# design 1

==> config.mk <==
export PLATFORM = sky130hd
export DESIGN_NAME = uart_tx
export DESIGN_NICKNAME = d
export VERILOG_FILES = /design/src/rtl/uart_pkg.sv /design/src/rtl/uart_baud_tick.sv /design/src/rtl/uart_tx.sv
export SDC_FILE = /design/constraint.sdc
export NUM_CORES = 1
export LEC_CHECK = 0
export CORE_ASPECT_RATIO = 1.75
export CORE_UTILIZATION = 35
export DETAILED_ROUTE_END_ITERATION = 16
export DONT_BUFFER_PORTS = 1
export GPL_ROUTABILITY_DRIVEN = 0
export GPL_TIMING_DRIVEN = 0
export MAX_ROUTING_LAYER = met4
export PLACE_DENSITY = 0.55
export SYNTH_ARGS = -nofsm -noshare
export SYNTH_HDL_FRONTEND = slang
export SYNTH_SLANG_ARGS = --single-unit
export TNS_END_PERCENT = 5
==> constraint.sdc <==
create_clock -name clk -period 2.6 [get_ports clk]
set_input_delay 0.52 -clock clk [delete_from_list [all_inputs] [get_ports clk]]
set_output_delay 0.52 -clock clk [all_outputs]
set_load 0.01 [all_outputs]
==> src/rtl/uart_pkg.sv <==
// Shared UART definitions used by the transmit and receive paths.
//   uart_state_e : transmitter frame state
//   LINE_IDLE    : level of an idle serial line
//   clk_max_f()  : clk cycles per line bit (integer division)
package uart_pkg;

  typedef enum logic [2:0] {
    IDLE   = 3'd0,
    START  = 3'd1,
    DATA   = 3'd2,
    PARITY = 3'd3,
    STOP   = 3'd4
  } uart_state_e;

  localparam logic LINE_IDLE = 1'b1;

  function automatic int clk_max_f(input int clk_rate, input int baud_rate);
    return clk_rate / baud_rate;
  endfunction

endpackage

==> src/rtl/uart_baud_tick.sv <==
// Fixed-rate bit timer: counts 0..CLK_MAX-1 and emits a one-cycle tick at the
// terminal count, then wraps.
//   clk_i  : clock, rising edge
//   rst_i  : synchronous active-high reset (counter -> 0)
//   clr_i  : synchronous clear (counter -> 0)
//   tick_o : high during the last cycle of each bit period
module uart_baud_tick #(
  parameter int CLK_MAX = 105
) (
  input  logic clk_i,
  input  logic rst_i,
  input  logic clr_i,
  output logic tick_o
);

  localparam int CW = (CLK_MAX < 2) ? 1 : $clog2(CLK_MAX);
  localparam logic [CW-1:0] TERM = CW'(CLK_MAX - 1);

  logic [CW-1:0] cnt_q, cnt_d;

  assign tick_o = (cnt_q == TERM);

  always_comb begin
    cnt_d = cnt_q + CW'(1);
    if (clr_i || tick_o) cnt_d = '0;
  end

  always_ff @(posedge clk_i) begin
    if (rst_i) cnt_q <= '0;
    else       cnt_q <= cnt_d;
  end

endmodule

==> src/rtl/uart_tx.sv <==
// UART transmitter: start bit, DATA_BITS data bits LSB-first, optional parity,
// STOP_BITS stop bits. Bit timing derived from the system clock.
// Optional feature: define UART_TX_PARITY_EN to insert a parity bit
// (even when PARITY_ODD=0, odd when PARITY_ODD=1).
//   clk      : system clock, rising edge
//   rst      : synchronous active-high reset, aborts any frame
//   tx_data  : word to send, sampled on accept (tx_valid & tx_ready)
//   tx_valid : send request
//   tx_ready : idle, can accept a word this cycle
//   tx       : registered serial line, idle high
//   busy     : frame in progress (= !tx_ready)
module uart_tx import uart_pkg::*; #(
  parameter int CLK_RATE   = 12200000,
  parameter int BAUD_RATE  = 115200,
  parameter int CLK_MAX    = clk_max_f(CLK_RATE, BAUD_RATE),
  parameter int DATA_BITS  = 8,
  parameter int STOP_BITS  = 1,
  parameter int PARITY_ODD = 0
) (
  input  logic                 clk,
  input  logic                 rst,
  input  logic [DATA_BITS-1:0] tx_data,
  input  logic                 tx_valid,
  output logic                 tx_ready,
  output logic                 tx,
  output logic                 busy
);

  localparam int BW = $clog2(DATA_BITS + 2);
  localparam logic [BW-1:0] LAST_DATA = BW'(DATA_BITS - 1);
  localparam logic [BW-1:0] LAST_STOP = BW'(STOP_BITS - 1);

  uart_state_e          state_q, state_d;
  logic [DATA_BITS-1:0] shift_q, shift_d;
  logic [BW-1:0]        bit_q, bit_d;
  logic                 tx_q, tx_d;
  logic                 tick;
  logic                 accept;

  assign tx_ready = (state_q == IDLE);
  assign busy     = ~tx_ready;
  assign tx       = tx_q;
  assign accept   = tx_valid & tx_ready;

  // Held clear while idle, so the first bit period starts at the accept edge.
  uart_baud_tick #(.CLK_MAX(CLK_MAX)) u_baud (
    .clk_i  (clk),
    .rst_i  (rst),
    .clr_i  (tx_ready),
    .tick_o (tick)
  );

`ifdef UART_TX_PARITY_EN
  logic par_q;
  always_ff @(posedge clk) begin
    if (rst)         par_q <= 1'b0;
    else if (accept) par_q <= (^tx_data) ^ PARITY_ODD[0];
  end
`else
  logic unused_parity_odd;
  assign unused_parity_odd = PARITY_ODD[0];
`endif

  // tx_d is the line value for the cycle after this edge, so tx stays a
  // flop output while changing exactly at bit boundaries.
  always_comb begin
    state_d = state_q;
    shift_d = shift_q;
    bit_d   = bit_q;
    tx_d    = tx_q;
    case (state_q)
      IDLE: begin
        tx_d = LINE_IDLE;
        if (accept) begin
          state_d = START;
          shift_d = tx_data;
          bit_d   = '0;
          tx_d    = 1'b0;
        end
      end
      START: if (tick) begin
        state_d = DATA;
        tx_d    = shift_q[0];
      end
      DATA: if (tick) begin
        if (bit_q == LAST_DATA) begin
          bit_d = '0;
`ifdef UART_TX_PARITY_EN
          state_d = PARITY;
          tx_d    = par_q;
`else
          state_d = STOP;
          tx_d    = LINE_IDLE;
`endif
        end else begin
          bit_d   = bit_q + BW'(1);
          shift_d = shift_q >> 1;
          tx_d    = shift_q[1];
        end
      end
`ifdef UART_TX_PARITY_EN
      PARITY: if (tick) begin
        state_d = STOP;
        tx_d    = LINE_IDLE;
      end
`endif
      STOP: if (tick) begin
        tx_d = LINE_IDLE;
        if (bit_q == LAST_STOP) begin
          state_d = IDLE;
          bit_d   = '0;
        end else begin
          bit_d = bit_q + BW'(1);
        end
      end
      default: begin
        state_d = IDLE;
        bit_d   = '0;
        tx_d    = LINE_IDLE;
      end
    endcase
  end

  always_ff @(posedge clk) begin
    if (rst) begin
      state_q <= IDLE;
      shift_q <= '0;
      bit_q   <= '0;
      tx_q    <= LINE_IDLE;
    end else begin
      state_q <= state_d;
      shift_q <= shift_d;
      bit_q   <= bit_d;
      tx_q    <= tx_d;
    end
  end

endmodule

# design 2

--- src/rtl/frame_swap_scheduler.sv ---
// rtl/frame_swap_scheduler.sv - double-buffer bank swap controller for the shared pixel RAM
// Optional FRAME_PAUSE_EN adds i_pause, which freezes the display timer and inhibits swaps/underruns.
module frame_swap_scheduler #(
  parameter int ADDR_W   = 11,
  parameter int DATA_W   = 16,
  parameter int TICK_DIV = 48000,
  parameter int DELAY_W  = 16
) (
  input  logic              i_clk,
  input  logic              i_reset,
  input  logic              i_wr_valid,
  output logic              o_wr_ready,
  input  logic [DATA_W-1:0] i_wr_data,
  input  logic              i_wr_last,
  input  logic [DELAY_W-1:0] i_wr_delay_ms,
  output logic [ADDR_W:0]   o_ram_w_addr,
  output logic [DATA_W-1:0] o_ram_w_data,
  output logic              o_ram_w_enable,
  output logic              o_read_bank,
`ifdef FRAME_PAUSE_EN
  input  logic              i_pause,
`endif
  input  logic              i_drv_frame_end,
  output logic              o_swap_stb,
  output logic [7:0]        o_frame_count,
  output logic              o_underrun,
  output logic              o_wr_error
);

  localparam int PRE_W = (TICK_DIV > 1) ? $clog2(TICK_DIV) : 1;
  localparam logic [PRE_W-1:0] PRE_MAX = PRE_W'(TICK_DIV - 1);

  typedef enum logic {FILL, READY} state_t;

  state_t              state, state_next;
  logic [ADDR_W-1:0]   wr_addr;
  logic [DELAY_W-1:0]  ms_remaining;
  logic [DELAY_W-1:0]  pending_delay;
  logic [PRE_W-1:0]    prescaler;
  logic                pause;
  logic                accept, at_end, fill_done, overflow;
  logic                tick, timer_idle, swap, underrun_now;

`ifdef FRAME_PAUSE_EN
  assign pause = i_pause;
`else
  assign pause = 1'b0;
`endif

  always_comb begin
    accept       = i_wr_valid && (state == FILL);
    at_end       = (wr_addr == {ADDR_W{1'b1}});
    fill_done    = accept && (i_wr_last || at_end);
    overflow     = accept && at_end && !i_wr_last;
    tick         = (prescaler == '0) && !pause;
    timer_idle   = (ms_remaining == '0);
    swap         = (state == READY) && timer_idle && i_drv_frame_end && !pause;
    underrun_now = (state == FILL) && timer_idle && i_drv_frame_end && !pause;
    o_wr_ready   = (state == FILL);
  end

  always_comb begin
    state_next = state;
    case (state)
      FILL:    if (fill_done) state_next = READY;
      READY:   if (swap) state_next = FILL;
      default: state_next = FILL;
    endcase
  end

  always_ff @(posedge i_clk or posedge i_reset) begin
    if (i_reset) begin
      state <= FILL;
    end else begin
      state <= state_next;
    end
  end

  // Write port: one-cycle registered copy of each accepted beat into the back bank.
  always_ff @(posedge i_clk or posedge i_reset) begin
    if (i_reset) begin
      wr_addr        <= '0;
      pending_delay  <= '0;
      o_ram_w_enable <= 1'b0;
      o_ram_w_addr   <= '0;
      o_ram_w_data   <= '0;
      o_wr_error     <= 1'b0;
    end else begin
      o_ram_w_enable <= accept;
      if (accept) begin
        o_ram_w_addr <= {~o_read_bank, wr_addr};
        o_ram_w_data <= i_wr_data;
      end
      if (fill_done) begin
        wr_addr       <= '0;
        pending_delay <= i_wr_delay_ms;
      end else if (accept) begin
        wr_addr <= wr_addr + ADDR_W'(1);
      end
      if (overflow) o_wr_error <= 1'b1;
    end
  end

  // Display timer and swap bookkeeping; a swap restarts the ms interval from a fresh prescaler.
  always_ff @(posedge i_clk or posedge i_reset) begin
    if (i_reset) begin
      prescaler     <= PRE_MAX;
      ms_remaining  <= '0;
      o_read_bank   <= 1'b0;
      o_swap_stb    <= 1'b0;
      o_frame_count <= 8'd0;
      o_underrun    <= 1'b0;
    end else begin
      o_swap_stb <= swap;
      o_underrun <= underrun_now;
      if (swap) begin
        prescaler     <= PRE_MAX;
        ms_remaining  <= pending_delay;
        o_read_bank   <= ~o_read_bank;
        o_frame_count <= o_frame_count + 8'd1;
      end else if (!pause) begin
        if (tick) begin
          prescaler <= PRE_MAX;
          if (!timer_idle) ms_remaining <= ms_remaining - DELAY_W'(1);
        end else begin
          prescaler <= prescaler - PRE_W'(1);
        end
      end
    end
  end

endmodule

--- config.mk ---
export PLATFORM = sky130hd
export DESIGN_NAME = frame_swap_scheduler
export DESIGN_NICKNAME = d
export VERILOG_FILES = /design/src/rtl/frame_swap_scheduler.sv
export SDC_FILE = /design/constraint.sdc
export NUM_CORES = 1
export LEC_CHECK = 0
export CELL_PAD_IN_SITES_DETAIL_PLACEMENT = 1
export CELL_PAD_IN_SITES_GLOBAL_PLACEMENT = 2
export CORE_MARGIN = 10
export CORE_UTILIZATION = 35
export CTS_BUF_LIST = sky130_fd_sc_hd__clkbuf_2 sky130_fd_sc_hd__clkbuf_4 sky130_fd_sc_hd__clkbuf_8
export CTS_CLUSTER_DIAMETER = 30
export CTS_CLUSTER_SIZE = 8
export DETAILED_ROUTE_END_ITERATION = 12
export MAX_ROUTING_LAYER = met4
export PLACE_DENSITY_LB_ADDON = 0.25
export SETUP_SLACK_MARGIN = 0.5
export SYNTH_ARGS = -nofsm -noshare
export SYNTH_HDL_FRONTEND = slang
export SYNTH_SLANG_ARGS = --single-unit
--- constraint.sdc ---
create_clock -name i_clk -period 3.77 [get_ports i_clk]
set_input_delay 0.377 -clock i_clk [delete_from_list [all_inputs] [get_ports i_clk]]
set_output_delay 0.377 -clock i_clk [all_outputs]
set_load 0.01 [all_outputs]

==> gallery <==
Track usage over the die.
panel A
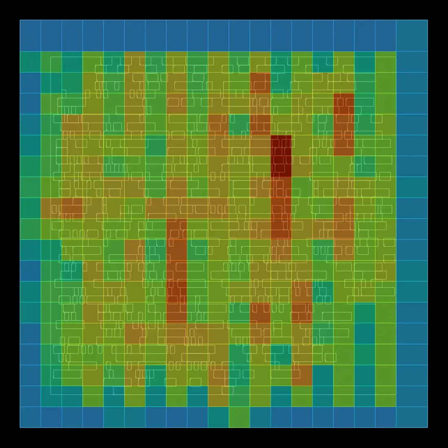
panel B
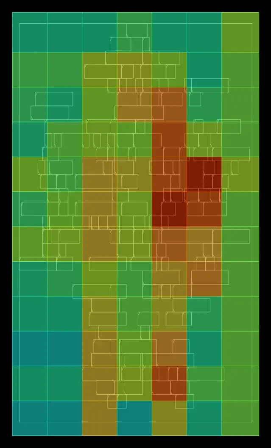
| picture | from |
|---|---|
| panel A | design 2 |
| panel B | design 1 |

design_2/sizes.png
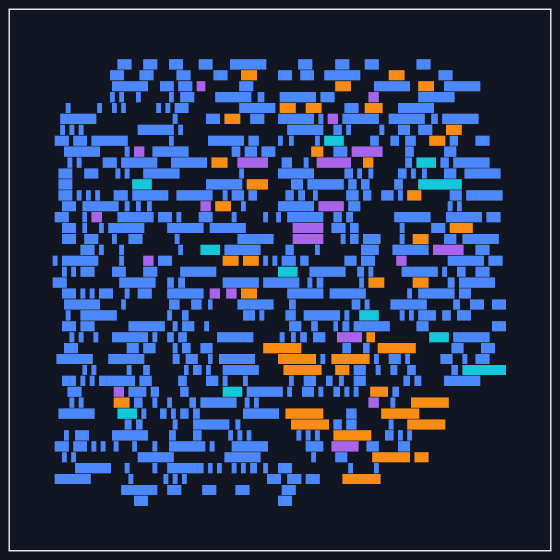
legend:
  cyan:
    size: _6 and larger
    cells: 11
  orange:
    size: _2 cells
    cells: 41
  purple:
    size: _3 and _4 cells
    cells: 21
  blue:
    size: _0 and _1 cells
    cells: 448
setup ws final: 1.268 ns
nonclk buf count: 84
Design Area, Final: 0.005787 sq mm

==> results_dict.tcl, design 2 <==
# metrics dict for downstream scripts
set metrics [dict create \
    xor_share_pct 4.928 \
    finalCriticalPeriod_ns 2.502 \
    path_depth 5 \
    endpoint_kind "flop" \
    synth_nets 476 \
    crit_end "ms_remaining[13]" \
    insertion_delay_ns 0.38 \
    clock_buffers 12 \
    fin_cells 693 \
    rsz0062_at_grt "false" \
    swShare_pct 26.52 \
    fill_cells 1445 \
    largest_cell_class "flip-flops and latches" \
    postSynthCellCount 434 \
    powerDensity_mw_per_mm2 469.7 \
    cts_buffers 9 \
    outcome "completed" \
    async_flop_share_pct 100.0 \
    drtIter0Drc 139 \
    maxSlewViolCount 0 \
    placed_area_sq_mm 0.005565 \
    clock.fmax_mhz 399.8 \
    hold_ws_ns 0.4518 \
    reg2reg_from "ms_remaining[2]" \
    power_top_consumer "sequential cells" \
    start_kind "flop" \
    syn_area_sq_mm 0.004596 \
    yosys.area.top_type "dfrtp_1" \
    warning_count 27 \
    clk_share_pct 3.827 \
    cp_max_fo 13 \
    r2r-end "ms_remaining[13]" \
    cts_root_buffer "clkbuf_8" \
    seq-cell-share_pct 43.96 \
    core_sq_mm 0.01272 \
    cts_hold_buf 0 \
    min_period_over_period_pct 66.35 \
    io_pins 79 \
    fp_util_pct 36.12 \
    leakage_nw 2.522 \
    nMultiInputCombCells 308 \
    wire_per_inst_um 16.35 \
    postCtsSetupRepairBufs 0 \
]
==> design 2: cells in the final DEF (no fill, tap or decap), types with 3 or more instances in the layout <==
| cell | n |
|---|---|
| nor4_1 | 7 |
| or3_1 | 3 |
| nand3_1 | 6 |
| nor2_1 | 23 |
| clkbuf_4 | 3 |
| inv_1 | 11 |
| ha_1 | 5 |
| clkdlybuf4s50_1 | 78 |
| and4_1 | 3 |
| xor2_1 | 12 |
| nand3b_1 | 3 |
| o21ai_0 | 12 |
| nor3_1 | 12 |
| and3_1 | 5 |
| a221oi_1 | 4 |
| nor4_4 | 3 |
| xnor2_1 | 12 |
| nor3_2 | 3 |
| mux2_2 | 18 |
| buf_4 | 6 |
| a21oi_1 | 4 |
| a31oi_1 | 10 |
| clkbuf_8 | 9 |
| dfstp_2 | 13 |
| nand4_1 | 7 |
| nand2_1 | 124 |
| dfrtp_1 | 88 |
| mux2i_1 | 6 |
==> design 2: metal layers <==
layer | wire (um) | up-vias | GRT usage, %
met5 | 0 | - | -
met4 | 133 | 0 | 4.172
met3 | 691 | 10 | 5.156
met2 | 5461 | 58 | 21.75
met1 | 5047 | 1690 | 15.27
li1 | - | 1638 | -
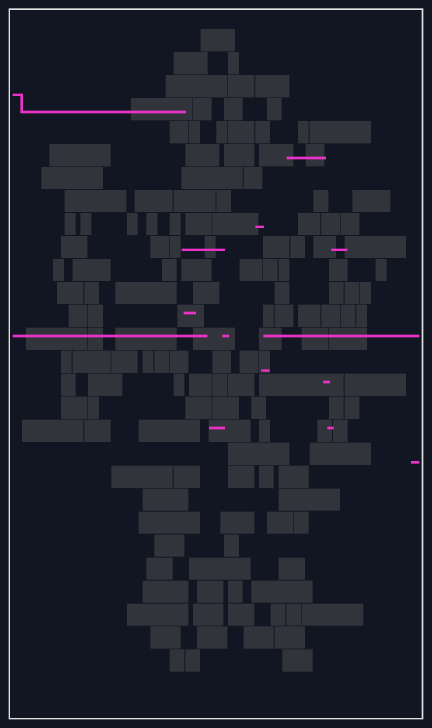
design_1/layer_met3.png
nets with wire on the layer: 8
longest straight run: 22.8 um
main direction: horizontal

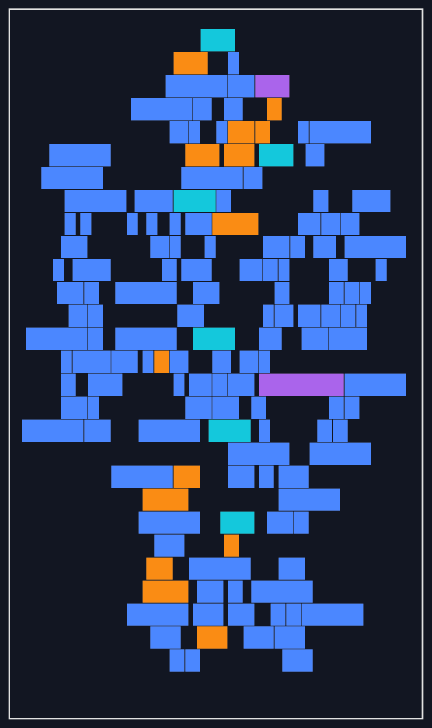
design_1/sizes.png
legend:
  blue:
    size: _0 and _1 cells
    cells: 126
  purple:
    size: _3 and _4 cells
    cells: 2
  orange:
    size: _2 cells
    cells: 14
  cyan:
    size: _6 and larger
    cells: 6

==> results_dict.tcl, design 1 <==
# metrics dict for downstream scripts
set metrics [dict create \
    cts_tree "built" \
    fp_util_pct 36.90 \
    max_slew_margin_pct 53.28 \
    crit_required_ns 2.08 \
    path_depth 3 \
    antenna_found_initial 0 \
    syn_area_sq_mm 0.001339 \
    maxSlewViolCount 0 \
    num_rows 29 \
    io_pins 14 \
    worstSetupStartpoint "state_q[0]" \
    wirelength_um 2855 \
    overflow 0 \
    highest-signal-layer "met4" \
    min_to "shift_q[7]" \
    cts_hold_buf 0 \
    via_per_inst 5.732 \
    insertion_delay_ns 0.27 \
    met2_length_um 1478 \
    htree_levels 1 \
    layout_top_cell "dfxtp_1" \
    area_growth_pct 7.663 \
    min_period_over_period_pct 80.21 \
    arrival_ns 1.57 \
    drc_errors 0 \
    common_cells "23 x dfxtp_1, 11 x nor2_1, 9 x a21oi_1" \
    synthMuxAreaShare_pct 6.916 \
    synth_cell_types 45 \
    simple_gate_share_pct 20.65 \
    leakage_nw 0.5370 \
    ys_ff 23 \
    use_met3_pct 3.461 \
    fin_area_sq_mm 0.001441 \
    outcome "completed" \
    path_class "reg -> out" \
    synth_area_per_cell_sq_um 9.297 \
    grt_usage_pct 15.38 \
    xor_share_pct 3.925 \
    powerDensity_mw_per_mm2 717.3 \
    async_flop_share_pct 0 \
    cts_buffers 3 \
    cts_root_buffer "clkbuf_8" \
    grt_max_degree 13 \
    use_met1_pct 15.68 \
    finalCriticalPeriod_ns 2.086 \
]
-- design 1: final cells by class --
type / count / area (sq um)
Fill cell: 390 / 2187
Multi-Input combinational cell: 106 / 794.5
Sequential cell: 23 / 460.4
Buffer: 9 / 61.31
Tap cell: 46 / 57.56
Clock buffer: 4 / 45.04
Inverter: 6 / 22.52
-- design 1: where the power goes --
part	internal (mW)	total, mW	switching, mW
combinational	0.160	0.370	0.210
sequential	0.402	0.439	0.0365
clock	0.109	0.225	0.116
total	0.671	1.03	0.362
-- design 1: flip-flops by register name, indices dropped and copies added (netlist names) --
| name | cells |
|---|---|
| bit_q | 4 |
| shift_q | 8 |
| u_baud.cnt_q | 7 |
| state_q | 3 |
| tx | 1 |
-- design 1: metrics by stage --
stage | worst slack (ns) | std cells | hold slack [ns] | utilization, % | total power [mW]
final | 0.5145 | 194 | 0.4070 | 39.72 | 1.034
after global routing | 0.4345 | 194 | 0.4429 | 39.72 | 1.098
after CTS | 0.5235 | 194 | 0.4054 | 39.72 | 1.045
after detailed placement | 0.6721 | 190 | 0.4695 | 38.48 | 0.8186
after global placement | 0.6820 | 190 | 0.4681 | 38.48 | 0.8081
after floorplan | 0.8897 | 144 | 0.4411 | - | 0.7477

# design 3

design_3/sizes.png
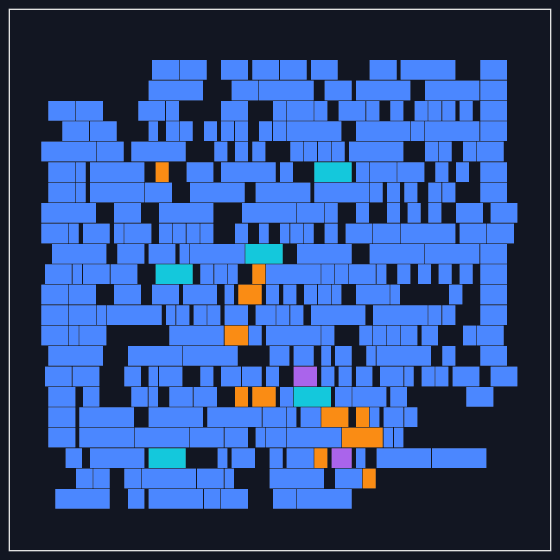

--- src/rtl/vga_pkg.sv ---
// Shared definitions for the host bus front end: address widths, the
// FSM state encoding and the host window decode helper.
package vga_pkg;

    localparam int HOST_ADDR_W = 11;
    localparam int VRAM_ADDR_W = 13;

    typedef enum logic [2:0] {
        ST_IDLE   = 3'd0,
        ST_SETTLE = 3'd1,
        ST_ACCESS = 3'd2,
        ST_RDWAIT = 3'd3,
        ST_HOLD   = 3'd4
    } hbs_state_t;

    typedef enum logic [1:0] {
        DEC_NONE = 2'd0,
        DEC_VRAM = 2'd1,
        DEC_BANK = 2'd2
    } hbs_dec_t;

    // Exactly one decode asserted selects a target; both or neither is ignored.
    function automatic hbs_dec_t decode_window(input logic vram_en_n, input logic bank_en_n);
        if (!vram_en_n && bank_en_n)
            return DEC_VRAM;
        else if (!bank_en_n && vram_en_n)
            return DEC_BANK;
        else
            return DEC_NONE;
    endfunction

endpackage

--- src/rtl/sync_ff.sv ---
// Single-bit multi-flop synchroniser with a configurable reset value.
module sync_ff #(
    parameter int   STAGES  = 2,
    parameter logic RST_VAL = 1'b1
) (
    input  logic clk,
    input  logic rst,
    input  logic i_d,
    output logic o_q
);

    logic [STAGES-1:0] r_sync;

    // Shift the asynchronous input through the flop chain.
    always_ff @(posedge clk) begin
        if (rst)
            r_sync <= {STAGES{RST_VAL}};
        else
            r_sync <= {r_sync[STAGES-2:0], i_d};
    end

    assign o_q = r_sync[STAGES-1];

endmodule

--- src/rtl/host_bus_sync.sv ---
// Host bus front end: synchronises the async host strobes, waits for the
// bus to settle, issues one VRAM access per host cycle and owns the bank
// register. Optional macro BANK_READBACK_EN makes bank reads drive the bus.
//
// state  | meaning
// IDLE   | waiting for a synchronised read or write strobe
// SETTLE | strobe low, counting settle cycles before latching the bus
// ACCESS | one-cycle VRAM strobe or bank register write
// RDWAIT | capturing VRAM read data
// HOLD   | access done, waiting for both strobes to release
module host_bus_sync
    import vga_pkg::*;
#(
    parameter int SYNC_STAGES   = 2,
    parameter int SETTLE_CYCLES = 2,
    parameter int BANK_BITS     = 2
) (
    input  logic                             clk,
    input  logic                             rst,
    input  logic [HOST_ADDR_W-1:0]           hostBusAddr,
    input  logic [7:0]                       hostBusDataIn,
    input  logic                             nHostRMEM,
    input  logic                             nHostWMEM,
    input  logic                             nHostVRAMEn,
    input  logic                             nHostBankRegEn,
    input  logic [7:0]                       hostRdData,
    output logic [HOST_ADDR_W+BANK_BITS-1:0] hostAddr,
    output logic [7:0]                       hostWrData,
    output logic                             hostSelect,
    output logic                             hostRd,
    output logic [7:0]                       hostBusDataOut,
    output logic                             hostBusDir
);

    localparam logic [2:0] SETTLE_TC = 3'(SETTLE_CYCLES);

    logic     w_rmem_n;
    logic     w_wmem_n;
    logic     w_vram_en_n;
    logic     w_bank_en_n;
    logic     w_rd_req;
    logic     w_wr_req;
    hbs_dec_t w_dec;

    hbs_state_t                       r_state;
    logic [2:0]                       r_cnt;
    logic [HOST_ADDR_W+BANK_BITS-1:0] r_host_addr;
    logic [7:0]                       r_wr_data;
    logic                             r_rd;
    hbs_dec_t                         r_dec;
    logic [BANK_BITS-1:0]             r_bank;
    logic                             r_sel;
    logic                             r_host_rd;
    logic                             r_dir;
    logic [7:0]                       r_data_out;

    sync_ff #(.STAGES(SYNC_STAGES), .RST_VAL(1'b1)) u_sync_rmem (
        .clk(clk), .rst(rst), .i_d(nHostRMEM), .o_q(w_rmem_n));
    sync_ff #(.STAGES(SYNC_STAGES), .RST_VAL(1'b1)) u_sync_wmem (
        .clk(clk), .rst(rst), .i_d(nHostWMEM), .o_q(w_wmem_n));
    sync_ff #(.STAGES(SYNC_STAGES), .RST_VAL(1'b1)) u_sync_vram (
        .clk(clk), .rst(rst), .i_d(nHostVRAMEn), .o_q(w_vram_en_n));
    sync_ff #(.STAGES(SYNC_STAGES), .RST_VAL(1'b1)) u_sync_bank (
        .clk(clk), .rst(rst), .i_d(nHostBankRegEn), .o_q(w_bank_en_n));

    // Both strobes low at once is not a legal bus cycle and requests nothing.
    assign w_rd_req = !w_rmem_n &&  w_wmem_n;
    assign w_wr_req = !w_wmem_n &&  w_rmem_n;
    assign w_dec    = decode_window(w_vram_en_n, w_bank_en_n);

    // Bus-cycle sequencer; all outputs are registered here.
    always_ff @(posedge clk) begin
        if (rst) begin
            r_state     <= ST_IDLE;
            r_cnt       <= '0;
            r_host_addr <= '0;
            r_wr_data   <= '0;
            r_rd        <= 1'b0;
            r_dec       <= DEC_NONE;
            r_bank      <= '0;
            r_sel       <= 1'b0;
            r_host_rd   <= 1'b0;
            r_dir       <= 1'b0;
            r_data_out  <= '0;
        end else begin
            r_sel <= 1'b0;
            case (r_state)
                ST_IDLE: begin
                    if (w_rd_req || w_wr_req) begin
                        r_state <= ST_SETTLE;
                        r_cnt   <= 3'd1;
                    end
                end
                ST_SETTLE: begin
                    if (!(w_rd_req || w_wr_req)) begin
                        r_state <= ST_IDLE;
                    end else if (r_cnt == SETTLE_TC) begin
                        // Address is captured with the bank in force now, so a
                        // bank write in ACCESS cannot disturb it until HOLD ends.
                        r_host_addr <= {r_bank, hostBusAddr};
                        r_wr_data   <= hostBusDataIn;
                        r_rd        <= w_rd_req;
                        r_dec       <= w_dec;
                        r_host_rd   <= w_rd_req;
                        r_sel       <= (w_dec == DEC_VRAM);
                        r_state     <= ST_ACCESS;
                    end else begin
                        r_cnt <= r_cnt + 3'd1;
                    end
                end
                ST_ACCESS: begin
                    if (r_dec == DEC_BANK && !r_rd)
                        r_bank <= r_wr_data[BANK_BITS-1:0];
                    if (r_dec == DEC_VRAM && r_rd) begin
                        r_dir   <= !w_rmem_n;
                        r_state <= ST_RDWAIT;
                    end
`ifdef BANK_READBACK_EN
                    else if (r_dec == DEC_BANK && r_rd) begin
                        r_dir      <= !w_rmem_n;
                        r_data_out <= {{(8-BANK_BITS){1'b0}}, r_bank};
                        r_state    <= ST_HOLD;
                    end
`endif
                    else begin
                        r_state <= ST_HOLD;
                    end
                end
                ST_RDWAIT: begin
                    r_data_out <= hostRdData;
                    r_dir      <= !w_rmem_n;
                    r_state    <= ST_HOLD;
                end
                ST_HOLD: begin
                    r_dir <= r_dir && !w_rmem_n;
                    if (w_rmem_n && w_wmem_n)
                        r_state <= ST_IDLE;
                end
                default: r_state <= ST_IDLE;
            endcase
        end
    end

    assign hostAddr       = r_host_addr;
    assign hostWrData     = r_wr_data;
    assign hostSelect     = r_sel;
    assign hostRd         = r_host_rd;
    assign hostBusDataOut = r_data_out;
    assign hostBusDir     = r_dir;

endmodule
--- config.mk ---
export PLATFORM = sky130hd
export DESIGN_NAME = host_bus_sync
export DESIGN_NICKNAME = d
export VERILOG_FILES = /design/src/rtl/vga_pkg.sv /design/src/rtl/sync_ff.sv /design/src/rtl/host_bus_sync.sv
export SDC_FILE = /design/constraint.sdc
export NUM_CORES = 1
export LEC_CHECK = 0
export CORE_MARGIN = 4
export CORE_UTILIZATION = 49
export CTS_CLUSTER_DIAMETER = 80
export CTS_CLUSTER_SIZE = 10
export DETAILED_ROUTE_END_ITERATION = 7
export GPL_ROUTABILITY_DRIVEN = 0
export GPL_TIMING_DRIVEN = 0
export PLACE_DENSITY = 0.9
export SYNTH_ARGS = -nofsm -noshare
export SYNTH_HDL_FRONTEND = slang
export SYNTH_HIERARCHICAL = 1
export SYNTH_SLANG_ARGS = --single-unit
--- constraint.sdc ---
create_clock -name clk -period 4.85 [get_ports clk]
set_input_delay 1.455 -clock clk [delete_from_list [all_inputs] [get_ports clk]]
set_output_delay 1.455 -clock clk [all_outputs]
set_load 0.01 [all_outputs]
# design 4

`config.mk`:
```
export PLATFORM = sky130hd
export DESIGN_NAME = move_key_tx_flat
export DESIGN_NICKNAME = d
export VERILOG_FILES = /design/src/rtl/move_key_tx_if.sv /design/src/rtl/move_key_tx.sv /design/src/flat_wrapper.sv
export SDC_FILE = /design/constraint.sdc
export NUM_CORES = 1
export LEC_CHECK = 0
export ABC_AREA = 1
export CAP_MARGIN = 10
export CORE_AREA = 3 3 170 172
export DETAILED_ROUTE_END_ITERATION = 8
export DIE_AREA = 0 0 173 175
export HOLD_SLACK_MARGIN = 0.05
export SLEW_MARGIN = 0
export SYNTH_ARGS = -nofsm -noshare
export SYNTH_HDL_FRONTEND = slang
export SYNTH_SLANG_ARGS = --single-unit
```
`constraint.sdc`:
```
create_clock -name clk -period 1.85 [get_ports clk]
set_input_delay 0.37 -clock clk [delete_from_list [all_inputs] [get_ports clk]]
set_output_delay 0.37 -clock clk [all_outputs]
set_load 0.01 [all_outputs]
```
`src/rtl/move_key_tx_if.sv`:
```
// Byte-transmit handshake between the movement-key controller and the shared uart core.
// The controller drives transmit/tx_byte; the uart core reports is_transmitting.
interface move_key_tx_if;
   logic       transmit;
   logic [7:0] tx_byte;
   logic       is_transmitting;

   modport master (output transmit, output tx_byte, input is_transmitting);
   modport slave  (input transmit, input tx_byte, output is_transmitting);
endinterface

```
`src/rtl/move_key_tx.sv`:
```
// Debounces jump/left/right buttons and sends 'w'/'a'/'d' key bytes through the uart core,
// auto-repeating while a button is held so far-end hold timers keep running.
module move_key_tx #(
   parameter int INIT_DELAY      = 100_000,
   parameter int DEBOUNCE_CYCLES = 1_000_000,
   parameter int REPEAT_CYCLES   = 20_000_000
) (
   input  logic                clk,
   input  logic                reset_n,
   input  logic                btn_up,
   input  logic                btn_left,
   input  logic                btn_right,
   move_key_tx_if.master       uart,
   output logic                busy,
   output logic [7:0]          sent_count
);

   localparam int IW = $clog2(INIT_DELAY) + 1;
   localparam int DW = $clog2(DEBOUNCE_CYCLES) + 1;
   localparam int RW = $clog2(REPEAT_CYCLES) + 1;
   localparam logic [IW-1:0] INIT_MAX = IW'(INIT_DELAY - 1);
   localparam logic [DW-1:0] DEB_MAX  = DW'(DEBOUNCE_CYCLES - 1);
   localparam logic [RW-1:0] REP_MAX  = RW'(REPEAT_CYCLES - 1);

   typedef enum logic [1:0] {S_INIT, S_IDLE, S_SEND, S_DONE} state_t;

   state_t        state, state_nxt;
   logic [2:0]    raw, sync1, sync2, deb, deb_q, ev, pending, pick;
   logic [7:0]    pick_byte;
   logic [DW-1:0] deb_cnt [3];
   logic [RW-1:0] rep_cnt [3];
   logic [IW-1:0] init_cnt;

   // Bit 0 = up, 1 = left, 2 = right; lower index wins arbitration.
   assign raw = {btn_right, btn_left, btn_up};

   // NOTE: sequential state uses <= so every flop samples pre-edge values, independent of
   // statement order; the small per-button counter arrays are reset like any other register.
   always_ff @(posedge clk) begin
      if (!reset_n) begin
         sync1 <= '0;
         sync2 <= '0;
         deb   <= '0;
         deb_q <= '0;
         for (int i = 0; i < 3; i++) begin
            deb_cnt[i] <= '0;
            rep_cnt[i] <= '0;
         end
      end else begin
         sync1 <= raw;
         sync2 <= sync1;
         deb_q <= deb;
         for (int i = 0; i < 3; i++) begin
            if (sync2[i] != deb[i]) begin
               if (deb_cnt[i] == DEB_MAX) begin
                  deb[i]     <= sync2[i];
                  deb_cnt[i] <= '0;
               end else begin
                  deb_cnt[i] <= deb_cnt[i] + DW'(1);
               end
            end else begin
               deb_cnt[i] <= '0;
            end

            if (!deb[i])                  rep_cnt[i] <= '0;
            else if (rep_cnt[i] == REP_MAX) rep_cnt[i] <= '0;
            else                          rep_cnt[i] <= rep_cnt[i] + RW'(1);
         end
      end
   end

   // NOTE: every always_comb output gets a default first so no path infers a latch.
   always_comb begin
      ev = '0;
      for (int i = 0; i < 3; i++)
         ev[i] = deb[i] & (~deb_q[i] | (rep_cnt[i] == REP_MAX));
   end

   always_comb begin
      pick      = '0;
      pick_byte = 8'h00;
      if (pending[0])      begin pick = 3'b001; pick_byte = 8'h77; end
      else if (pending[1]) begin pick = 3'b010; pick_byte = 8'h61; end
      else if (pending[2]) begin pick = 3'b100; pick_byte = 8'h64; end
   end

   // Events arriving on the pickup edge are OR-ed in after the clear, so they stay queued.
   always_ff @(posedge clk) begin
      if (!reset_n || state == S_INIT) pending <= '0;
      else if (state == S_IDLE)        pending <= (pending & ~pick) | ev;
      else                             pending <= pending | ev;
   end

   always_ff @(posedge clk) begin
      if (!reset_n) state <= S_INIT;
      else          state <= state_nxt;
   end

   always_comb begin
      state_nxt = state;
      case (state)
         S_INIT: if (init_cnt == INIT_MAX)     state_nxt = S_IDLE;
         S_IDLE: if (|pending)                 state_nxt = S_SEND;
         S_SEND: if (uart.is_transmitting)     state_nxt = S_DONE;
         S_DONE: if (!uart.is_transmitting)    state_nxt = S_IDLE;
         default:                              state_nxt = S_INIT;
      endcase
   end

   always_comb begin
      uart.transmit = (state == S_SEND) & ~uart.is_transmitting;
      busy          = (state != S_IDLE);
   end

   // tx_byte only changes in S_IDLE, holding the byte steady through the whole frame.
   always_ff @(posedge clk) begin
      if (!reset_n) begin
         init_cnt     <= '0;
         uart.tx_byte <= 8'h00;
         sent_count   <= 8'h00;
      end else begin
         if (state == S_INIT)
            init_cnt <= (init_cnt == INIT_MAX) ? '0 : init_cnt + IW'(1);
         if (state == S_IDLE)
            uart.tx_byte <= pick_byte;
         if (state == S_SEND && uart.is_transmitting)
            sent_count <= sent_count + 8'd1;
      end
   end

endmodule

```
`src/flat_wrapper.sv`:
```
// flat-port wrapper written by rule: the top's interface ports become plain ports
module move_key_tx_flat 
#(
   parameter int INIT_DELAY      = 100_000,
   parameter int DEBOUNCE_CYCLES = 1_000_000,
   parameter int REPEAT_CYCLES   = 20_000_000
)
  (clk, reset_n, btn_up, btn_left, btn_right, busy, sent_count, uart_transmit, uart_tx_byte, uart_is_transmitting);
  move_key_tx_if uart_i ();
  input  logic clk;
  input  logic reset_n;
  input  logic btn_up;
  input  logic btn_left;
  input  logic btn_right;
  output logic busy;
  output logic [7:0] sent_count;
  output wire logic [$bits(uart_i.transmit)-1:0] uart_transmit;
  output wire logic [$bits(uart_i.tx_byte)-1:0] uart_tx_byte;
  input wire logic [$bits(uart_i.is_transmitting)-1:0] uart_is_transmitting;
  assign uart_transmit = uart_i.transmit;
  assign uart_tx_byte = uart_i.tx_byte;
  assign uart_i.is_transmitting = uart_is_transmitting;
  move_key_tx #(.INIT_DELAY(INIT_DELAY), .DEBOUNCE_CYCLES(DEBOUNCE_CYCLES), .REPEAT_CYCLES(REPEAT_CYCLES)) u_core (.clk(clk), .reset_n(reset_n), .btn_up(btn_up), .btn_left(btn_left), .btn_right(btn_right), .uart(uart_i), .busy(busy), .sent_count(sent_count));
endmodule
```
# design 5

--- config.mk ---
export PLATFORM = sky130hd
export DESIGN_NAME = kbd_seg_ctrl
export DESIGN_NICKNAME = d
export VERILOG_FILES = /design/src/rtl/kbd_seg_ctrl.sv
export SDC_FILE = /design/constraint.sdc
export NUM_CORES = 1
export LEC_CHECK = 0
export CAP_MARGIN = 25
export CORE_ASPECT_RATIO = 2
export CORE_MARGIN = 4
export CORE_UTILIZATION = 42
export CTS_BUF_LIST = sky130_fd_sc_hd__clkbuf_16
export CTS_CLUSTER_SIZE = 16
export DETAILED_ROUTE_END_ITERATION = 8
export MAX_ROUTING_LAYER = met4
export PLACE_DENSITY = 0.75
export REMOVE_ABC_BUFFERS = 1
export SETUP_SLACK_MARGIN = 0.15
export SLEW_MARGIN = 20
export SYNTH_ARGS = -nofsm -noshare
export SYNTH_HDL_FRONTEND = slang
export SYNTH_SLANG_ARGS = --single-unit
--- constraint.sdc ---
create_clock -name clk -period 1.71 [get_ports clk]
set_clock_uncertainty 0.1 [all_clocks]
set_input_delay 0.171 -clock clk [delete_from_list [all_inputs] [get_ports clk]]
set_output_delay 0.171 -clock clk [all_outputs]
set_load 0.02 [all_outputs]
--- src/rtl/kbd_seg_ctrl.sv ---
// Keyboard-experiment display sequencer: key events in, eight BCD/hex digit codes plus blank mask out.
// Optional time-multiplexed scan outputs are built only when SEG_SCAN_EN is defined.
module kbd_seg_ctrl #(
   parameter int unsigned SCAN_DIV   = 50000,
   parameter int unsigned LEAD_BLANK = 1
) (
   input  logic        clk,
   input  logic        rst,
   input  logic        ev_valid,
   output logic        ev_ready,
   input  logic [7:0]  ev_code,
   input  logic [7:0]  ev_ascii,
   input  logic        ev_break,
   output logic [31:0] seg_num,
   output logic [7:0]  seg_blank,
   output logic [7:0]  scan_sel,
   output logic [3:0]  scan_num
);

   typedef enum logic [1:0] {StIdle, StHeld, StUpd} state_e;

   state_e      state_q, state_d;
   logic        tgt_held_q, tgt_held_d;
   logic [7:0]  held_q, held_d;
   logic [7:0]  ascii_q, ascii_d;
   logic [3:0]  ones_q, ones_d;
   logic [3:0]  tens_q, tens_d;
   logic [31:0] num_q, num_d;
   logic [7:0]  blank_q, blank_d;
   logic        accept;
   logic        bump;
   logic        tens_dark;

   assign ev_ready  = (state_q != StUpd);
   assign accept    = ev_valid & ev_ready;
   assign seg_num   = num_q;
   assign seg_blank = blank_q;
   assign tens_dark = (LEAD_BLANK != 0) && (tens_q == 4'd0);

   always_ff @(posedge clk or posedge rst) begin
      if (rst) begin
         state_q    <= StIdle;
         tgt_held_q <= 1'b0;
         held_q     <= 8'h00;
         ascii_q    <= 8'h00;
         ones_q     <= 4'd0;
         tens_q     <= 4'd0;
         num_q      <= 32'h0;
         blank_q    <= 8'hFF;
      end else begin
         state_q    <= state_d;
         tgt_held_q <= tgt_held_d;
         held_q     <= held_d;
         ascii_q    <= ascii_d;
         ones_q     <= ones_d;
         tens_q     <= tens_d;
         num_q      <= num_d;
         blank_q    <= blank_d;
      end
   end

   always_comb begin
      state_d    = state_q;
      tgt_held_d = tgt_held_q;
      held_d     = held_q;
      ascii_d    = ascii_q;
      ones_d     = ones_q;
      tens_d     = tens_q;
      num_d      = num_q;
      blank_d    = blank_q;
      bump       = 1'b0;

      case (state_q)
         StIdle: begin
            if (accept && !ev_break) begin
               bump       = 1'b1;
               held_d     = ev_code;
               ascii_d    = ev_ascii;
               tgt_held_d = 1'b1;
               state_d    = StUpd;
            end
         end
         StHeld: begin
            if (accept) begin
               if (!ev_break) begin
                  // A repeat of the held code is typematic and does not count.
                  bump       = (ev_code != held_q);
                  held_d     = ev_code;
                  ascii_d    = ev_ascii;
                  tgt_held_d = 1'b1;
                  state_d    = StUpd;
               end else if (ev_code == held_q) begin
                  tgt_held_d = 1'b0;
                  state_d    = StUpd;
               end
            end
         end
         StUpd: begin
            state_d = tgt_held_q ? StHeld : StIdle;
            num_d   = {tens_q, ones_q, 8'h00, ascii_q, held_q};
            blank_d = {tens_dark, 1'b0, 2'b11,
                       tgt_held_q ? {{2{ascii_q == 8'h00}}, 2'b00} : 4'hF};
         end
         default: state_d = StIdle;
      endcase

      if (bump) begin
         if (ones_q == 4'd9) begin
            ones_d = 4'd0;
            tens_d = (tens_q == 4'd9) ? 4'd0 : tens_q + 4'd1;
         end else begin
            ones_d = ones_q + 4'd1;
         end
      end
   end

`ifdef SEG_SCAN_EN
   localparam int unsigned DivW = $clog2(SCAN_DIV);

   logic [DivW-1:0] div_q;
   logic [2:0]      idx_q;

   always_ff @(posedge clk or posedge rst) begin
      if (rst) begin
         div_q <= '0;
         idx_q <= 3'd0;
      end else if (div_q == DivW'(SCAN_DIV - 1)) begin
         div_q <= '0;
         idx_q <= idx_q + 3'd1;
      end else begin
         div_q <= div_q + 1'b1;
      end
   end

   assign scan_sel = (8'd1 << idx_q) & ~blank_q;
   assign scan_num = num_q[{idx_q, 2'b00} +: 4];
`else
   assign scan_sel = 8'h00;
   assign scan_num = 4'h0;
`endif

endmodule
design_3/clk_routes.png
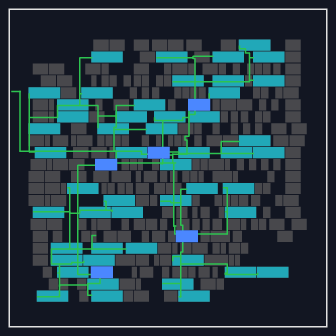
legend:
  green:
    item: clock wires
    length: 507 um
  cyan:
    item: flip-flops
    count: 50
  blue:
    item: clock drivers
    count: 5
routed clock nets: 6
Setup Skew: 0.006927 ns
Insertion Delay late pin: 0.30 ns
clock share of power: 32.0%

About design_3/sizes.png:
legend:
  purple:
    size: _3 and _4 cells
    cells: 2
  cyan:
    size: _6 and larger
    cells: 5
  orange:
    size: _2 cells
    cells: 11
  blue:
    size: _0 and _1 cells
    cells: 275
nonclk buf count: 84
setup ws final: 2.100 ns
Design Area, Final: 0.002788 sq mm

==> results_dict.tcl, design 3 <==
# metrics dict for downstream scripts
set metrics [dict create \
    drc_errors 0 \
    leakage_nw 0.9979 \
    buffer_area_share_pct 26.03 \
    most_common_cell "dfxtp_1" \
    seqPwrFrac_pct 58.0 \
    syn_area_sq_mm 0.002001 \
    lay_top_cells "64 x clkdlybuf4s50_1, 50 x dfxtp_1, 30 x a21oi_1" \
    cts_root_buffer "clkbuf_8" \
    clock_path_buffers 2 \
    clock_buffers 6 \
    antenna_found_initial 0 \
    outcome "completed" \
    total_power_mw 0.7247 \
    fin_cells 341 \
    placed_area_sq_mm 0.002701 \
    crit_family "buffers and inverters" \
    crit_required_ns 3.39 \
    swShare_pct 23.22 \
    num-nets-final 329 \
    combGateArea_sq_um 892.1 \
]
==> design 3: through the flow <==
step	util, %	hold slack [ns]
after global placement	71.11	0.3855
final	73.39	0.4095
after detailed placement	71.11	0.3917
after floorplan	-	0.3832
after global routing	73.39	0.4252
after CTS	73.39	0.4128
==> design 3: path summary, 6_finish.rpt <==
check                        startpoint                    end  slack [ns]  depth (start not counted)
hold / removal    u_sync_rmem/r_sync[0]  u_sync_rmem/r_sync[1]        0.41                          1
hold reg to reg   u_sync_rmem/r_sync[0]  u_sync_rmem/r_sync[1]        0.41                          1
setup / recovery                 hostRd                 hostRd        2.10                          1
setup reg to reg  u_sync_rmem/r_sync[1]          hostWrData[5]        2.74                          7
==> design 3: layer usage <==
layer  global-route usage [%]  vias up  wire, um
li1                         -      928         -
met1                    23.83      869      2093
met2                    35.20       74      2415
met5                        0        -         0
met3                    7.479        6       476
met4                    6.054        0        43
==> design 3: kinds of logic after synthesis <==
kind of cell	synth area share [%]
flip-flops	50.03
adder cells (fa/ha/maj)	2.502
AND-OR/OR-AND	18.39
AND/OR/NAND/NOR	19.70
buffers and inverters	5.378
multiplexers	4.003
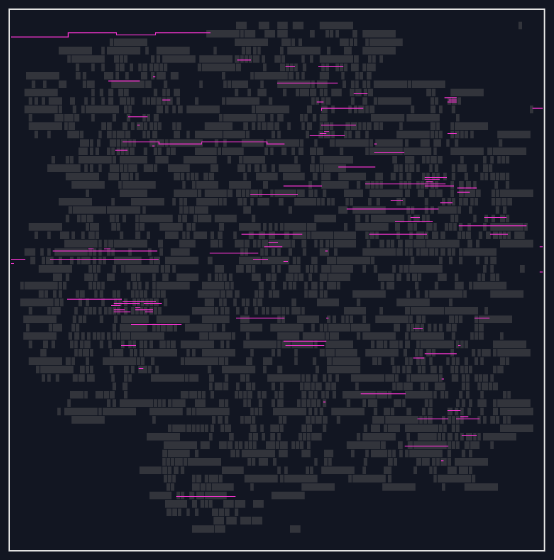
design_4/layer_met3.png
main direction: horizontal
longest straight run: 35.0 um

==> results_dict.tcl, design 4 <==
# metrics dict for downstream scripts
set metrics [dict create \
    portBuffers 21 \
    setup-tns-final_ns 0 \
    hold_path_class "in -> reg" \
    cp_max_fo 2 \
    drtIter0Drc 582 \
    powerDensity_mw_per_mm2 678.5 \
    num-nets-final 1646 \
    regArea_sq_mm 0.005177 \
    fa_ha_area_share_pct 1.480 \
    dp_hpwl_um 17420 \
    dr.pass1.iters 5 \
    clk_pin_slew_ns 0.07 \
    placed_area_sq_mm 0.01230 \
    fin_area_sq_mm 0.01297 \
    wirelength_um 23550 \
    clock_path_buffers 2 \
    clock_sink_count 188 \
    use_met1_pct 20.81 \
    n_all_inverters 177 \
    fp_util_pct 39.78 \
    fill_cells 2824 \
    insertion_delay_ns 0.43 \
    synth_seq_share_pct 47.09 \
    cts_buffers 17 \
    synth_cell_types 43 \
    routed-wl-met3_um 797 \
    drive_above_1_share_pct 7.378 \
    clk_share_pct 4.437 \
    vdd_drop_max_mv 0.6982 \
    grtUsageMet2_pct 26.62 \
    outcome "completed" \
    ys_sh_aoi_pct 5.943 \
    power_frac_clock_pct 41.4 \
    cts_hold_buf 0 \
    simple_gate_share_pct 33.13 \
    finalHoldViolCount 0 \
    cts_tree "built" \
    top_area_share_pct 38.52 \
    buffer_area_share_pct 3.820 \
    wire_per_inst_um 11.67 \
    seqPwrFrac_pct 54.3 \
    finalCriticalPeriod_ns 1.809 \
    setup_viol 0 \
    synth-edff-count 141 \
    layout_top_cell "nand2_1" \
    async_flop_share_pct 0 \
]
[design 4: final timing paths]
path | startpoint | to | slack [ns]
hold reg to reg | u_core.sync1[1] | u_core.sync2[1] | 0.42
setup reg to reg | u_core.deb_cnt[2][1] | u_core.deb_cnt[2][14] | 0.13
hold / removal | reset_n | u_core.sync1[0] | 0.27
setup / recovery | u_core.uart.tx_byte[2] | uart_tx_byte[2] | 0.04
[design 4: state kept, by name, indices dropped and copies added (netlist names)]
signal and count:
u_core.deb 3, u_core.pending 3, u_core.uart.tx_byte 4, u_core.deb_cnt 63, u_core.sync1 3, u_core.sent_count 8
u_core.state 2, u_core.deb_q 3, u_core.init_cnt 18, u_core.rep_cnt 78, u_core.sync2 3
[design 4: synth_stat cells (all sizes together), types with 2 or more instances]
cell    instances
xnor2          15
conb            2
ha             13
inv           176
edfxtp        141
xor2           44
buf            21
nand3b          8
nor2          279
nand4          38
nand3          77
nor3           46
nand2         391
o21ai          27
a21oi          88
o22ai           2
dfxtp          47
or2             9
[design 4: repair_timing]
action | 4_1_cts | 5_1_grt
gates resized | 10 | 12
cloned | 0 | 4
buffers inserted | 0 | 1
pin swaps | 0 | 1
setup endpoints to repair | 2 | 94
hold endpoints to repair | 0 | 0
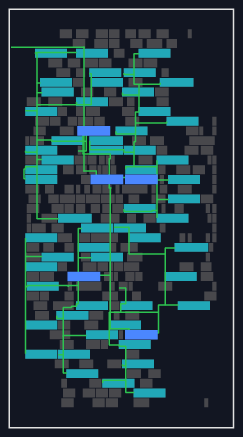
design_5/clk_routes.png
legend:
  cyan:
    item: flip-flops
    count: 55
  green:
    item: clock wires
    length: 637 um
  blue:
    item: clock drivers
    count: 5
flops lie: all over the die

==> results_dict.tcl, design 5 <==
# metrics dict for downstream scripts
set metrics [dict create \
    grt-busiest-layer "met2" \
    min_period_over_period_pct 106.0 \
    setup-tns-final_ns -0.3130 \
    place_congestion 0.7982 \
    setup_viol 6 \
    io_pins 73 \
    grt_pass1_vias 1637 \
    cts_tree "built" \
    postCtsSetupRepairBufs 4 \
    worstSetupStartpoint "held_q[2]" \
    clock.fmax_mhz 551.8 \
    vias 1602 \
    yosys_warnings 0 \
    signal_buffers 74 \
    ys_area_sq_mm 0.002487 \
    portBuffers 50 \
    path_class "reg -> reg" \
    outcome "finished, violations left" \
    warning_count 27 \
    overflow 0 \
    leakage_nw 1.530 \
    r2r-end "tgt_held_q" \
    clock_sink_count 55 \
    setup_ws_ns -0.1022 \
    vdd_drop_max_mv 0.9202 \
    grt_usage_pct 14.31 \
    failed_checks "setup timing" \
    path_cells "xor2_2, nor4_2, buf_4, and3_4, buf_4, nand3b_1, a21o_1" \
    syn_area_sq_mm 0.002487 \
    synth_seq_share_pct 55.53 \
    crit_end "tgt_held_q" \
    clock_path_buffers 2 \
    num-nets-final 284 \
]
design 5: cell usage after synthesis:
master | instances | area share, %
dfrtp_1 | 51 | 51
mux2_2 | 40 | 18
buf_4 | 24 | 7.2
xor2_1 | 10 | 3.5
nand2_1 | 8 | 1.2
inv_1 | 5 | 0.75
o21ai_0 | 5 | 1.0
buf_2 | 4 | 0.80
dfstp_2 | 4 | 4.2
nor3b_1 | 4 | 1.2
nor2_1 | 3 | 0.45
nor2b_1 | 3 | 0.75
a21oi_1 | 2 | 0.40
clkbuf_1 | 2 | 0.30
conb_1 | 2 | 0.30
nand3b_1 | 2 | 0.60
nand4_1 | 2 | 0.50
nor3_1 | 2 | 0.40
nor4_1 | 2 | 0.50
nor4_2 | 2 | 1.0
o22ai_1 | 2 | 0.50
xnor2_1 | 2 | 0.70
a21boi_0 | 1 | 0.30
a21o_1 | 1 | 0.30
a31oi_1 | 1 | 0.25
and2_1 | 1 | 0.25
and3_1 | 1 | 0.25
buf_6 | 1 | 0.45
mux2_4 | 1 | 0.60
mux2i_1 | 1 | 0.40
nand2b_1 | 1 | 0.25
nand3_1 | 1 | 0.20
nor2_2 | 1 | 0.25
o2bb2ai_1 | 1 | 0.35
or4_1 | 1 | 0.30

==> notes/layouts.md <==
Pictures saved along the way, in no particular order.

Gate families picked out.
picture 1
Bar = 20 um.
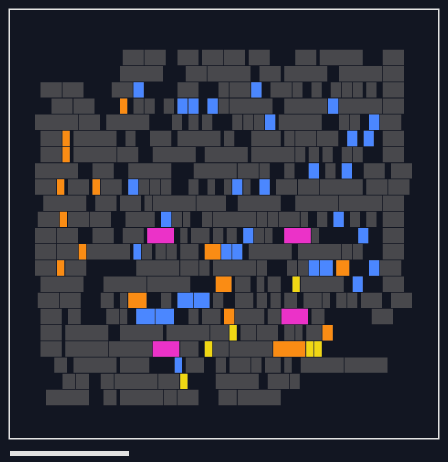
picture 2
Bar = 50 um.
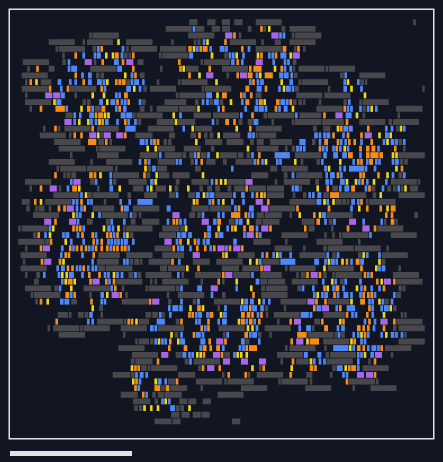
picture 3
Bar = 20 um.
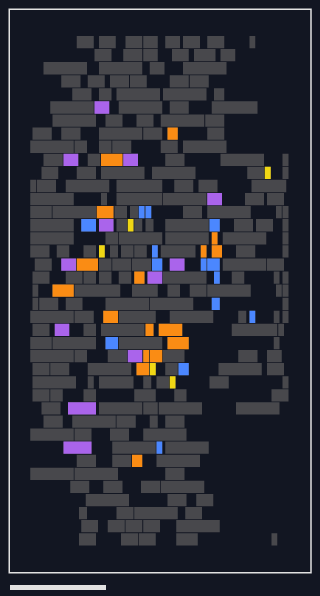
design 5 -> picture 3
design 3 -> picture 1
design 4 -> picture 2
- most cells: picture 2

Key to picture 3:
legend:
  blue:
    family: NAND gates
    cells: 14
    most_used: nand2_1
    where: middle
  yellow:
    family: inverters
    cells: 5
    most_used: inv_1
    where: middle
  purple:
    family: XOR/XNOR gates
    cells: 12
    most_used: xor2_1
  orange:
    family: NOR gates
    cells: 17
    most_used: nor2_1
    where: middle


# design 6

design_6/clk_routes.png
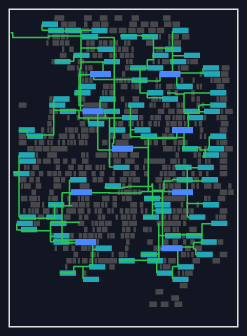

==> config.mk <==
export PLATFORM = sky130hd
export DESIGN_NAME = camera_emulator
export DESIGN_NICKNAME = d
export VERILOG_FILES = /design/src/rtl/camera_emulator.sv
export SDC_FILE = /design/constraint.sdc
export NUM_CORES = 1
export LEC_CHECK = 0
export CAP_MARGIN = 0
export CORE_ASPECT_RATIO = 1.4
export CORE_UTILIZATION = 35
export CTS_CLUSTER_SIZE = 12
export DETAILED_ROUTE_END_ITERATION = 10
export SLEW_MARGIN = 40
export SYNTH_ARGS = -nofsm -noshare
export SYNTH_HDL_FRONTEND = slang
export SYNTH_SLANG_ARGS = --single-unit
==> constraint.sdc <==
create_clock -name clk -period 6.8 [get_ports clk]
set_clock_uncertainty 0.05 [all_clocks]
set_input_delay 1.36 -clock clk [delete_from_list [all_inputs] [get_ports clk]]
set_output_delay 1.36 -clock clk [all_outputs]
set_load 0.02 [all_outputs]
==> src/rtl/camera_emulator.sv <==
// Synthetic OV7670-style parallel camera source: drives pclk (clk/2), vsync,
// href and RGB565 bytes (high byte first) from one of four test patterns.
module camera_emulator #(
  parameter int H_ACTIVE = 640,
  parameter int H_BLANK  = 288,
  parameter int V_SYNC   = 3,
  parameter int V_BACK   = 17,
  parameter int V_ACTIVE = 480,
  parameter int V_FRONT  = 10
) (
  input  logic        clk,
  input  logic        reset,
  input  logic        enable,
  input  logic [1:0]  pattern_sel,
  input  logic [15:0] solid_rgb,
  output logic        pclk,
  output logic        vsync,
  output logic        href,
  output logic [7:0]  p_data,
  output logic        frame_start,
  output logic [15:0] frame_count,
  output logic        busy,
  output logic [2:0]  dbg_state
);

  localparam logic [10:0] LINE_M1   = 11'(2 * H_ACTIVE + H_BLANK - 1);
  localparam logic [10:0] ACT_BYTES = 11'(2 * H_ACTIVE);
  localparam logic [9:0]  VS_M1     = 10'(V_SYNC - 1);
  localparam logic [9:0]  VB_M1     = 10'(V_BACK - 1);
  localparam logic [9:0]  VA_M1     = 10'(V_ACTIVE - 1);
  localparam logic [9:0]  VF_M1     = 10'(V_FRONT - 1);

  typedef enum logic [2:0] {S_IDLE, S_VSYNC, S_VBACK, S_ACTIVE, S_VFRONT} state_t;

  state_t      state, nstate;
  logic [10:0] bc, nbc;
  logic [9:0]  lc, nlc, lines_m1;
  logic        end_line, frame_end, start_frame, nhref;
  logic [1:0]  pat;
  logic [15:0] solid, pidx, pix;
  logic [9:0]  x;
  logic [12:0] bar_q;
  logic [7:0]  byte_sel;

  assign dbg_state = state;

  function automatic logic [15:0] bar_colour(input logic [2:0] b);
    case (b)
      3'd0:    return 16'hFFFF;
      3'd1:    return 16'hFFE0;
      3'd2:    return 16'h07FF;
      3'd3:    return 16'h07E0;
      3'd4:    return 16'hF81F;
      3'd5:    return 16'hF800;
      3'd6:    return 16'h001F;
      default: return 16'h0000;
    endcase
  endfunction

  // bc/lc always name the byte currently on the bus; the next position is
  // computed here so outputs can be registered for it on the update edge.
  always_comb begin
    nstate    = state;
    nbc       = bc;
    nlc       = lc;
    frame_end = 1'b0;
    end_line  = (bc == LINE_M1);
    case (state)
      S_VSYNC:  lines_m1 = VS_M1;
      S_VBACK:  lines_m1 = VB_M1;
      S_ACTIVE: lines_m1 = VA_M1;
      default:  lines_m1 = VF_M1;
    endcase
    if (state == S_IDLE) begin
      if (enable) begin
        nstate = S_VSYNC;
        nbc    = '0;
        nlc    = '0;
      end
    end else begin
      nbc = end_line ? 11'd0 : bc + 11'd1;
      nlc = end_line ? lc + 10'd1 : lc;
      if (end_line && lc == lines_m1) begin
        nlc = '0;
        case (state)
          S_VSYNC:  nstate = S_VBACK;
          S_VBACK:  nstate = S_ACTIVE;
          S_ACTIVE: nstate = S_VFRONT;
          default: begin
            frame_end = 1'b1;
            nstate    = enable ? S_VSYNC : S_IDLE;
          end
        endcase
      end
    end
    start_frame = enable && (state == S_IDLE || frame_end);
  end

  // Pixel for the next byte position, from the per-frame latched pattern.
  always_comb begin
    nhref = (nstate == S_ACTIVE) && (nbc < ACT_BYTES);
    x     = nbc[10:1];
    bar_q = {x, 3'b000} / 13'(H_ACTIVE);
    case (pat)
      2'd0:    pix = bar_colour(bar_q[2:0]);
      2'd1:    pix = pidx;
      2'd2:    pix = solid;
      default: pix = (x[3] ^ nlc[3]) ? 16'hFFFF : 16'h0000;
    endcase
    byte_sel = nbc[0] ? pix[7:0] : pix[15:8];
  end

  always_ff @(posedge clk) begin
    if (reset) begin
      pclk        <= 1'b0;
      vsync       <= 1'b0;
      href        <= 1'b0;
      p_data      <= '0;
      frame_start <= 1'b0;
      frame_count <= '0;
      busy        <= 1'b0;
      state       <= S_IDLE;
      bc          <= '0;
      lc          <= '0;
      pat         <= '0;
      solid       <= '0;
      pidx        <= '0;
    end else begin
      pclk        <= ~pclk;
      frame_start <= 1'b0;
      if (pclk) begin
        state  <= nstate;
        bc     <= nbc;
        lc     <= nlc;
        vsync  <= (nstate == S_VSYNC);
        href   <= nhref;
        p_data <= nhref ? byte_sel : 8'h00;
        busy   <= (nstate != S_IDLE);
        if (start_frame) begin
          frame_start <= 1'b1;
          pat         <= pattern_sel;
          solid       <= solid_rgb;
          pidx        <= '0;
        end else if (nhref && nbc[0]) begin
          pidx <= pidx + 16'd1;
        end
        if (frame_end) frame_count <= frame_count + 16'd1;
      end
    end
  end

endmodule
# design 7

## src/rtl/ac_pkg.sv

```systemverilog
// Shared strap codes, bundle layout and filter FSM states for the system-check path.
package ac_pkg;

  localparam logic [1:0] PROC_ID_SPR    = 2'b00;
  localparam logic [1:0] PROC_ID_GNR    = 2'b10;
  localparam logic [2:0] PKG_ID_NON_MCP = 3'b000;
  localparam logic [2:0] PKG_ID_HBM     = 3'b010;

  // Bundle layout, MSB first: {SKT_OCC[1:0], PROC0[1:0], PROC1[1:0], PKG0[2:0], PKG1[2:0]}
  localparam int unsigned STRAP_W   = 12;
  localparam int unsigned SKT_W     = 2;
  localparam int unsigned ID_W      = 10;
  localparam int unsigned SKT_LSB   = 10;
  localparam int unsigned PROC0_LSB = 8;
  localparam int unsigned PROC1_LSB = 6;
  localparam int unsigned PKG0_LSB  = 3;
  localparam int unsigned PKG1_LSB  = 0;

  localparam logic [SKT_W-1:0] SKT_ABSENT = 2'b11;

  typedef enum logic [1:0] {
    ST_DISABLED = 2'd0,
    ST_QUALIFY  = 2'd1,
    ST_LOCKED   = 2'd2
  } strapState_e;

  function automatic logic [ID_W-1:0] packIds(input logic [1:0] proc0, input logic [1:0] proc1,
                                              input logic [2:0] pkg0, input logic [2:0] pkg1);
    return {proc0, proc1, pkg0, pkg1};
  endfunction

endpackage

```

## src/rtl/ac_cpu_strap_filter_if.sv

```systemverilog
// Raw CPU strap pins in, qualified strap values and status out.
interface ac_cpu_strap_filter_if;

  logic [1:0] ivCPU_SKT_OCC_RAW;
  logic [1:0] ivPROC_ID_CPU0_RAW;
  logic [1:0] ivPROC_ID_CPU1_RAW;
  logic [2:0] ivPKG_ID_CPU0_RAW;
  logic [2:0] ivPKG_ID_CPU1_RAW;

  logic [1:0] ovCPU_SKT_OCC;
  logic [1:0] ovPROC_ID_CPU0;
  logic [1:0] ovPROC_ID_CPU1;
  logic [2:0] ovPKG_ID_CPU0;
  logic [2:0] ovPKG_ID_CPU1;
  logic       oSTRAPS_VALID;
  logic       oSKT_CHANGE;
  logic       oID_DRIFT;

  modport master (
    output ivCPU_SKT_OCC_RAW, ivPROC_ID_CPU0_RAW, ivPROC_ID_CPU1_RAW,
           ivPKG_ID_CPU0_RAW, ivPKG_ID_CPU1_RAW,
    input  ovCPU_SKT_OCC, ovPROC_ID_CPU0, ovPROC_ID_CPU1, ovPKG_ID_CPU0, ovPKG_ID_CPU1,
           oSTRAPS_VALID, oSKT_CHANGE, oID_DRIFT
  );

  modport slave (
    input  ivCPU_SKT_OCC_RAW, ivPROC_ID_CPU0_RAW, ivPROC_ID_CPU1_RAW,
           ivPKG_ID_CPU0_RAW, ivPKG_ID_CPU1_RAW,
    output ovCPU_SKT_OCC, ovPROC_ID_CPU0, ovPROC_ID_CPU1, ovPKG_ID_CPU0, ovPKG_ID_CPU1,
           oSTRAPS_VALID, oSKT_CHANGE, oID_DRIFT
  );

endinterface

```

## src/rtl/ac_strap_debounce.sv

```systemverilog
// Stability counter: counts cycles a sample has held steady while differing from a target.
module ac_strap_debounce #(
  parameter int unsigned WIDTH      = 12,
  parameter int unsigned DEB_CYCLES = 1000,
  parameter int unsigned CNT_W      = 10
) (
  input  logic             iClk,
  input  logic             iRst_n,
  input  logic             iClear,
  input  logic [WIDTH-1:0] ivTarget,
  input  logic [WIDTH-1:0] ivSample,
  output logic             oHeld,
  output logic             oAccept
);

  localparam logic [CNT_W-1:0] CNT_MAX = CNT_W'(DEB_CYCLES - 1);
  localparam logic [CNT_W-1:0] CNT_PRE = CNT_W'(DEB_CYCLES - 2);

  logic [WIDTH-1:0] prevQ;
  logic [CNT_W-1:0] cntQ;
  logic [CNT_W-1:0] cntD;
  logic             advance;

  assign advance = !iClear && (ivSample == prevQ) && (ivSample != ivTarget);

  always_comb begin
    cntD = '0;
    if (advance) begin
      cntD = (cntQ == CNT_MAX) ? cntQ : cntQ + 1'b1;
    end
  end

  // Accept fires on the cycle the count reaches its ceiling; held stays up while saturated.
  assign oAccept = advance && (cntQ == CNT_PRE);
  assign oHeld   = advance && (cntQ == CNT_MAX);

  always_ff @(posedge iClk or negedge iRst_n) begin
    if (!iRst_n) begin
      prevQ <= '0;
      cntQ  <= '0;
    end else begin
      prevQ <= ivSample;
      cntQ  <= cntD;
    end
  end

endmodule

```

## src/rtl/ac_cpu_strap_filter.sv

```systemverilog
// Synchronises and debounces CPU0/CPU1 socket and ID straps; freezes IDs once qualified.
module ac_cpu_strap_filter
  import ac_pkg::*;
#(
  parameter int unsigned SYNC_STAGES = 2,
  parameter int unsigned DEB_CYCLES  = 1000,
  parameter int unsigned CNT_W       = 10
) (
  input  logic                   iClk,
  input  logic                   iRst_n,
  input  logic                   iEnable,
  ac_cpu_strap_filter_if.slave   strapIf
);

  localparam logic [ID_W-1:0] ID_RESET =
    packIds(PROC_ID_SPR, PROC_ID_SPR, PKG_ID_NON_MCP, PKG_ID_NON_MCP);

  logic [STRAP_W-1:0] rawBundle;
  logic [STRAP_W-1:0] syncQ [SYNC_STAGES];
  logic [STRAP_W-1:0] syncV;
  logic [SKT_W-1:0]   syncSkt;
  logic [ID_W-1:0]    syncId;

  strapState_e state, stateNext;

  logic [SKT_W-1:0] sktQ, sktD;
  logic [ID_W-1:0]  idQ, idD;
  logic             validQ, validD;
  logic             chgQ, chgD;
  logic             driftQ, driftD;

  logic qClear, lockClear;
  logic qHeld, qAccept;
  logic sktHeld, sktAccept;
  logic idHeld, idAccept;
  logic unusedOk;

  assign rawBundle = {strapIf.ivCPU_SKT_OCC_RAW, strapIf.ivPROC_ID_CPU0_RAW,
                      strapIf.ivPROC_ID_CPU1_RAW, strapIf.ivPKG_ID_CPU0_RAW,
                      strapIf.ivPKG_ID_CPU1_RAW};

  always_ff @(posedge iClk or negedge iRst_n) begin
    if (!iRst_n) begin
      for (int unsigned i = 0; i < SYNC_STAGES; i++) begin
        syncQ[i] <= '0;
      end
    end else begin
      syncQ[0] <= rawBundle;
      for (int unsigned i = 1; i < SYNC_STAGES; i++) begin
        syncQ[i] <= syncQ[i-1];
      end
    end
  end

  assign syncV   = syncQ[SYNC_STAGES-1];
  assign syncSkt = syncV[SKT_LSB +: SKT_W];
  assign syncId  = syncV[ID_W-1:0];

  assign qClear    = !iEnable || (state != ST_QUALIFY);
  assign lockClear = !iEnable || (state != ST_LOCKED);

  // Target ~syncV can never equal a stable sample, so qualification only tracks stability.
  ac_strap_debounce #(.WIDTH(STRAP_W), .DEB_CYCLES(DEB_CYCLES), .CNT_W(CNT_W)) uQualify (
    .iClk(iClk), .iRst_n(iRst_n), .iClear(qClear),
    .ivTarget(~syncV), .ivSample(syncV), .oHeld(qHeld), .oAccept(qAccept)
  );

  ac_strap_debounce #(.WIDTH(SKT_W), .DEB_CYCLES(DEB_CYCLES), .CNT_W(CNT_W)) uSktTrack (
    .iClk(iClk), .iRst_n(iRst_n), .iClear(lockClear),
    .ivTarget(sktQ), .ivSample(syncSkt), .oHeld(sktHeld), .oAccept(sktAccept)
  );

  ac_strap_debounce #(.WIDTH(ID_W), .DEB_CYCLES(DEB_CYCLES), .CNT_W(CNT_W)) uIdTrack (
    .iClk(iClk), .iRst_n(iRst_n), .iClear(lockClear),
    .ivTarget(idQ), .ivSample(syncId), .oHeld(idHeld), .oAccept(idAccept)
  );

  assign unusedOk = qAccept & sktHeld & idHeld;

  always_comb begin
    stateNext = state;
    sktD      = sktQ;
    idD       = idQ;
    validD    = validQ;
    chgD      = 1'b0;
    driftD    = driftQ;
    if (!iEnable) begin
      stateNext = ST_DISABLED;
      sktD      = SKT_ABSENT;
      idD       = ID_RESET;
      validD    = 1'b0;
      driftD    = 1'b0;
    end else begin
      case (state)
        ST_DISABLED: begin
          stateNext = ST_QUALIFY;
          sktD      = SKT_ABSENT;
          idD       = ID_RESET;
          validD    = 1'b0;
          driftD    = 1'b0;
        end
        ST_QUALIFY: begin
          if (qHeld) begin
            stateNext = ST_LOCKED;
            sktD      = syncSkt;
            idD       = syncId;
            validD    = 1'b1;
          end
        end
        ST_LOCKED: begin
          if (sktAccept) begin
            sktD = syncSkt;
            chgD = 1'b1;
          end
          if (idAccept) begin
            driftD = 1'b1;
          end
        end
        default: stateNext = ST_DISABLED;
      endcase
    end
  end

  always_ff @(posedge iClk or negedge iRst_n) begin
    if (!iRst_n) begin
      state  <= ST_DISABLED;
      sktQ   <= SKT_ABSENT;
      idQ    <= ID_RESET;
      validQ <= 1'b0;
      chgQ   <= 1'b0;
      driftQ <= 1'b0;
    end else begin
      state  <= stateNext;
      sktQ   <= sktD;
      idQ    <= idD;
      validQ <= validD;
      chgQ   <= chgD;
      driftQ <= driftD;
    end
  end

  assign strapIf.ovCPU_SKT_OCC  = sktQ;
  assign strapIf.ovPROC_ID_CPU0 = idQ[PROC0_LSB +: 2];
  assign strapIf.ovPROC_ID_CPU1 = idQ[PROC1_LSB +: 2];
  assign strapIf.ovPKG_ID_CPU0  = idQ[PKG0_LSB +: 3];
  assign strapIf.ovPKG_ID_CPU1  = idQ[PKG1_LSB +: 3];
  assign strapIf.oSTRAPS_VALID  = validQ;
  assign strapIf.oSKT_CHANGE    = chgQ;
  assign strapIf.oID_DRIFT      = driftQ;

endmodule

```

## src/flat_wrapper.sv

```systemverilog
// flat-port wrapper written by rule: the top's interface ports become plain ports
module ac_cpu_strap_filter_flat import ac_pkg::*;
#(
  parameter int unsigned SYNC_STAGES = 2,
  parameter int unsigned DEB_CYCLES  = 1000,
  parameter int unsigned CNT_W       = 10
)
  (iClk, iRst_n, iEnable, strapIf_ivCPU_SKT_OCC_RAW, strapIf_ivPROC_ID_CPU0_RAW, strapIf_ivPROC_ID_CPU1_RAW, strapIf_ivPKG_ID_CPU0_RAW, strapIf_ivPKG_ID_CPU1_RAW, strapIf_ovCPU_SKT_OCC, strapIf_ovPROC_ID_CPU0, strapIf_ovPROC_ID_CPU1, strapIf_ovPKG_ID_CPU0, strapIf_ovPKG_ID_CPU1, strapIf_oSTRAPS_VALID, strapIf_oSKT_CHANGE, strapIf_oID_DRIFT);
  ac_cpu_strap_filter_if strapIf_i ();
  input  logic iClk;
  input  logic iRst_n;
  input  logic iEnable;
  input wire logic [$bits(strapIf_i.ivCPU_SKT_OCC_RAW)-1:0] strapIf_ivCPU_SKT_OCC_RAW;
  input wire logic [$bits(strapIf_i.ivPROC_ID_CPU0_RAW)-1:0] strapIf_ivPROC_ID_CPU0_RAW;
  input wire logic [$bits(strapIf_i.ivPROC_ID_CPU1_RAW)-1:0] strapIf_ivPROC_ID_CPU1_RAW;
  input wire logic [$bits(strapIf_i.ivPKG_ID_CPU0_RAW)-1:0] strapIf_ivPKG_ID_CPU0_RAW;
  input wire logic [$bits(strapIf_i.ivPKG_ID_CPU1_RAW)-1:0] strapIf_ivPKG_ID_CPU1_RAW;
  output wire logic [$bits(strapIf_i.ovCPU_SKT_OCC)-1:0] strapIf_ovCPU_SKT_OCC;
  output wire logic [$bits(strapIf_i.ovPROC_ID_CPU0)-1:0] strapIf_ovPROC_ID_CPU0;
  output wire logic [$bits(strapIf_i.ovPROC_ID_CPU1)-1:0] strapIf_ovPROC_ID_CPU1;
  output wire logic [$bits(strapIf_i.ovPKG_ID_CPU0)-1:0] strapIf_ovPKG_ID_CPU0;
  output wire logic [$bits(strapIf_i.ovPKG_ID_CPU1)-1:0] strapIf_ovPKG_ID_CPU1;
  output wire logic [$bits(strapIf_i.oSTRAPS_VALID)-1:0] strapIf_oSTRAPS_VALID;
  output wire logic [$bits(strapIf_i.oSKT_CHANGE)-1:0] strapIf_oSKT_CHANGE;
  output wire logic [$bits(strapIf_i.oID_DRIFT)-1:0] strapIf_oID_DRIFT;
  assign strapIf_i.ivCPU_SKT_OCC_RAW = strapIf_ivCPU_SKT_OCC_RAW;
  assign strapIf_i.ivPROC_ID_CPU0_RAW = strapIf_ivPROC_ID_CPU0_RAW;
  assign strapIf_i.ivPROC_ID_CPU1_RAW = strapIf_ivPROC_ID_CPU1_RAW;
  assign strapIf_i.ivPKG_ID_CPU0_RAW = strapIf_ivPKG_ID_CPU0_RAW;
  assign strapIf_i.ivPKG_ID_CPU1_RAW = strapIf_ivPKG_ID_CPU1_RAW;
  assign strapIf_ovCPU_SKT_OCC = strapIf_i.ovCPU_SKT_OCC;
  assign strapIf_ovPROC_ID_CPU0 = strapIf_i.ovPROC_ID_CPU0;
  assign strapIf_ovPROC_ID_CPU1 = strapIf_i.ovPROC_ID_CPU1;
  assign strapIf_ovPKG_ID_CPU0 = strapIf_i.ovPKG_ID_CPU0;
  assign strapIf_ovPKG_ID_CPU1 = strapIf_i.ovPKG_ID_CPU1;
  assign strapIf_oSTRAPS_VALID = strapIf_i.oSTRAPS_VALID;
  assign strapIf_oSKT_CHANGE = strapIf_i.oSKT_CHANGE;
  assign strapIf_oID_DRIFT = strapIf_i.oID_DRIFT;
  ac_cpu_strap_filter #(.SYNC_STAGES(SYNC_STAGES), .DEB_CYCLES(DEB_CYCLES), .CNT_W(CNT_W)) u_core (.iClk(iClk), .iRst_n(iRst_n), .iEnable(iEnable), .strapIf(strapIf_i));
endmodule
```

## config.mk

```make
export PLATFORM = sky130hd
export DESIGN_NAME = ac_cpu_strap_filter_flat
export DESIGN_NICKNAME = d
export VERILOG_FILES = /design/src/rtl/ac_pkg.sv /design/src/rtl/ac_cpu_strap_filter_if.sv /design/src/rtl/ac_strap_debounce.sv /design/src/rtl/ac_cpu_strap_filter.sv /design/src/flat_wrapper.sv
export SDC_FILE = /design/constraint.sdc
export NUM_CORES = 1
export LEC_CHECK = 0
export CAP_MARGIN = 25
export CORE_MARGIN = 4
export CORE_UTILIZATION = 27
export CTS_CLUSTER_DIAMETER = 150
export DETAILED_ROUTE_END_ITERATION = 10
export PLACE_DENSITY_LB_ADDON = 0.1
export REMOVE_ABC_BUFFERS = 1
export SYNTH_ARGS = -nofsm -noshare
export SYNTH_HDL_FRONTEND = slang
export SYNTH_SLANG_ARGS = --single-unit
```

## constraint.sdc

```tcl
create_clock -name iClk -period 2.8 [get_ports iClk]
set_input_delay 0.28 -clock iClk [delete_from_list [all_inputs] [get_ports iClk]]
set_output_delay 0.28 -clock iClk [all_outputs]
set_load 0.005 [all_outputs]
```

# design 8

File: src/rtl/vga_timing_if.sv
// Raster/pixel bundle between the VGA timing generator and the shape renderers.
// The timing generator is the master; renderers read coordinates and return colour.
interface vga_timing_if;
    logic [10:0] hc;
    logic [10:0] vc;
    logic        vidon;
    logic        vblank_tick;
    logic [11:0] pix_in;
    logic [11:0] vga_rgb;
    logic        vga_hs;
    logic        vga_vs;

    modport master (
        output hc, vc, vidon, vblank_tick, vga_rgb, vga_hs, vga_vs,
        input  pix_in
    );

    modport slave (
        input  hc, vc, vidon, vblank_tick, vga_rgb, vga_hs, vga_vs,
        output pix_in
    );
endinterface

File: src/rtl/vga_timing.sv
// 800x600@60 raster generator: free-running hc/vc counters, active-video flag,
// frame tick, and sync/colour re-timing against the renderer latency PIPE.
module vga_timing #(
    parameter int HVIS = 800,
    parameter int HFP  = 40,
    parameter int HSW  = 128,
    parameter int HBP  = 88,
    parameter int VVIS = 600,
    parameter int VFP  = 1,
    parameter int VSW  = 4,
    parameter int VBP  = 23,
    parameter int PIPE = 2
) (
    input  logic         clk_40m,
    input  logic         rst_n,
    vga_timing_if.master bus
);
    localparam int HTOTAL = HVIS + HFP + HSW + HBP;
    localparam int VTOTAL = VVIS + VFP + VSW + VBP;

    localparam logic [10:0] H_LAST   = 11'(HTOTAL - 1);
    localparam logic [10:0] V_LAST   = 11'(VTOTAL - 1);
    localparam logic [10:0] H_VIS    = 11'(HVIS);
    localparam logic [10:0] V_VIS    = 11'(VVIS);
    localparam logic [10:0] HS_START = 11'(HVIS + HFP);
    localparam logic [10:0] HS_END   = 11'(HVIS + HFP + HSW);
    localparam logic [10:0] VS_START = 11'(VVIS + VFP);
    localparam logic [10:0] VS_END   = 11'(VVIS + VFP + VSW);

    typedef struct packed {
        logic vid;
        logic hs;
        logic vs;
    } tap_t;

    logic [10:0] r_hc;
    logic [10:0] r_vc;
    logic [10:0] w_hc_nxt;
    logic [10:0] w_vc_nxt;
    logic        r_vidon;
    logic        r_tick;
    logic        w_hs_raw;
    logic        w_vs_raw;
    tap_t        w_cur;
    tap_t        w_tap;
    logic [11:0] r_rgb;
    logic        r_hs;
    logic        r_vs;

    always_comb begin
        w_hc_nxt = r_hc + 11'd1;
        w_vc_nxt = r_vc;
        if (r_hc == H_LAST) begin
            w_hc_nxt = '0;
            w_vc_nxt = (r_vc == V_LAST) ? '0 : r_vc + 11'd1;
        end
    end

    // Flags are decoded from the next count so they land in the same cycle as hc/vc.
    always_ff @(posedge clk_40m or negedge rst_n) begin
        if (!rst_n) begin
            r_hc    <= H_LAST;
            r_vc    <= V_LAST;
            r_vidon <= 1'b0;
            r_tick  <= 1'b0;
        end else begin
            r_hc    <= w_hc_nxt;
            r_vc    <= w_vc_nxt;
            r_vidon <= (w_hc_nxt < H_VIS) && (w_vc_nxt < V_VIS);
            r_tick  <= (w_hc_nxt == 11'd0) && (w_vc_nxt == V_VIS);
        end
    end

    assign w_hs_raw = (r_hc >= HS_START) && (r_hc < HS_END);
    assign w_vs_raw = (r_vc >= VS_START) && (r_vc < VS_END);
    assign w_cur    = '{vid: r_vidon, hs: w_hs_raw, vs: w_vs_raw};

    generate
        if (PIPE == 0) begin : g_nodly
            assign w_tap = w_cur;
        end else begin : g_dly
            tap_t r_dly [PIPE];

            always_ff @(posedge clk_40m or negedge rst_n) begin
                if (!rst_n) begin
                    for (int i = 0; i < PIPE; i++) r_dly[i] <= '0;
                end else begin
                    r_dly[0] <= w_cur;
                    for (int i = 1; i < PIPE; i++) r_dly[i] <= r_dly[i-1];
                end
            end

            assign w_tap = r_dly[PIPE-1];
        end
    endgenerate

    // The tap is aligned with pix_in; colour is forced black outside active video.
    always_ff @(posedge clk_40m or negedge rst_n) begin
        if (!rst_n) begin
            r_rgb <= '0;
            r_hs  <= 1'b0;
            r_vs  <= 1'b0;
        end else begin
            r_rgb <= w_tap.vid ? bus.pix_in : 12'h000;
            r_hs  <= w_tap.hs;
            r_vs  <= w_tap.vs;
        end
    end

    assign bus.hc          = r_hc;
    assign bus.vc          = r_vc;
    assign bus.vidon       = r_vidon;
    assign bus.vblank_tick = r_tick;
    assign bus.vga_rgb     = r_rgb;
    assign bus.vga_hs      = r_hs;
    assign bus.vga_vs      = r_vs;
endmodule

File: src/flat_wrapper.sv
// flat-port wrapper written by rule: the top's interface ports become plain ports
module vga_timing_flat 
#(
    parameter int HVIS = 800,
    parameter int HFP  = 40,
    parameter int HSW  = 128,
    parameter int HBP  = 88,
    parameter int VVIS = 600,
    parameter int VFP  = 1,
    parameter int VSW  = 4,
    parameter int VBP  = 23,
    parameter int PIPE = 2
)
  (clk_40m, rst_n, bus_hc, bus_vc, bus_vidon, bus_vblank_tick, bus_vga_rgb, bus_vga_hs, bus_vga_vs, bus_pix_in);
  vga_timing_if bus_i ();
  input  logic clk_40m;
  input  logic rst_n;
  output wire logic [$bits(bus_i.hc)-1:0] bus_hc;
  output wire logic [$bits(bus_i.vc)-1:0] bus_vc;
  output wire logic [$bits(bus_i.vidon)-1:0] bus_vidon;
  output wire logic [$bits(bus_i.vblank_tick)-1:0] bus_vblank_tick;
  output wire logic [$bits(bus_i.vga_rgb)-1:0] bus_vga_rgb;
  output wire logic [$bits(bus_i.vga_hs)-1:0] bus_vga_hs;
  output wire logic [$bits(bus_i.vga_vs)-1:0] bus_vga_vs;
  input wire logic [$bits(bus_i.pix_in)-1:0] bus_pix_in;
  assign bus_hc = bus_i.hc;
  assign bus_vc = bus_i.vc;
  assign bus_vidon = bus_i.vidon;
  assign bus_vblank_tick = bus_i.vblank_tick;
  assign bus_vga_rgb = bus_i.vga_rgb;
  assign bus_vga_hs = bus_i.vga_hs;
  assign bus_vga_vs = bus_i.vga_vs;
  assign bus_i.pix_in = bus_pix_in;
  vga_timing #(.HVIS(HVIS), .HFP(HFP), .HSW(HSW), .HBP(HBP), .VVIS(VVIS), .VFP(VFP), .VSW(VSW), .VBP(VBP), .PIPE(PIPE)) u_core (.clk_40m(clk_40m), .rst_n(rst_n), .bus(bus_i));
endmodule
File: config.mk
export PLATFORM = sky130hd
export DESIGN_NAME = vga_timing_flat
export DESIGN_NICKNAME = d
export VERILOG_FILES = /design/src/rtl/vga_timing_if.sv /design/src/rtl/vga_timing.sv /design/src/flat_wrapper.sv
export SDC_FILE = /design/constraint.sdc
export NUM_CORES = 1
export LEC_CHECK = 0
export ABC_AREA = 1
export CAP_MARGIN = 20
export CORE_ASPECT_RATIO = 0.5
export CORE_MARGIN = 5
export CORE_UTILIZATION = 54
export DETAILED_ROUTE_END_ITERATION = 8
export GPL_TIMING_DRIVEN = 0
export PLACE_DENSITY = 0.85
export SLEW_MARGIN = 20
export SYNTH_ARGS = -nofsm -noshare
export SYNTH_HDL_FRONTEND = slang
export SYNTH_SLANG_ARGS = --single-unit
File: constraint.sdc
create_clock -name clk_40m -period 4.91 [get_ports clk_40m]
set_input_delay 0.982 -clock clk_40m [delete_from_list [all_inputs] [get_ports clk_40m]]
set_output_delay 0.982 -clock clk_40m [all_outputs]
set_load 0.02 [all_outputs]
design_6/sizes.png
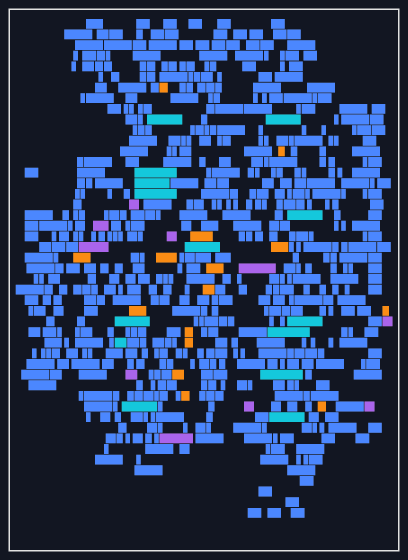
legend:
  purple:
    size: _3 and _4 cells
    cells: 10
  orange:
    size: _2 cells
    cells: 15
  cyan:
    size: _6 and larger
    cells: 14
  blue:
    size: _0 and _1 cells
    cells: 569
nonclk buf count: 57
Design Area, Final: 0.005608 sq mm
setup ws final: 2.598 ns
area grow syn2layout: 20.97%

## Picture notes: design_6/clk_routes.png
legend:
  blue:
    item: clock drivers
    count: 9
  cyan:
    item: flip-flops
    count: 87
  green:
    item: clock wires
    length: 1200 um
flops lie: all over the die
routed clock nets: 10
Insertion Delay late pin: 0.35 ns
clock share of power: 48.4%
power in the clock group: 0.609 mW

==> results_dict.tcl, design 6 <==
# metrics dict for downstream scripts
set metrics [dict create \
    clk_pin_slew_ns 0.07 \
    clock.fmax_mhz 238.0 \
    vias 4190 \
    synth_area_per_cell_sq_um 8.133 \
    met2_length_um 6248 \
    synth-main-ff-cell "dfxtp_1" \
    cp_max_fo 13 \
    total_power_mw 1.260 \
    wirelength_um 11910 \
    syn_area_sq_mm 0.004636 \
    postRouteAntennaNets 0 \
    ys_cells 570 \
    worst_path_largest_cell_delay_ns 0.65 \
    grt_pass1_wl_um 20300 \
    path_cells "clkdlybuf4s50_1, inv_1, o221ai_2, o41a_1, a21oi_2, o41a_1, or4b_1, xor2_1, nor2_1" \
    warning_count 26 \
    slowest_stage "clkdlybuf4s50_1" \
    hold_path_class "reg -> reg" \
    htree_levels 3 \
    finalHoldViolCount 0 \
    clock_path_buffers 2 \
    synth-edff-count 0 \
    finalCriticalPeriod_ns 4.202 \
    core_sq_mm 0.01287 \
    num-nets-final 628 \
    xor_share_pct 7.368 \
    ys_top_cells_by_area "dfxtp_1 38%, nor2_1 8.4%, mux2i_1 5.2%" \
    leakage_nw 1.964 \
    rsz0062_at_grt "false" \
    die_h_um 138.2 \
    outcome "completed" \
    use_met1_pct 21.14 \
    ys_area_sq_mm 0.004636 \
    yosys.area.top_type "dfxtp_1" \
    tightest_slew_ns 0.8045 \
    start_kind "primary input" \
    drtIter0Drc 218 \
    ys_ff 87 \
    endpoint_kind "flop" \
    postSynthCellCount 570 \
    async_flop_share_pct 0 \
    dp_hpwl_um 8421 \
    die_w_um 99.27 \
    fp_util_pct 36.01 \
    placed_area_sq_mm 0.005231 \
    dpl_worst_slack_ns 2.281 \
]
-- design 6: worst register-to-register path, delay by kind of cell, from the launching register on --
kind	cells	cell delay (ns)
XOR/XNOR	1	0.16
AND-OR/OR-AND	5	1.73
AND/OR/NAND/NOR	3	1.00
flip-flops	1	0.49
adder cells (fa/ha/maj)	1	0.28
-- design 6: power breakdown --
part / total (mW) / internal [mW] / switching (mW)
registers: 0.535 / 0.520 / 0.0151
clock network: 0.609 / 0.397 / 0.212
logic: 0.116 / 0.0464 / 0.0693
-- design 6: area by class of cell --
class	count	area [sq um]	area share (%)
Inverter	10	37.54	0.6693
Sequential cell	87	1742	31.06
Timing Repair Buffer	57	553.0	9.862
Multi-Input combinational cell	438	2716	48.44
Clock inverter	7	142.6	2.544
Tap cell	153	191.4	3.414
Clock buffer	9	225.2	4.016
-- design 6: path summary, 6_finish.rpt --
| path | start | to | slack [ns] | depth (start not counted) |
|---|---|---|---|---|
| max | enable | pidx[15] | 2.60 | 9 |
| min | p_data[2] | p_data[2] | 0.40 | 2 |
| max reg2reg | bc[0] | pidx[15] | 2.96 | 10 |
| min reg2reg | p_data[2] | p_data[2] | 0.40 | 2 |
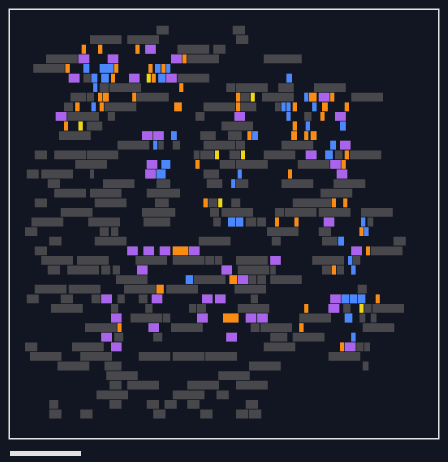
design_7/logic_types.png
Bar = 20 um.
legend:
  yellow:
    family: inverters
    cells: 7
    most_used: inv_1
  purple:
    family: XOR/XNOR gates
    cells: 44
    most_used: xor2_1
  blue:
    family: NAND gates
    cells: 39
    most_used: nand2_1
  orange:
    family: NOR gates
    cells: 52
    most_used: nor2_1

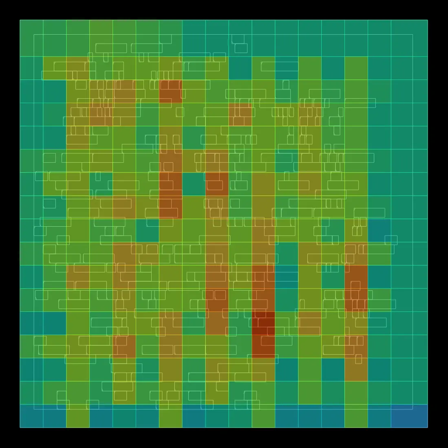
design_7/congestion.png
final core utilization: 34.42%
met1 usage: 14.00%
WL/cell: 13.67 um

==> results_dict.tcl, design 7 <==
# metrics dict for downstream scripts
set metrics [dict create \
    lay_top_cells "81 x dfrtp_1, 42 x nor2_1, 28 x clkdlybuf4s50_1" \
    placed_cells 497 \
    overflow 0 \
    synth_cell_types 35 \
    grt_usage_pct 10.60 \
    xor_share_pct 11.12 \
    num-nets-final 361 \
    worst_path_largest_cell_delay_ns 0.40 \
    num_rows 41 \
    ys_cells 296 \
    setup-tns-final_ns 0 \
    htree_levels 3 \
    outcome "completed" \
    cts_root_buffer "clkbuf_16" \
    dr.pass1.iters 4 \
    ys_ff 83 \
    setup_viol 0 \
    fp_util_pct 27.57 \
    drc_errors 0 \
    path_class "reg -> reg" \
    crit_required_ns 3.06 \
    grt_pass1_vias 2313 \
    postRouteAntennaNets 0 \
    seqPwrFrac_pct 46.5 \
    fin_area_sq_mm 0.004325 \
    synthMuxAreaShare_pct 1.228 \
    clock_power_mw 1.29 \
    core_sq_mm 0.01257 \
    clock_sink_count 83 \
]
==> design 7: layer usage <==
metal / vias up / global-route usage, % / wire (um)
li1: 1075 / - / -
met1: 1091 / 14.00 / 3361
met2: 25 / 15.94 / 3298
met3: 9 / 2.751 / 219
met4: 0 / 5.672 / 148
met5: - / 0 / 0
==> design 7: worst min path at each step <==
stage | from | to | slack [ns] | cells past startpoint
floorplan | iRst_n | u_core.idQ[0] | -0.02 | 0
global placement | iRst_n | u_core.syncQ[12] | 0.31 | 1
detailed placement | iRst_n | u_core.syncQ[12] | 0.31 | 1
CTS | u_core.syncQ[22] | u_core.syncV[10] | 0.35 | 0
global route | u_core.syncQ[22] | u_core.syncV[10] | 0.35 | 0
finish | u_core.syncQ[22] | u_core.syncV[10] | 0.35 | 0
==> design 7: sequential cells by signal, indices dropped and copies added (netlist names) <==
register and cells:
u_core.syncQ 12, u_core.syncV 12, u_core.uQualify.prevQ 12, u_core.idQ 10, u_core.uIdTrack.cntQ 10, u_core.uQualify.cntQ 10
u_core.uSktTrack.cntQ 10, u_core.state 2, u_core.strapIf.ovCPU_SKT_OCC 2, u_core.strapIf.oID_DRIFT 1, u_core.strapIf.oSKT_CHANGE 1, u_core.strapIf.oSTRAPS_VALID 1
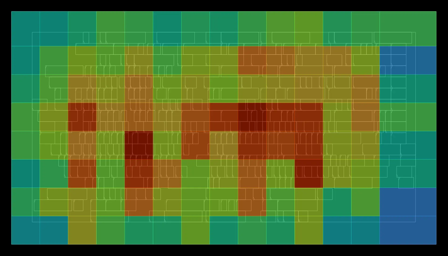
design_8/congestion.png
final core utilization: 71.14%
met1 usage: 27.70%
WL/cell: 13.48 um

==> results_dict.tcl, design 8 <==
# metrics dict for downstream scripts
set metrics [dict create \
    outcome "completed" \
    p_comb_mw 0.0401 \
    htree_levels 2 \
    hold_ws_ns 0.3562 \
    grt_usage_pct 21.74 \
    lay_top_cells "92 x nand2_1, 57 x inv_1, 50 x clkdlybuf4s50_1" \
    setup_viol 0 \
    fa_ha_area_share_pct 2.121 \
    warning_count 29 \
    cts_hold_buf 0 \
    top_area_share_pct 33.93 \
    antenna_found_initial 0 \
    path_depth 1 \
    reg2reg_depth 9 \
    grt_max_degree 32 \
]
design 8: per-stage QoR:
step	std cells	worst slack [ns]	total power, mW	instance area [sq um]	util (%)
floorplan	310	3.069	0.3860	2360	-
global placement	418	1.761	0.4133	2942	68.13
detailed placement	419	2.725	0.4167	2957	68.47
CTS	427	2.388	0.7039	3072	71.14
global route	427	2.352	0.7278	3072	71.14
finish	427	2.386	0.6979	3072	71.14
design 8: layer usage:
layer / GRT usage, % / up-vias / routed length, um / part of all wire [%]
met3: 4.467 / 7 / 420 / 7.3
met4: 4.244 / 0 / 49 / 0.85
met5: 0 / - / 0 / 0
li1: - / 1071 / - / -
met2: 38.04 / 69 / 2892 / 50
met1: 27.70 / 1022 / 2396 / 42
design 8: cells in the mapped netlist (all sizes together):
master  number
ha           4
nor4         1
nand2       95
and2         1
nor3b        1
inv         60
o211ai       1
buf          3
nand4       10
a31oi        1
dfstp       12
a21oi        4
nor2        42
o21ai        7
xor2         1
dfrtp       32
clkbuf       2
a311oi       1
nor3         5
clkinv       1
nand3       26

==> screenshots <==
M3 wires.
(a)
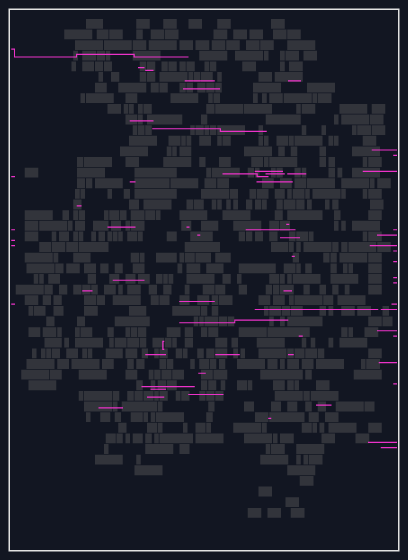
(b)
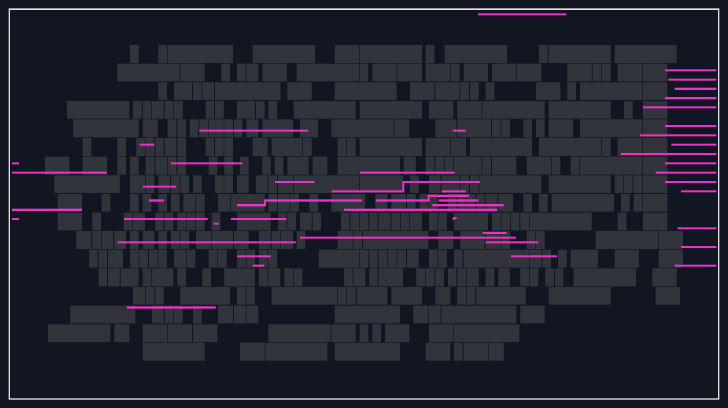
(c)
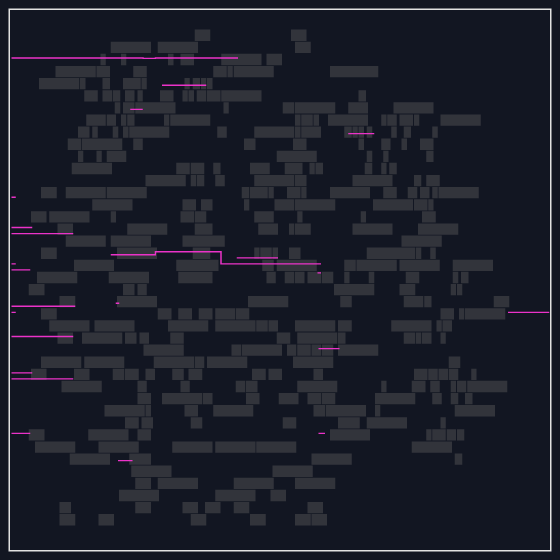
(c) comes from design 7.
(b) comes from design 8.
(a) comes from design 6.

Key to (c):
main direction: horizontal
longest straight run: 29.4 um
wire length on this layer: 219 um
share of all routed wire: 3.1%


# design 9

design_9/sizes.png
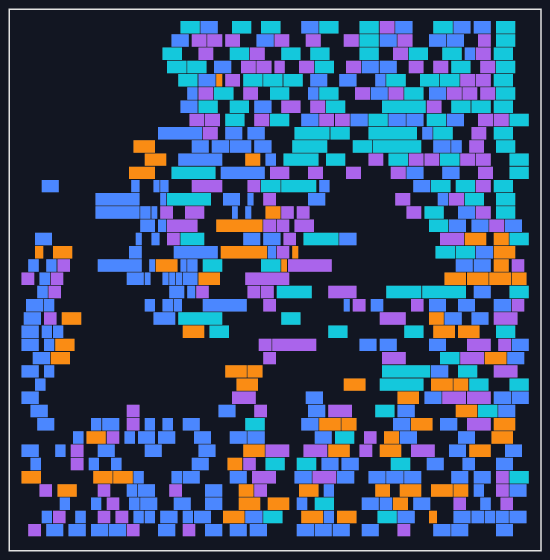

==> src/rtl/cpu_types_pkg.sv <==
// Shared MIPS core types: machine word, RAM handshake state and arbiter grant state.
package cpu_types_pkg;

  localparam int WORD_BITS = 32;

  typedef logic [WORD_BITS-1:0] word_t;

  typedef enum logic [1:0] {
    FREE   = 2'd0,
    BUSY   = 2'd1,
    ACCESS = 2'd2,
    ERROR  = 2'd3
  } ramstate_t;

  typedef enum logic [1:0] {
    IDLE   = 2'd0,
    DGRANT = 2'd1,
    IGRANT = 2'd2
  } arb_state_t;

endpackage

==> src/rtl/memory_arbiter_watchdog.sv <==
// Per-access watchdog: counts granted cycles and flags the last cycle before abort.
module arb_watchdog #(
  parameter int TIMEOUT = 64
) (
  input  logic CLK,
  input  logic nRST,
  input  logic clear,
  input  logic enable,
  output logic expired
);

  localparam int CW = (TIMEOUT > 1) ? $clog2(TIMEOUT) : 1;

  logic [CW-1:0] count;

  assign expired = enable && (count == CW'(TIMEOUT - 1));

  always_ff @(posedge CLK or negedge nRST) begin
    if (!nRST) begin
      count <= '0;
    end else if (clear) begin
      count <= '0;
    end else if (enable && !expired) begin
      count <= count + 1'b1;
    end
  end

endmodule

==> src/rtl/memory_arbiter.sv <==
// Single-port RAM arbiter between instruction fetch and data access, data first.
// Optional macro MEM_ARB_FAIR_EN bounds instruction starvation to STARVE_LIMIT data grants.
module memory_arbiter
  import cpu_types_pkg::*;
#(
  parameter int WORD_W       = 32,
  parameter int TIMEOUT      = 64,
  parameter int STARVE_LIMIT = 4
) (
  input  logic              CLK,
  input  logic              nRST,
  input  logic              iREN,
  input  logic [WORD_W-1:0] iaddr,
  output logic              iwait,
  output logic [WORD_W-1:0] iload,
  input  logic              dREN,
  input  logic              dWEN,
  input  logic [WORD_W-1:0] daddr,
  input  logic [WORD_W-1:0] dstore,
  output logic              dwait,
  output logic [WORD_W-1:0] dload,
  output logic              ramREN,
  output logic              ramWEN,
  output logic [WORD_W-1:0] ramaddr,
  output logic [WORD_W-1:0] ramstore,
  input  logic [WORD_W-1:0] ramload,
  input  ramstate_t         ramstate,
  output logic              err_flag,
  output logic              timeout_flag,
  output arb_state_t        state
);

  logic d_req;
  logic granted;
  logic req_held;
  logic expired;
  logic pick_i;
  logic grant_i;
  logic i_done;
  logic d_done;

  assign d_req    = dREN | dWEN;
  assign granted  = (state != IDLE);
  assign req_held = ((state == DGRANT) & d_req) | ((state == IGRANT) & iREN);
  assign grant_i  = pick_i | (iREN & ~d_req);

`ifdef MEM_ARB_FAIR_EN
  localparam int SW = $clog2(STARVE_LIMIT + 1);

  logic [SW-1:0] starve_cnt;

  assign pick_i = iREN && (starve_cnt == SW'(STARVE_LIMIT));

  always_ff @(posedge CLK or negedge nRST) begin
    if (!nRST) begin
      starve_cnt <= '0;
    end else if (state == IDLE) begin
      if (!iREN || grant_i) begin
        starve_cnt <= '0;
      end else if (d_req) begin
        starve_cnt <= starve_cnt + 1'b1;
      end
    end
  end
`else
  // Strict data priority; the comparison is constant-false and keeps STARVE_LIMIT referenced.
  assign pick_i = iREN & (STARVE_LIMIT < 0);
`endif

  arb_watchdog #(.TIMEOUT(TIMEOUT)) u_watchdog (
    .CLK     (CLK),
    .nRST    (nRST),
    .clear   (~granted),
    .enable  (granted),
    .expired (expired)
  );

  always_ff @(posedge CLK or negedge nRST) begin
    if (!nRST) begin
      state        <= IDLE;
      err_flag     <= 1'b0;
      timeout_flag <= 1'b0;
    end else begin
      case (state)
        IDLE: begin
          if (grant_i)    state <= IGRANT;
          else if (d_req) state <= DGRANT;
        end
        default: begin
          if (!req_held || ramstate == ERROR || ramstate == ACCESS || expired)
            state <= IDLE;
        end
      endcase
      if (granted && req_held && ramstate == ERROR) err_flag <= 1'b1;
      if (granted && req_held && (ramstate == FREE || ramstate == BUSY) && expired)
        timeout_flag <= 1'b1;
    end
  end

  // RAM side is a pure function of the registered grant, so reset drops it at once.
  always_comb begin
    ramREN   = 1'b0;
    ramWEN   = 1'b0;
    ramaddr  = '0;
    ramstore = '0;
    case (state)
      DGRANT: begin
        ramaddr = daddr;
        if (dWEN) begin
          ramWEN   = 1'b1;
          ramstore = dstore;
        end else begin
          ramREN = 1'b1;
        end
      end
      IGRANT: begin
        ramREN  = 1'b1;
        ramaddr = iaddr;
      end
      default: ;
    endcase
  end

  assign i_done = (state == IGRANT) && iREN && (ramstate == ACCESS);
  assign d_done = (state == DGRANT) && d_req && (ramstate == ACCESS);

  assign iwait = ~i_done;
  assign dwait = ~d_done;
  assign iload = i_done ? ramload : '0;
  assign dload = d_done ? ramload : '0;

endmodule

==> config.mk <==
export PLATFORM = sky130hd
export DESIGN_NAME = memory_arbiter
export DESIGN_NICKNAME = d
export VERILOG_FILES = /design/src/rtl/cpu_types_pkg.sv /design/src/rtl/memory_arbiter_watchdog.sv /design/src/rtl/memory_arbiter.sv
export SDC_FILE = /design/constraint.sdc
export NUM_CORES = 1
export LEC_CHECK = 0
export CORE_AREA = 2 2 107 109
export CTS_CLUSTER_DIAMETER = 120
export DETAILED_ROUTE_END_ITERATION = 6
export DIE_AREA = 0 0 109 111
export PLACE_DENSITY = 0.63
export SYNTH_ARGS = -nofsm -noshare
export SYNTH_HDL_FRONTEND = slang
export SYNTH_HIERARCHICAL = 1
export SYNTH_SLANG_ARGS = --single-unit
==> constraint.sdc <==
create_clock -name CLK -period 1.6 [get_ports CLK]
set_input_delay 0.24 -clock CLK [delete_from_list [all_inputs] [get_ports CLK]]
set_output_delay 0.24 -clock CLK [all_outputs]
set_load 0.02 [all_outputs]
# design 10

--- src/rtl/sampler.sv ---
// ----------------------------------------------------------------------------
// sampler
//   Decimates the synchronized probe word by a programmable divider and emits
//   one registered sample plus a one-cycle strobe per sample period. Byte
//   groups flagged in grp_dis_i are zeroed in the captured word.
//
//   Ports:
//     clk_i      system clock
//     rst_in     asynchronous active-low reset
//     en_i       run enable (level)
//     div_i      divider value N, sample period = N+1 clocks
//     div_we_i   load div_i into the divider register
//     grp_dis_i  per-byte group disable, bit g zeroes bits [8g+7:8g]
//     data_i     synchronized probe word
//     smpl_o     registered sample word
//     stb_o      one-cycle strobe, smpl_o valid in the same cycle
// ----------------------------------------------------------------------------

// Per-byte mask lane: passes the byte through unless its group is disabled.
module sampler_lane (
    input  logic [7:0] din,
    input  logic       dis,
    output logic [7:0] dout
);
    assign dout = dis ? 8'h00 : din;
endmodule

module sampler #(
    parameter int WIDTH = 32,
    parameter int DIV_W = 24
) (
    input  logic               clk_i,
    input  logic               rst_in,
    input  logic               en_i,
    input  logic [DIV_W-1:0]   div_i,
    input  logic               div_we_i,
    input  logic [WIDTH/8-1:0] grp_dis_i,
    input  logic [WIDTH-1:0]   data_i,
    output logic [WIDTH-1:0]   smpl_o,
    output logic               stb_o
);
    localparam int NUM_GRP = WIDTH / 8;

    typedef enum logic {IDLE, RUN} state_t;

    state_t                     state;
    logic [DIV_W-1:0]           div_q;
    logic [DIV_W-1:0]           cnt;
    logic [DIV_W-1:0]           reload;
    logic [NUM_GRP-1:0][7:0]    data_g;
    logic [NUM_GRP-1:0][7:0]    masked_g;

    assign data_g = data_i;

    for (genvar g = 0; g < NUM_GRP; g++) begin : g_lane
        sampler_lane u_lane (
            .din  (data_g[g]),
            .dis  (grp_dis_i[g]),
            .dout (masked_g[g])
        );
    end

    // A divider write on the reload edge takes effect immediately.
    assign reload = div_we_i ? div_i : div_q;

    always_ff @(posedge clk_i or negedge rst_in) begin
        if (!rst_in) begin
            state  <= IDLE;
            div_q  <= '0;
            cnt    <= '0;
            smpl_o <= '0;
            stb_o  <= 1'b0;
        end else begin
            if (div_we_i)
                div_q <= div_i;

            case (state)
                IDLE: begin
                    // cnt parked at 0 so the first RUN edge captures.
                    stb_o <= 1'b0;
                    cnt   <= '0;
                    if (en_i)
                        state <= RUN;
                end
                RUN: begin
                    if (!en_i) begin
                        // Stop wins over a due capture; phase is discarded.
                        state <= IDLE;
                        stb_o <= 1'b0;
                    end else if (cnt == '0) begin
                        stb_o  <= 1'b1;
                        smpl_o <= masked_g;
                        cnt    <= reload;
                    end else begin
                        stb_o <= 1'b0;
                        cnt   <= cnt - DIV_W'(1);
                    end
                end
                default: begin
                    state <= IDLE;
                    stb_o <= 1'b0;
                end
            endcase
        end
    end
endmodule

--- config.mk ---
export PLATFORM = sky130hd
export DESIGN_NAME = sampler
export DESIGN_NICKNAME = d
export VERILOG_FILES = /design/src/rtl/sampler.sv
export SDC_FILE = /design/constraint.sdc
export NUM_CORES = 1
export LEC_CHECK = 0
export CAP_MARGIN = 5
export CORE_ASPECT_RATIO = 1.2
export CORE_MARGIN = 1
export CORE_UTILIZATION = 50
export DETAILED_ROUTE_END_ITERATION = 8
export PLACE_DENSITY = 0.84
export SLEW_MARGIN = 20
export SYNTH_ARGS = -nofsm -noshare
export SYNTH_HDL_FRONTEND = slang
export SYNTH_HIERARCHICAL = 1
export SYNTH_SLANG_ARGS = --single-unit
--- constraint.sdc ---
create_clock -name clk_i -period 4.1 [get_ports clk_i]
set_input_delay 0.82 -clock clk_i [delete_from_list [all_inputs] [get_ports clk_i]]
set_output_delay 0.82 -clock clk_i [all_outputs]
set_load 0.01 [all_outputs]
# design 11

`src/rtl/jk_pkg.sv`:
```
// Shared types and constants for the jkff stimulus command player.
package jk_pkg;

    localparam int unsigned JK_HOLD_W = 8;

    typedef enum logic {
        IDLE = 1'b0,
        PLAY = 1'b1
    } jk_state_e;

    typedef struct packed {
        logic                 j;
        logic                 k;
        logic [JK_HOLD_W-1:0] hold;
    } jk_cmd_t;

    // {j,k} encodings as seen by the flip-flop
    localparam logic [1:0] JK_HOLD   = 2'b00;
    localparam logic [1:0] JK_RESET  = 2'b01;
    localparam logic [1:0] JK_SET    = 2'b10;
    localparam logic [1:0] JK_TOGGLE = 2'b11;

endpackage

```
`src/rtl/jk_cmd_fifo.sv`:
```
// Command FIFO: synchronous write, combinational read of the head entry.
module jk_cmd_fifo #(
    parameter int unsigned DEPTH = 4,
    parameter int unsigned WIDTH = 10,
    parameter int unsigned LW    = $clog2(DEPTH + 1)
) (
    input  logic             clk,
    input  logic             rst_n,
    input  logic             push,
    input  logic [WIDTH-1:0] wdata,
    input  logic             pop,
    output logic [WIDTH-1:0] rdata,
    output logic             full,
    output logic             empty,
    output logic [LW-1:0]    level
);

    localparam int unsigned AW = $clog2(DEPTH);

    logic [WIDTH-1:0] mem [DEPTH];
    logic [AW-1:0]    wptr;
    logic [AW-1:0]    rptr;
    logic [LW-1:0]    count;
    logic             push_ok;
    logic             pop_ok;

    // A full FIFO refuses a push even when a pop happens in the same cycle
    assign push_ok = push && !full;
    assign pop_ok  = pop && !empty;

    assign full  = (count == LW'(DEPTH));
    assign empty = (count == '0);
    assign level = count;
    assign rdata = mem[rptr];

    always_ff @(posedge clk) begin
        if (push_ok) begin
            mem[wptr] <= wdata;
        end
    end

    always_ff @(posedge clk or negedge rst_n) begin
        if (!rst_n) begin
            wptr  <= '0;
            rptr  <= '0;
            count <= '0;
        end else begin
            if (push_ok) begin
                wptr <= wptr + AW'(1);
            end
            if (pop_ok) begin
                rptr <= rptr + AW'(1);
            end
            case ({push_ok, pop_ok})
                2'b10:   count <= count + LW'(1);
                2'b01:   count <= count - LW'(1);
                default: count <= count;
            endcase
        end
    end

endmodule

```
`src/rtl/jk_seq_gen.sv`:
```
// Plays queued {j,k,hold} commands onto registered jkff j/k inputs.
module jk_seq_gen
    import jk_pkg::*;
#(
    parameter int unsigned DEPTH  = 4,
    parameter int unsigned HOLD_W = 8
) (
    input  logic                         clk,
    input  logic                         rst_n,
    input  logic                         cmd_valid,
    output logic                         cmd_ready,
    input  logic                         cmd_j,
    input  logic                         cmd_k,
    input  logic [HOLD_W-1:0]            cmd_hold,
    input  logic                         enable,
    output logic                         j,
    output logic                         k,
    output logic                         busy,
    output logic                         done,
    output logic [$clog2(DEPTH+1)-1:0]   level
);

    localparam int unsigned LW = $clog2(DEPTH + 1);
    localparam int unsigned CW = 2 + HOLD_W;

    typedef struct packed {
        logic              j;
        logic              k;
        logic [HOLD_W-1:0] hold;
    } cmd_t;

    jk_state_e         state_q, state_d;
    logic [HOLD_W-1:0] cnt_q, cnt_d;
    logic              j_q, j_d;
    logic              k_q, k_d;
    logic              busy_q, busy_d;
    logic              done_q, done_d;
    logic              pop;
    logic              full;
    logic              empty;
    logic [CW-1:0]     rdata;
    cmd_t              head;
    logic [HOLD_W-1:0] head_hold;

    jk_cmd_fifo #(
        .DEPTH (DEPTH),
        .WIDTH (CW),
        .LW    (LW)
    ) u_fifo (
        .clk   (clk),
        .rst_n (rst_n),
        .push  (cmd_valid),
        .wdata ({cmd_j, cmd_k, cmd_hold}),
        .pop   (pop),
        .rdata (rdata),
        .full  (full),
        .empty (empty),
        .level (level)
    );

    assign cmd_ready = !full;
    assign head      = rdata;
    // A zero hold plays for one cycle, same as hold=1
    assign head_hold = (head.hold == '0) ? HOLD_W'(1) : head.hold;

    assign j    = j_q;
    assign k    = k_q;
    assign busy = busy_q;
    assign done = done_q;

    always_ff @(posedge clk or negedge rst_n) begin
        if (!rst_n) begin
            state_q <= IDLE;
            cnt_q   <= '0;
            j_q     <= 1'b0;
            k_q     <= 1'b0;
            busy_q  <= 1'b0;
            done_q  <= 1'b0;
        end else begin
            state_q <= state_d;
            cnt_q   <= cnt_d;
            j_q     <= j_d;
            k_q     <= k_d;
            busy_q  <= busy_d;
            done_q  <= done_d;
        end
    end

    always_comb begin
        state_d = state_q;
        cnt_d   = cnt_q;
        j_d     = j_q;
        k_d     = k_q;
        busy_d  = busy_q;
        done_d  = 1'b0;
        pop     = 1'b0;
        case (state_q)
            IDLE: begin
                {j_d, k_d} = JK_HOLD;
                busy_d     = 1'b0;
                if (enable && !empty) begin
                    pop     = 1'b1;
                    j_d     = head.j;
                    k_d     = head.k;
                    cnt_d   = head_hold;
                    busy_d  = 1'b1;
                    state_d = PLAY;
                end
            end
            PLAY: begin
                if (cnt_q > HOLD_W'(1)) begin
                    cnt_d = cnt_q - HOLD_W'(1);
                end else if (enable && !empty) begin
                    // Back-to-back: next command lands on the same edge
                    pop   = 1'b1;
                    j_d   = head.j;
                    k_d   = head.k;
                    cnt_d = head_hold;
                end else begin
                    {j_d, k_d} = JK_HOLD;
                    cnt_d      = '0;
                    busy_d     = 1'b0;
                    done_d     = 1'b1;
                    state_d    = IDLE;
                end
            end
            default: begin
                state_d = IDLE;
            end
        endcase
    end

endmodule

```
`config.mk`:
```
export PLATFORM = sky130hd
export DESIGN_NAME = jk_seq_gen
export DESIGN_NICKNAME = d
export VERILOG_FILES = /design/src/rtl/jk_pkg.sv /design/src/rtl/jk_cmd_fifo.sv /design/src/rtl/jk_seq_gen.sv
export SDC_FILE = /design/constraint.sdc
export NUM_CORES = 1
export LEC_CHECK = 0
export CORE_MARGIN = 2
export CORE_UTILIZATION = 60
export DETAILED_ROUTE_END_ITERATION = 7
export DONT_BUFFER_PORTS = 1
export HOLD_SLACK_MARGIN = 0.05
export PLACE_DENSITY = 0.76
export SLEW_MARGIN = 30
export SYNTH_ARGS = -nofsm -noshare
export SYNTH_HDL_FRONTEND = slang
export SYNTH_SLANG_ARGS = --single-unit
```
`constraint.sdc`:
```
create_clock -name clk -period 3.4 [get_ports clk]
set_input_delay 0.68 -clock clk [delete_from_list [all_inputs] [get_ports clk]]
set_output_delay 0.68 -clock clk [all_outputs]
set_load 0.02 [all_outputs]
```

## Gallery

Gate families picked out.
Bar = 20 um.
Plate I
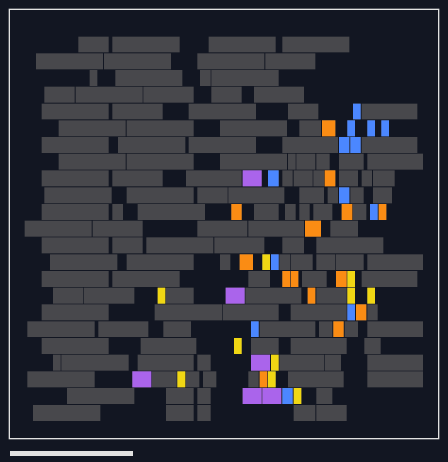
Plate II
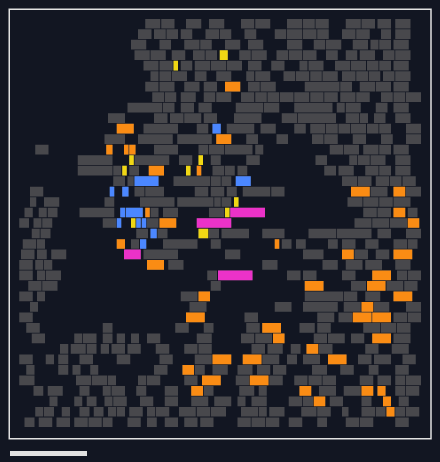
Plate III
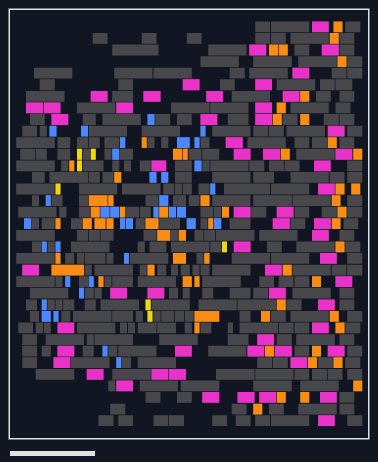
The one with the smallest die is Plate I.
The one with the largest die is Plate II.
For design 11, see Plate I.
For design 10, see Plate III.
For design 9, see Plate II.

Key to Plate II:
legend:
  yellow:
    family: inverters
    cells: 10
    most_used: inv_1
  magenta:
    family: adder and majority cells
    cells: 4
    most_used: ha_4
    where: middle
  blue:
    family: NAND gates
    cells: 12
    most_used: nand2_1
  orange:
    family: NOR gates
    cells: 45
    most_used: nor2b_4

design_11/layer_met3.png
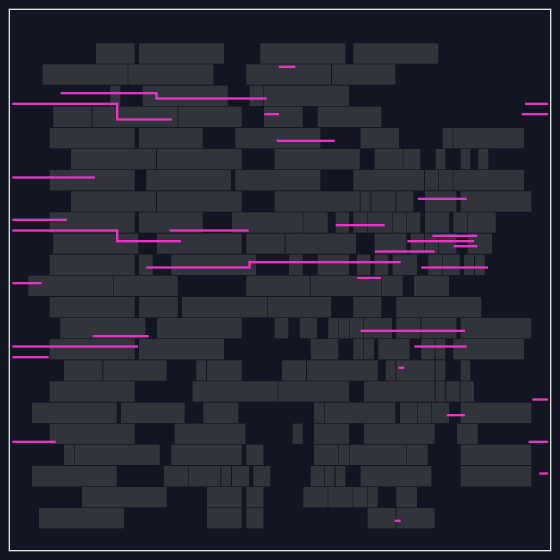
nets with wire on the layer: 25
wire length on this layer: 258 um
longest straight run: 19.3 um
share of all routed wire: 6.1%
main direction: horizontal
M3 GR Usage: 8.430%
total vias in the final route: 1406
DRT Wirelength: 4232 um

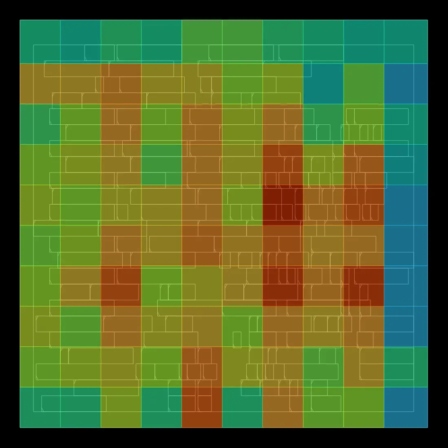
design_11/congestion.png
Global Route Usage Sum: 20.29%
final core utilization: 68.76%
M2 GR Usage: 30.77%
met1 usage: 25.48%

==> results_dict.tcl, design 11 <==
# metrics dict for downstream scripts
set metrics [dict create \
    finalCriticalPeriod_ns 2.808 \
    postRouteAntennaNets 0 \
    nMultiInputCombCells 89 \
    postSynthCellCount 163 \
    simple_gate_share_pct 7.382 \
    drive_above_1_share_pct 17.61 \
    fin_cells 226 \
    drtIter0Drc 158 \
    buffer_area_share_pct 0.1794 \
    fp_util_pct 63.49 \
    htree_levels 3 \
    clock_path_buffers 2 \
    core_sq_mm 0.004058 \
    cts_hold_buf 1 \
    wire_per_inst_um 18.73 \
    die_area_sq_mm 0.004834 \
    outcome "completed" \
    num_rows 23 \
    tap_cells 50 \
]
## design 11: where the power goes
| group | switching [mW] | internal (mW) |
|---|---|---|
| combinational | 0.154 | 0.0866 |
| clock | 0.258 | 0.330 |
| sequential | 0.0814 | 0.919 |
| total | 0.494 | 1.34 |
## design 11: metrics by stage
step,instance area [sq um],util (%)
6_report,2790,68.76
5_1_grt,2790,68.76
4_1_cts,2795,68.89
3_5_place_dp,2603,64.14
3_3_place_gp,2603,64.14
2_1_floorplan,2576,-
## design 11: registers in the layout (all words and copies together) (netlist names)
signal,flops
busy,1
cnt_q,8
done,1
j,1
k,1
state_q,1
u_fifo.level,3
u_fifo.mem,40
u_fifo.rptr,2
u_fifo.wptr,2
## design 11: cell usage after synthesis, types with 2 or more instances
cell type / n
a31oi_1: 2
mux4_2: 10
nor4_1: 2
and3_1: 4
o21ai_0: 4
o22ai_1: 2
nand3_1: 5
inv_1: 10
nor3_1: 6
nor2_1: 5
edfxtp_1: 40
a221o_1: 3
a32oi_1: 2
dfrtp_1: 20
nand2_1: 8
ha_1: 7
and3b_1: 2
a21oi_1: 4
xnor2_1: 4
mux2i_1: 2
xor2_1: 2
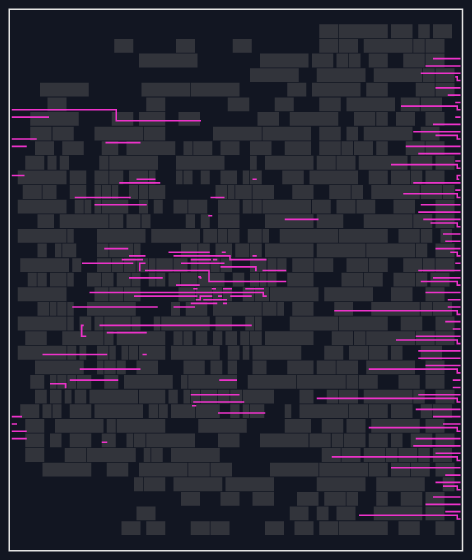
design_10/layer_met3.png
wire length on this layer: 841 um
main direction: horizontal
share of all routed wire: 8.6%
longest straight run: 32.2 um
nets with wire on the layer: 101
DRT Wirelength: 9771 um
total vias in the final route: 3360
M3 GR Usage: 3.931%

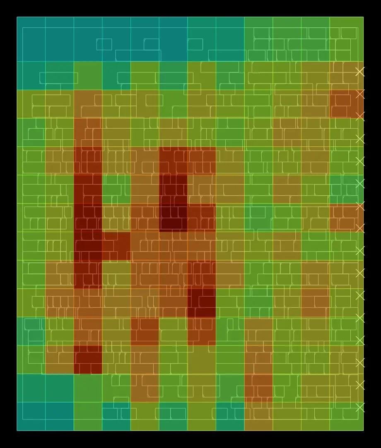
design_10/congestion.png
WL/cell: 17.67 um
Global Route Usage Sum: 24.43%
M2 GR Usage: 41.05%
met1 usage: 31.74%

==> results_dict.tcl, design 10 <==
# metrics dict for downstream scripts
set metrics [dict create \
    synthMuxAreaShare_pct 16.12 \
    failed_checks "DRC" \
    arrival_ns 2.95 \
    io_pins 97 \
    num-nets-final 522 \
    worst_path_largest_cell_delay_ns 0.43 \
    antenna_found_initial 0 \
    die_area_sq_mm 0.008453 \
    drc_errors 33 \
    drive_above_1_share_pct 18.87 \
    outcome "finished, violations left" \
    min_period_over_period_pct 66.46 \
    reg2reg_depth 7 \
    grt_pass1_vias 3318 \
    max_slew_margin_pct 43.24 \
    num_rows 35 \
    fa_ha_area_share_pct 0.6188 \
    warning_count 27 \
    most_common_cell "dfrtp_1" \
    r2r-end "smpl_o[17]" \
    htree_levels 3 \
    grt_max_degree 83 \
]
[design 10: sequential cells by signal (all words and copies together), names as in the netlist]
register and count:
cnt 24, stb_o 1, state 1, div_q 24, smpl_o 32
[design 10: layout make-up]
| cell class | count | area share [%] |
|---|---|---|
| Sequential cell | 82 | 38.66 |
| Tap cell | 92 | 2.169 |
| Inverter | 7 | 0.4950 |
| Multi-Input combinational cell | 254 | 35.38 |
| Clock inverter | 4 | 1.391 |
| Timing Repair Buffer | 102 | 18.98 |
| Clock buffer | 12 | 2.923 |
[design 10: cell families after synthesis]
logic type      Yosys count
compound gates           77
fa+ha+maj                 2
buf+inv                  25
flops                    82
mux                      58
simple gates            117
[design 10: where the power goes]
part           internal, mW  total [mW]  switching (mW)  leakage [nW]
clock                 0.377       0.651           0.274         0.117
sequential             1.00        1.17           0.170          1.06
combinational         0.765        1.64           0.871          1.04
total                  2.14        3.46            1.32          2.21
[design 10: routing by layer]
layer | vias to the layer above | global-route usage (%) | wire length [um]
met2 | 171 | 41.05 | 4773
met3 | 26 | 3.931 | 841
met4 | 0 | 10.21 | 189
met5 | - | 0 | 0
li1 | 1528 | - | -
met1 | 1635 | 31.74 | 3967
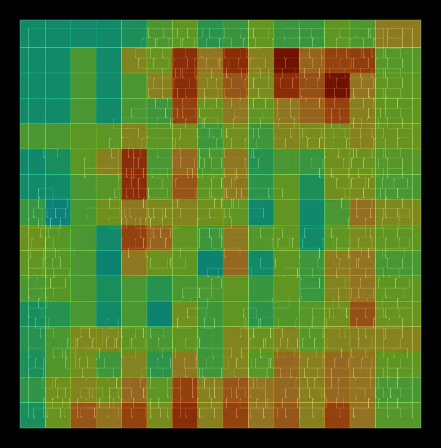
design_9/congestion.png
M2 GR Usage: 33.13%
Top Usage Layer GRT: met2
met1 usage: 19.01%
WL/cell: 17.03 um
M3 GR Usage: 3.527%

About design_9/sizes.png:
legend:
  purple:
    size: _3 and _4 cells
    cells: 136
  blue:
    size: _0 and _1 cells
    cells: 229
  cyan:
    size: _6 and larger
    cells: 108
  orange:
    size: _2 cells
    cells: 67

==> results_dict.tcl, design 9 <==
# metrics dict for downstream scripts
set metrics [dict create \
    slowest_stage "dfrtp_2" \
    clock_power_mw 0.498 \
    reg2reg_depth 6 \
    endpoint_kind "output port" \
    portBuffers 270 \
    syn_area_sq_mm 0.001843 \
    min_period_over_period_pct 117.5 \
    warning_count 30 \
    lay_top_cells "136 x clkdlybuf4s50_1, 91 x buf_6, 56 x and2_4" \
    max_slew_margin_pct 68.27 \
    num_rows 39 \
    cts_root_buffer "clkbuf_16" \
    setup_viol 132 \
    highest-signal-layer "met4" \
    core_sq_mm 0.01108 \
    simple_gate_share_pct 52.14 \
    fin_skew_ns 0.001307 \
    logic_family "simple AND/OR/NAND/NOR gates" \
    largest_cell_class "buffers" \
    layout_top_cell "clkdlybuf4s50_1" \
    synthMuxAreaShare_pct 0 \
    swShare_pct 42.09 \
    clk_share_pct 1.550 \
    dp_hpwl_um 8351 \
    synth_nets 395 \
    p_comb_share_pct 84.2 \
    setup_ws_ns -0.2798 \
    crit_required_ns 1.36 \
    failed_checks "setup timing" \
    grt_pass1_vias 3054 \
    reg2reg_from "state[0]" \
    via_per_inst 4.454 \
    routed-wl-met3_um 849 \
    hold_path_class "in -> async" \
    powerDensity_mw_per_mm2 971.8 \
    outcome "finished, violations left" \
    setup-tns-final_ns -27.40 \
    final_core_util_pct 51.76 \
    num-nets-final 680 \
    cts_hold_buf 0 \
    n_all_inverters 10 \
    fp_util_pct 16.64 \
]
design 9: synthesized netlist by cell type (all sizes together) (4+ instances only):
cell type	count
and2	65
and3	33
nor2b	33
a22oi	32
buf	16
dfrtp	10
inv	10
clkbuf	9
nor2	7
nand2	6
ha	4
nand3	4
design 9: sequential cells by signal (all words and copies together), names as in the netlist:
register and count:
u_watchdog/count 6, state 2, err_flag 1, timeout_flag 1
design 9: worst max-delay path by stage:
stage | slack (ns) | cells after the start | start | end
floorplan | 0.002 | 7 | state[0] | iload[10]
global placement | -0.62 | 6 | ramstate[0] | dload[0]
detailed placement | -0.62 | 6 | ramstate[0] | iload[12]
CTS | -0.30 | 8 | state[0] | dload[12]
global route | -0.35 | 7 | state[0] | iload[11]
finish | -0.28 | 8 | state[0] | dload[23]
design 9: through the flow:
stage               instances  setup slack [ns]  area, sq um
finish                    683           -0.2798         5733
global route              683           -0.3486         5733
CTS                       679           -0.3034         5170
detailed placement        665           -0.6192         4950
global placement          665           -0.6235         4950
floorplan                 256          0.002469         2018
design 9: timing repair:
item	4_1_cts	5_1_grt
pin swaps	16	22
buffers inserted	6	3
cloned	4	3
gates resized	697	138
setup endpoints to repair	138	139


==> gallery <==
Clock network drawn from the DEF.
shot_01.png
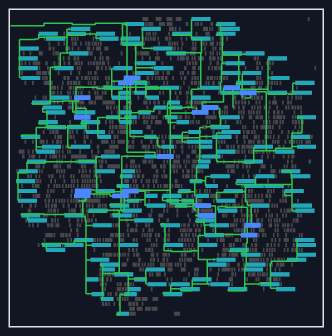
shot_02.png
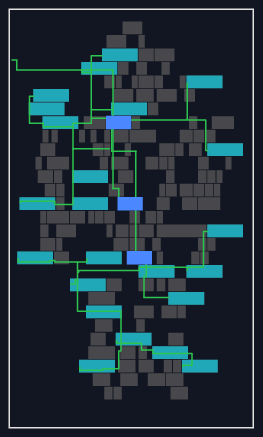
shot_03.png
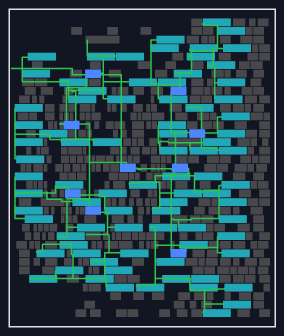
shot_04.png
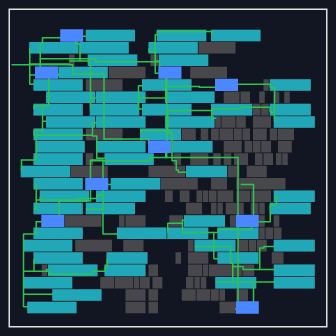
shot_05.png
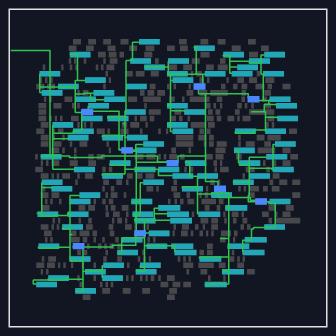
shot_06.png
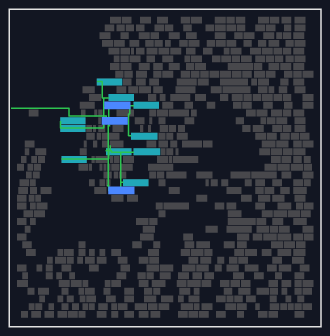
shot_03.png: design 10
shot_06.png: design 9
shot_01.png: design 4
shot_05.png: design 2
shot_04.png: design 11
shot_02.png: design 1


==> layout pictures side by side <==
Sizing map.
image #1
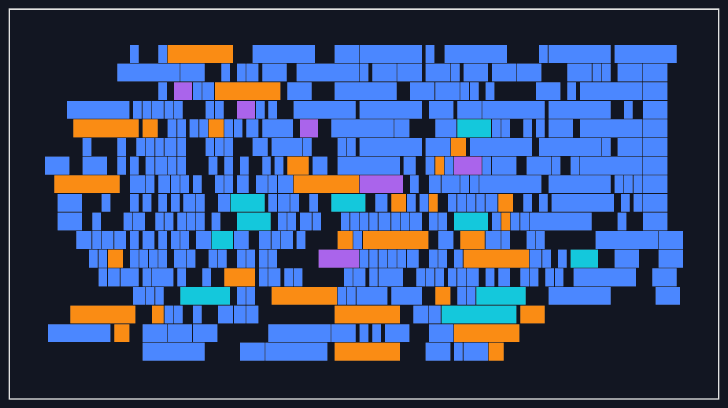
image #2
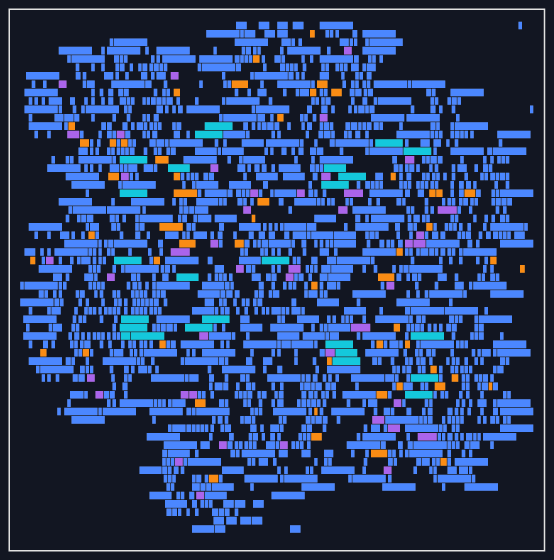
image #3
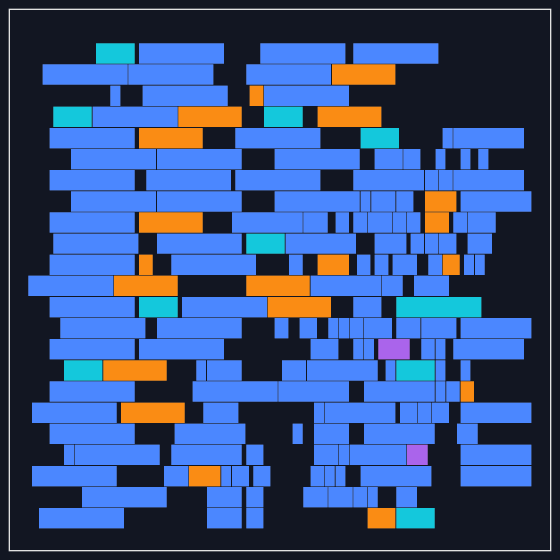
image #4
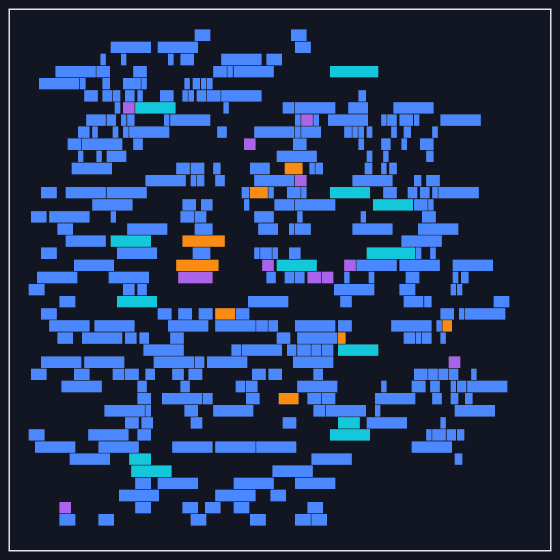
image #5
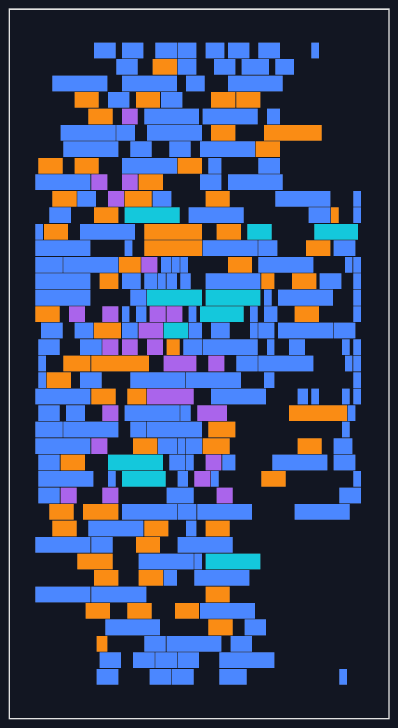
image #6
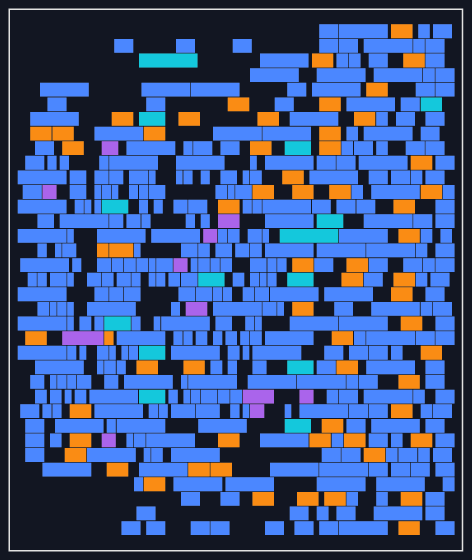
Of these, most cells: image #2
image #3: design 11
image #1: design 8
image #6: design 10
image #4: design 7
image #2: design 4
image #5: design 5

Power figures rest on the tool's default switching activity, not on a simulated workload.
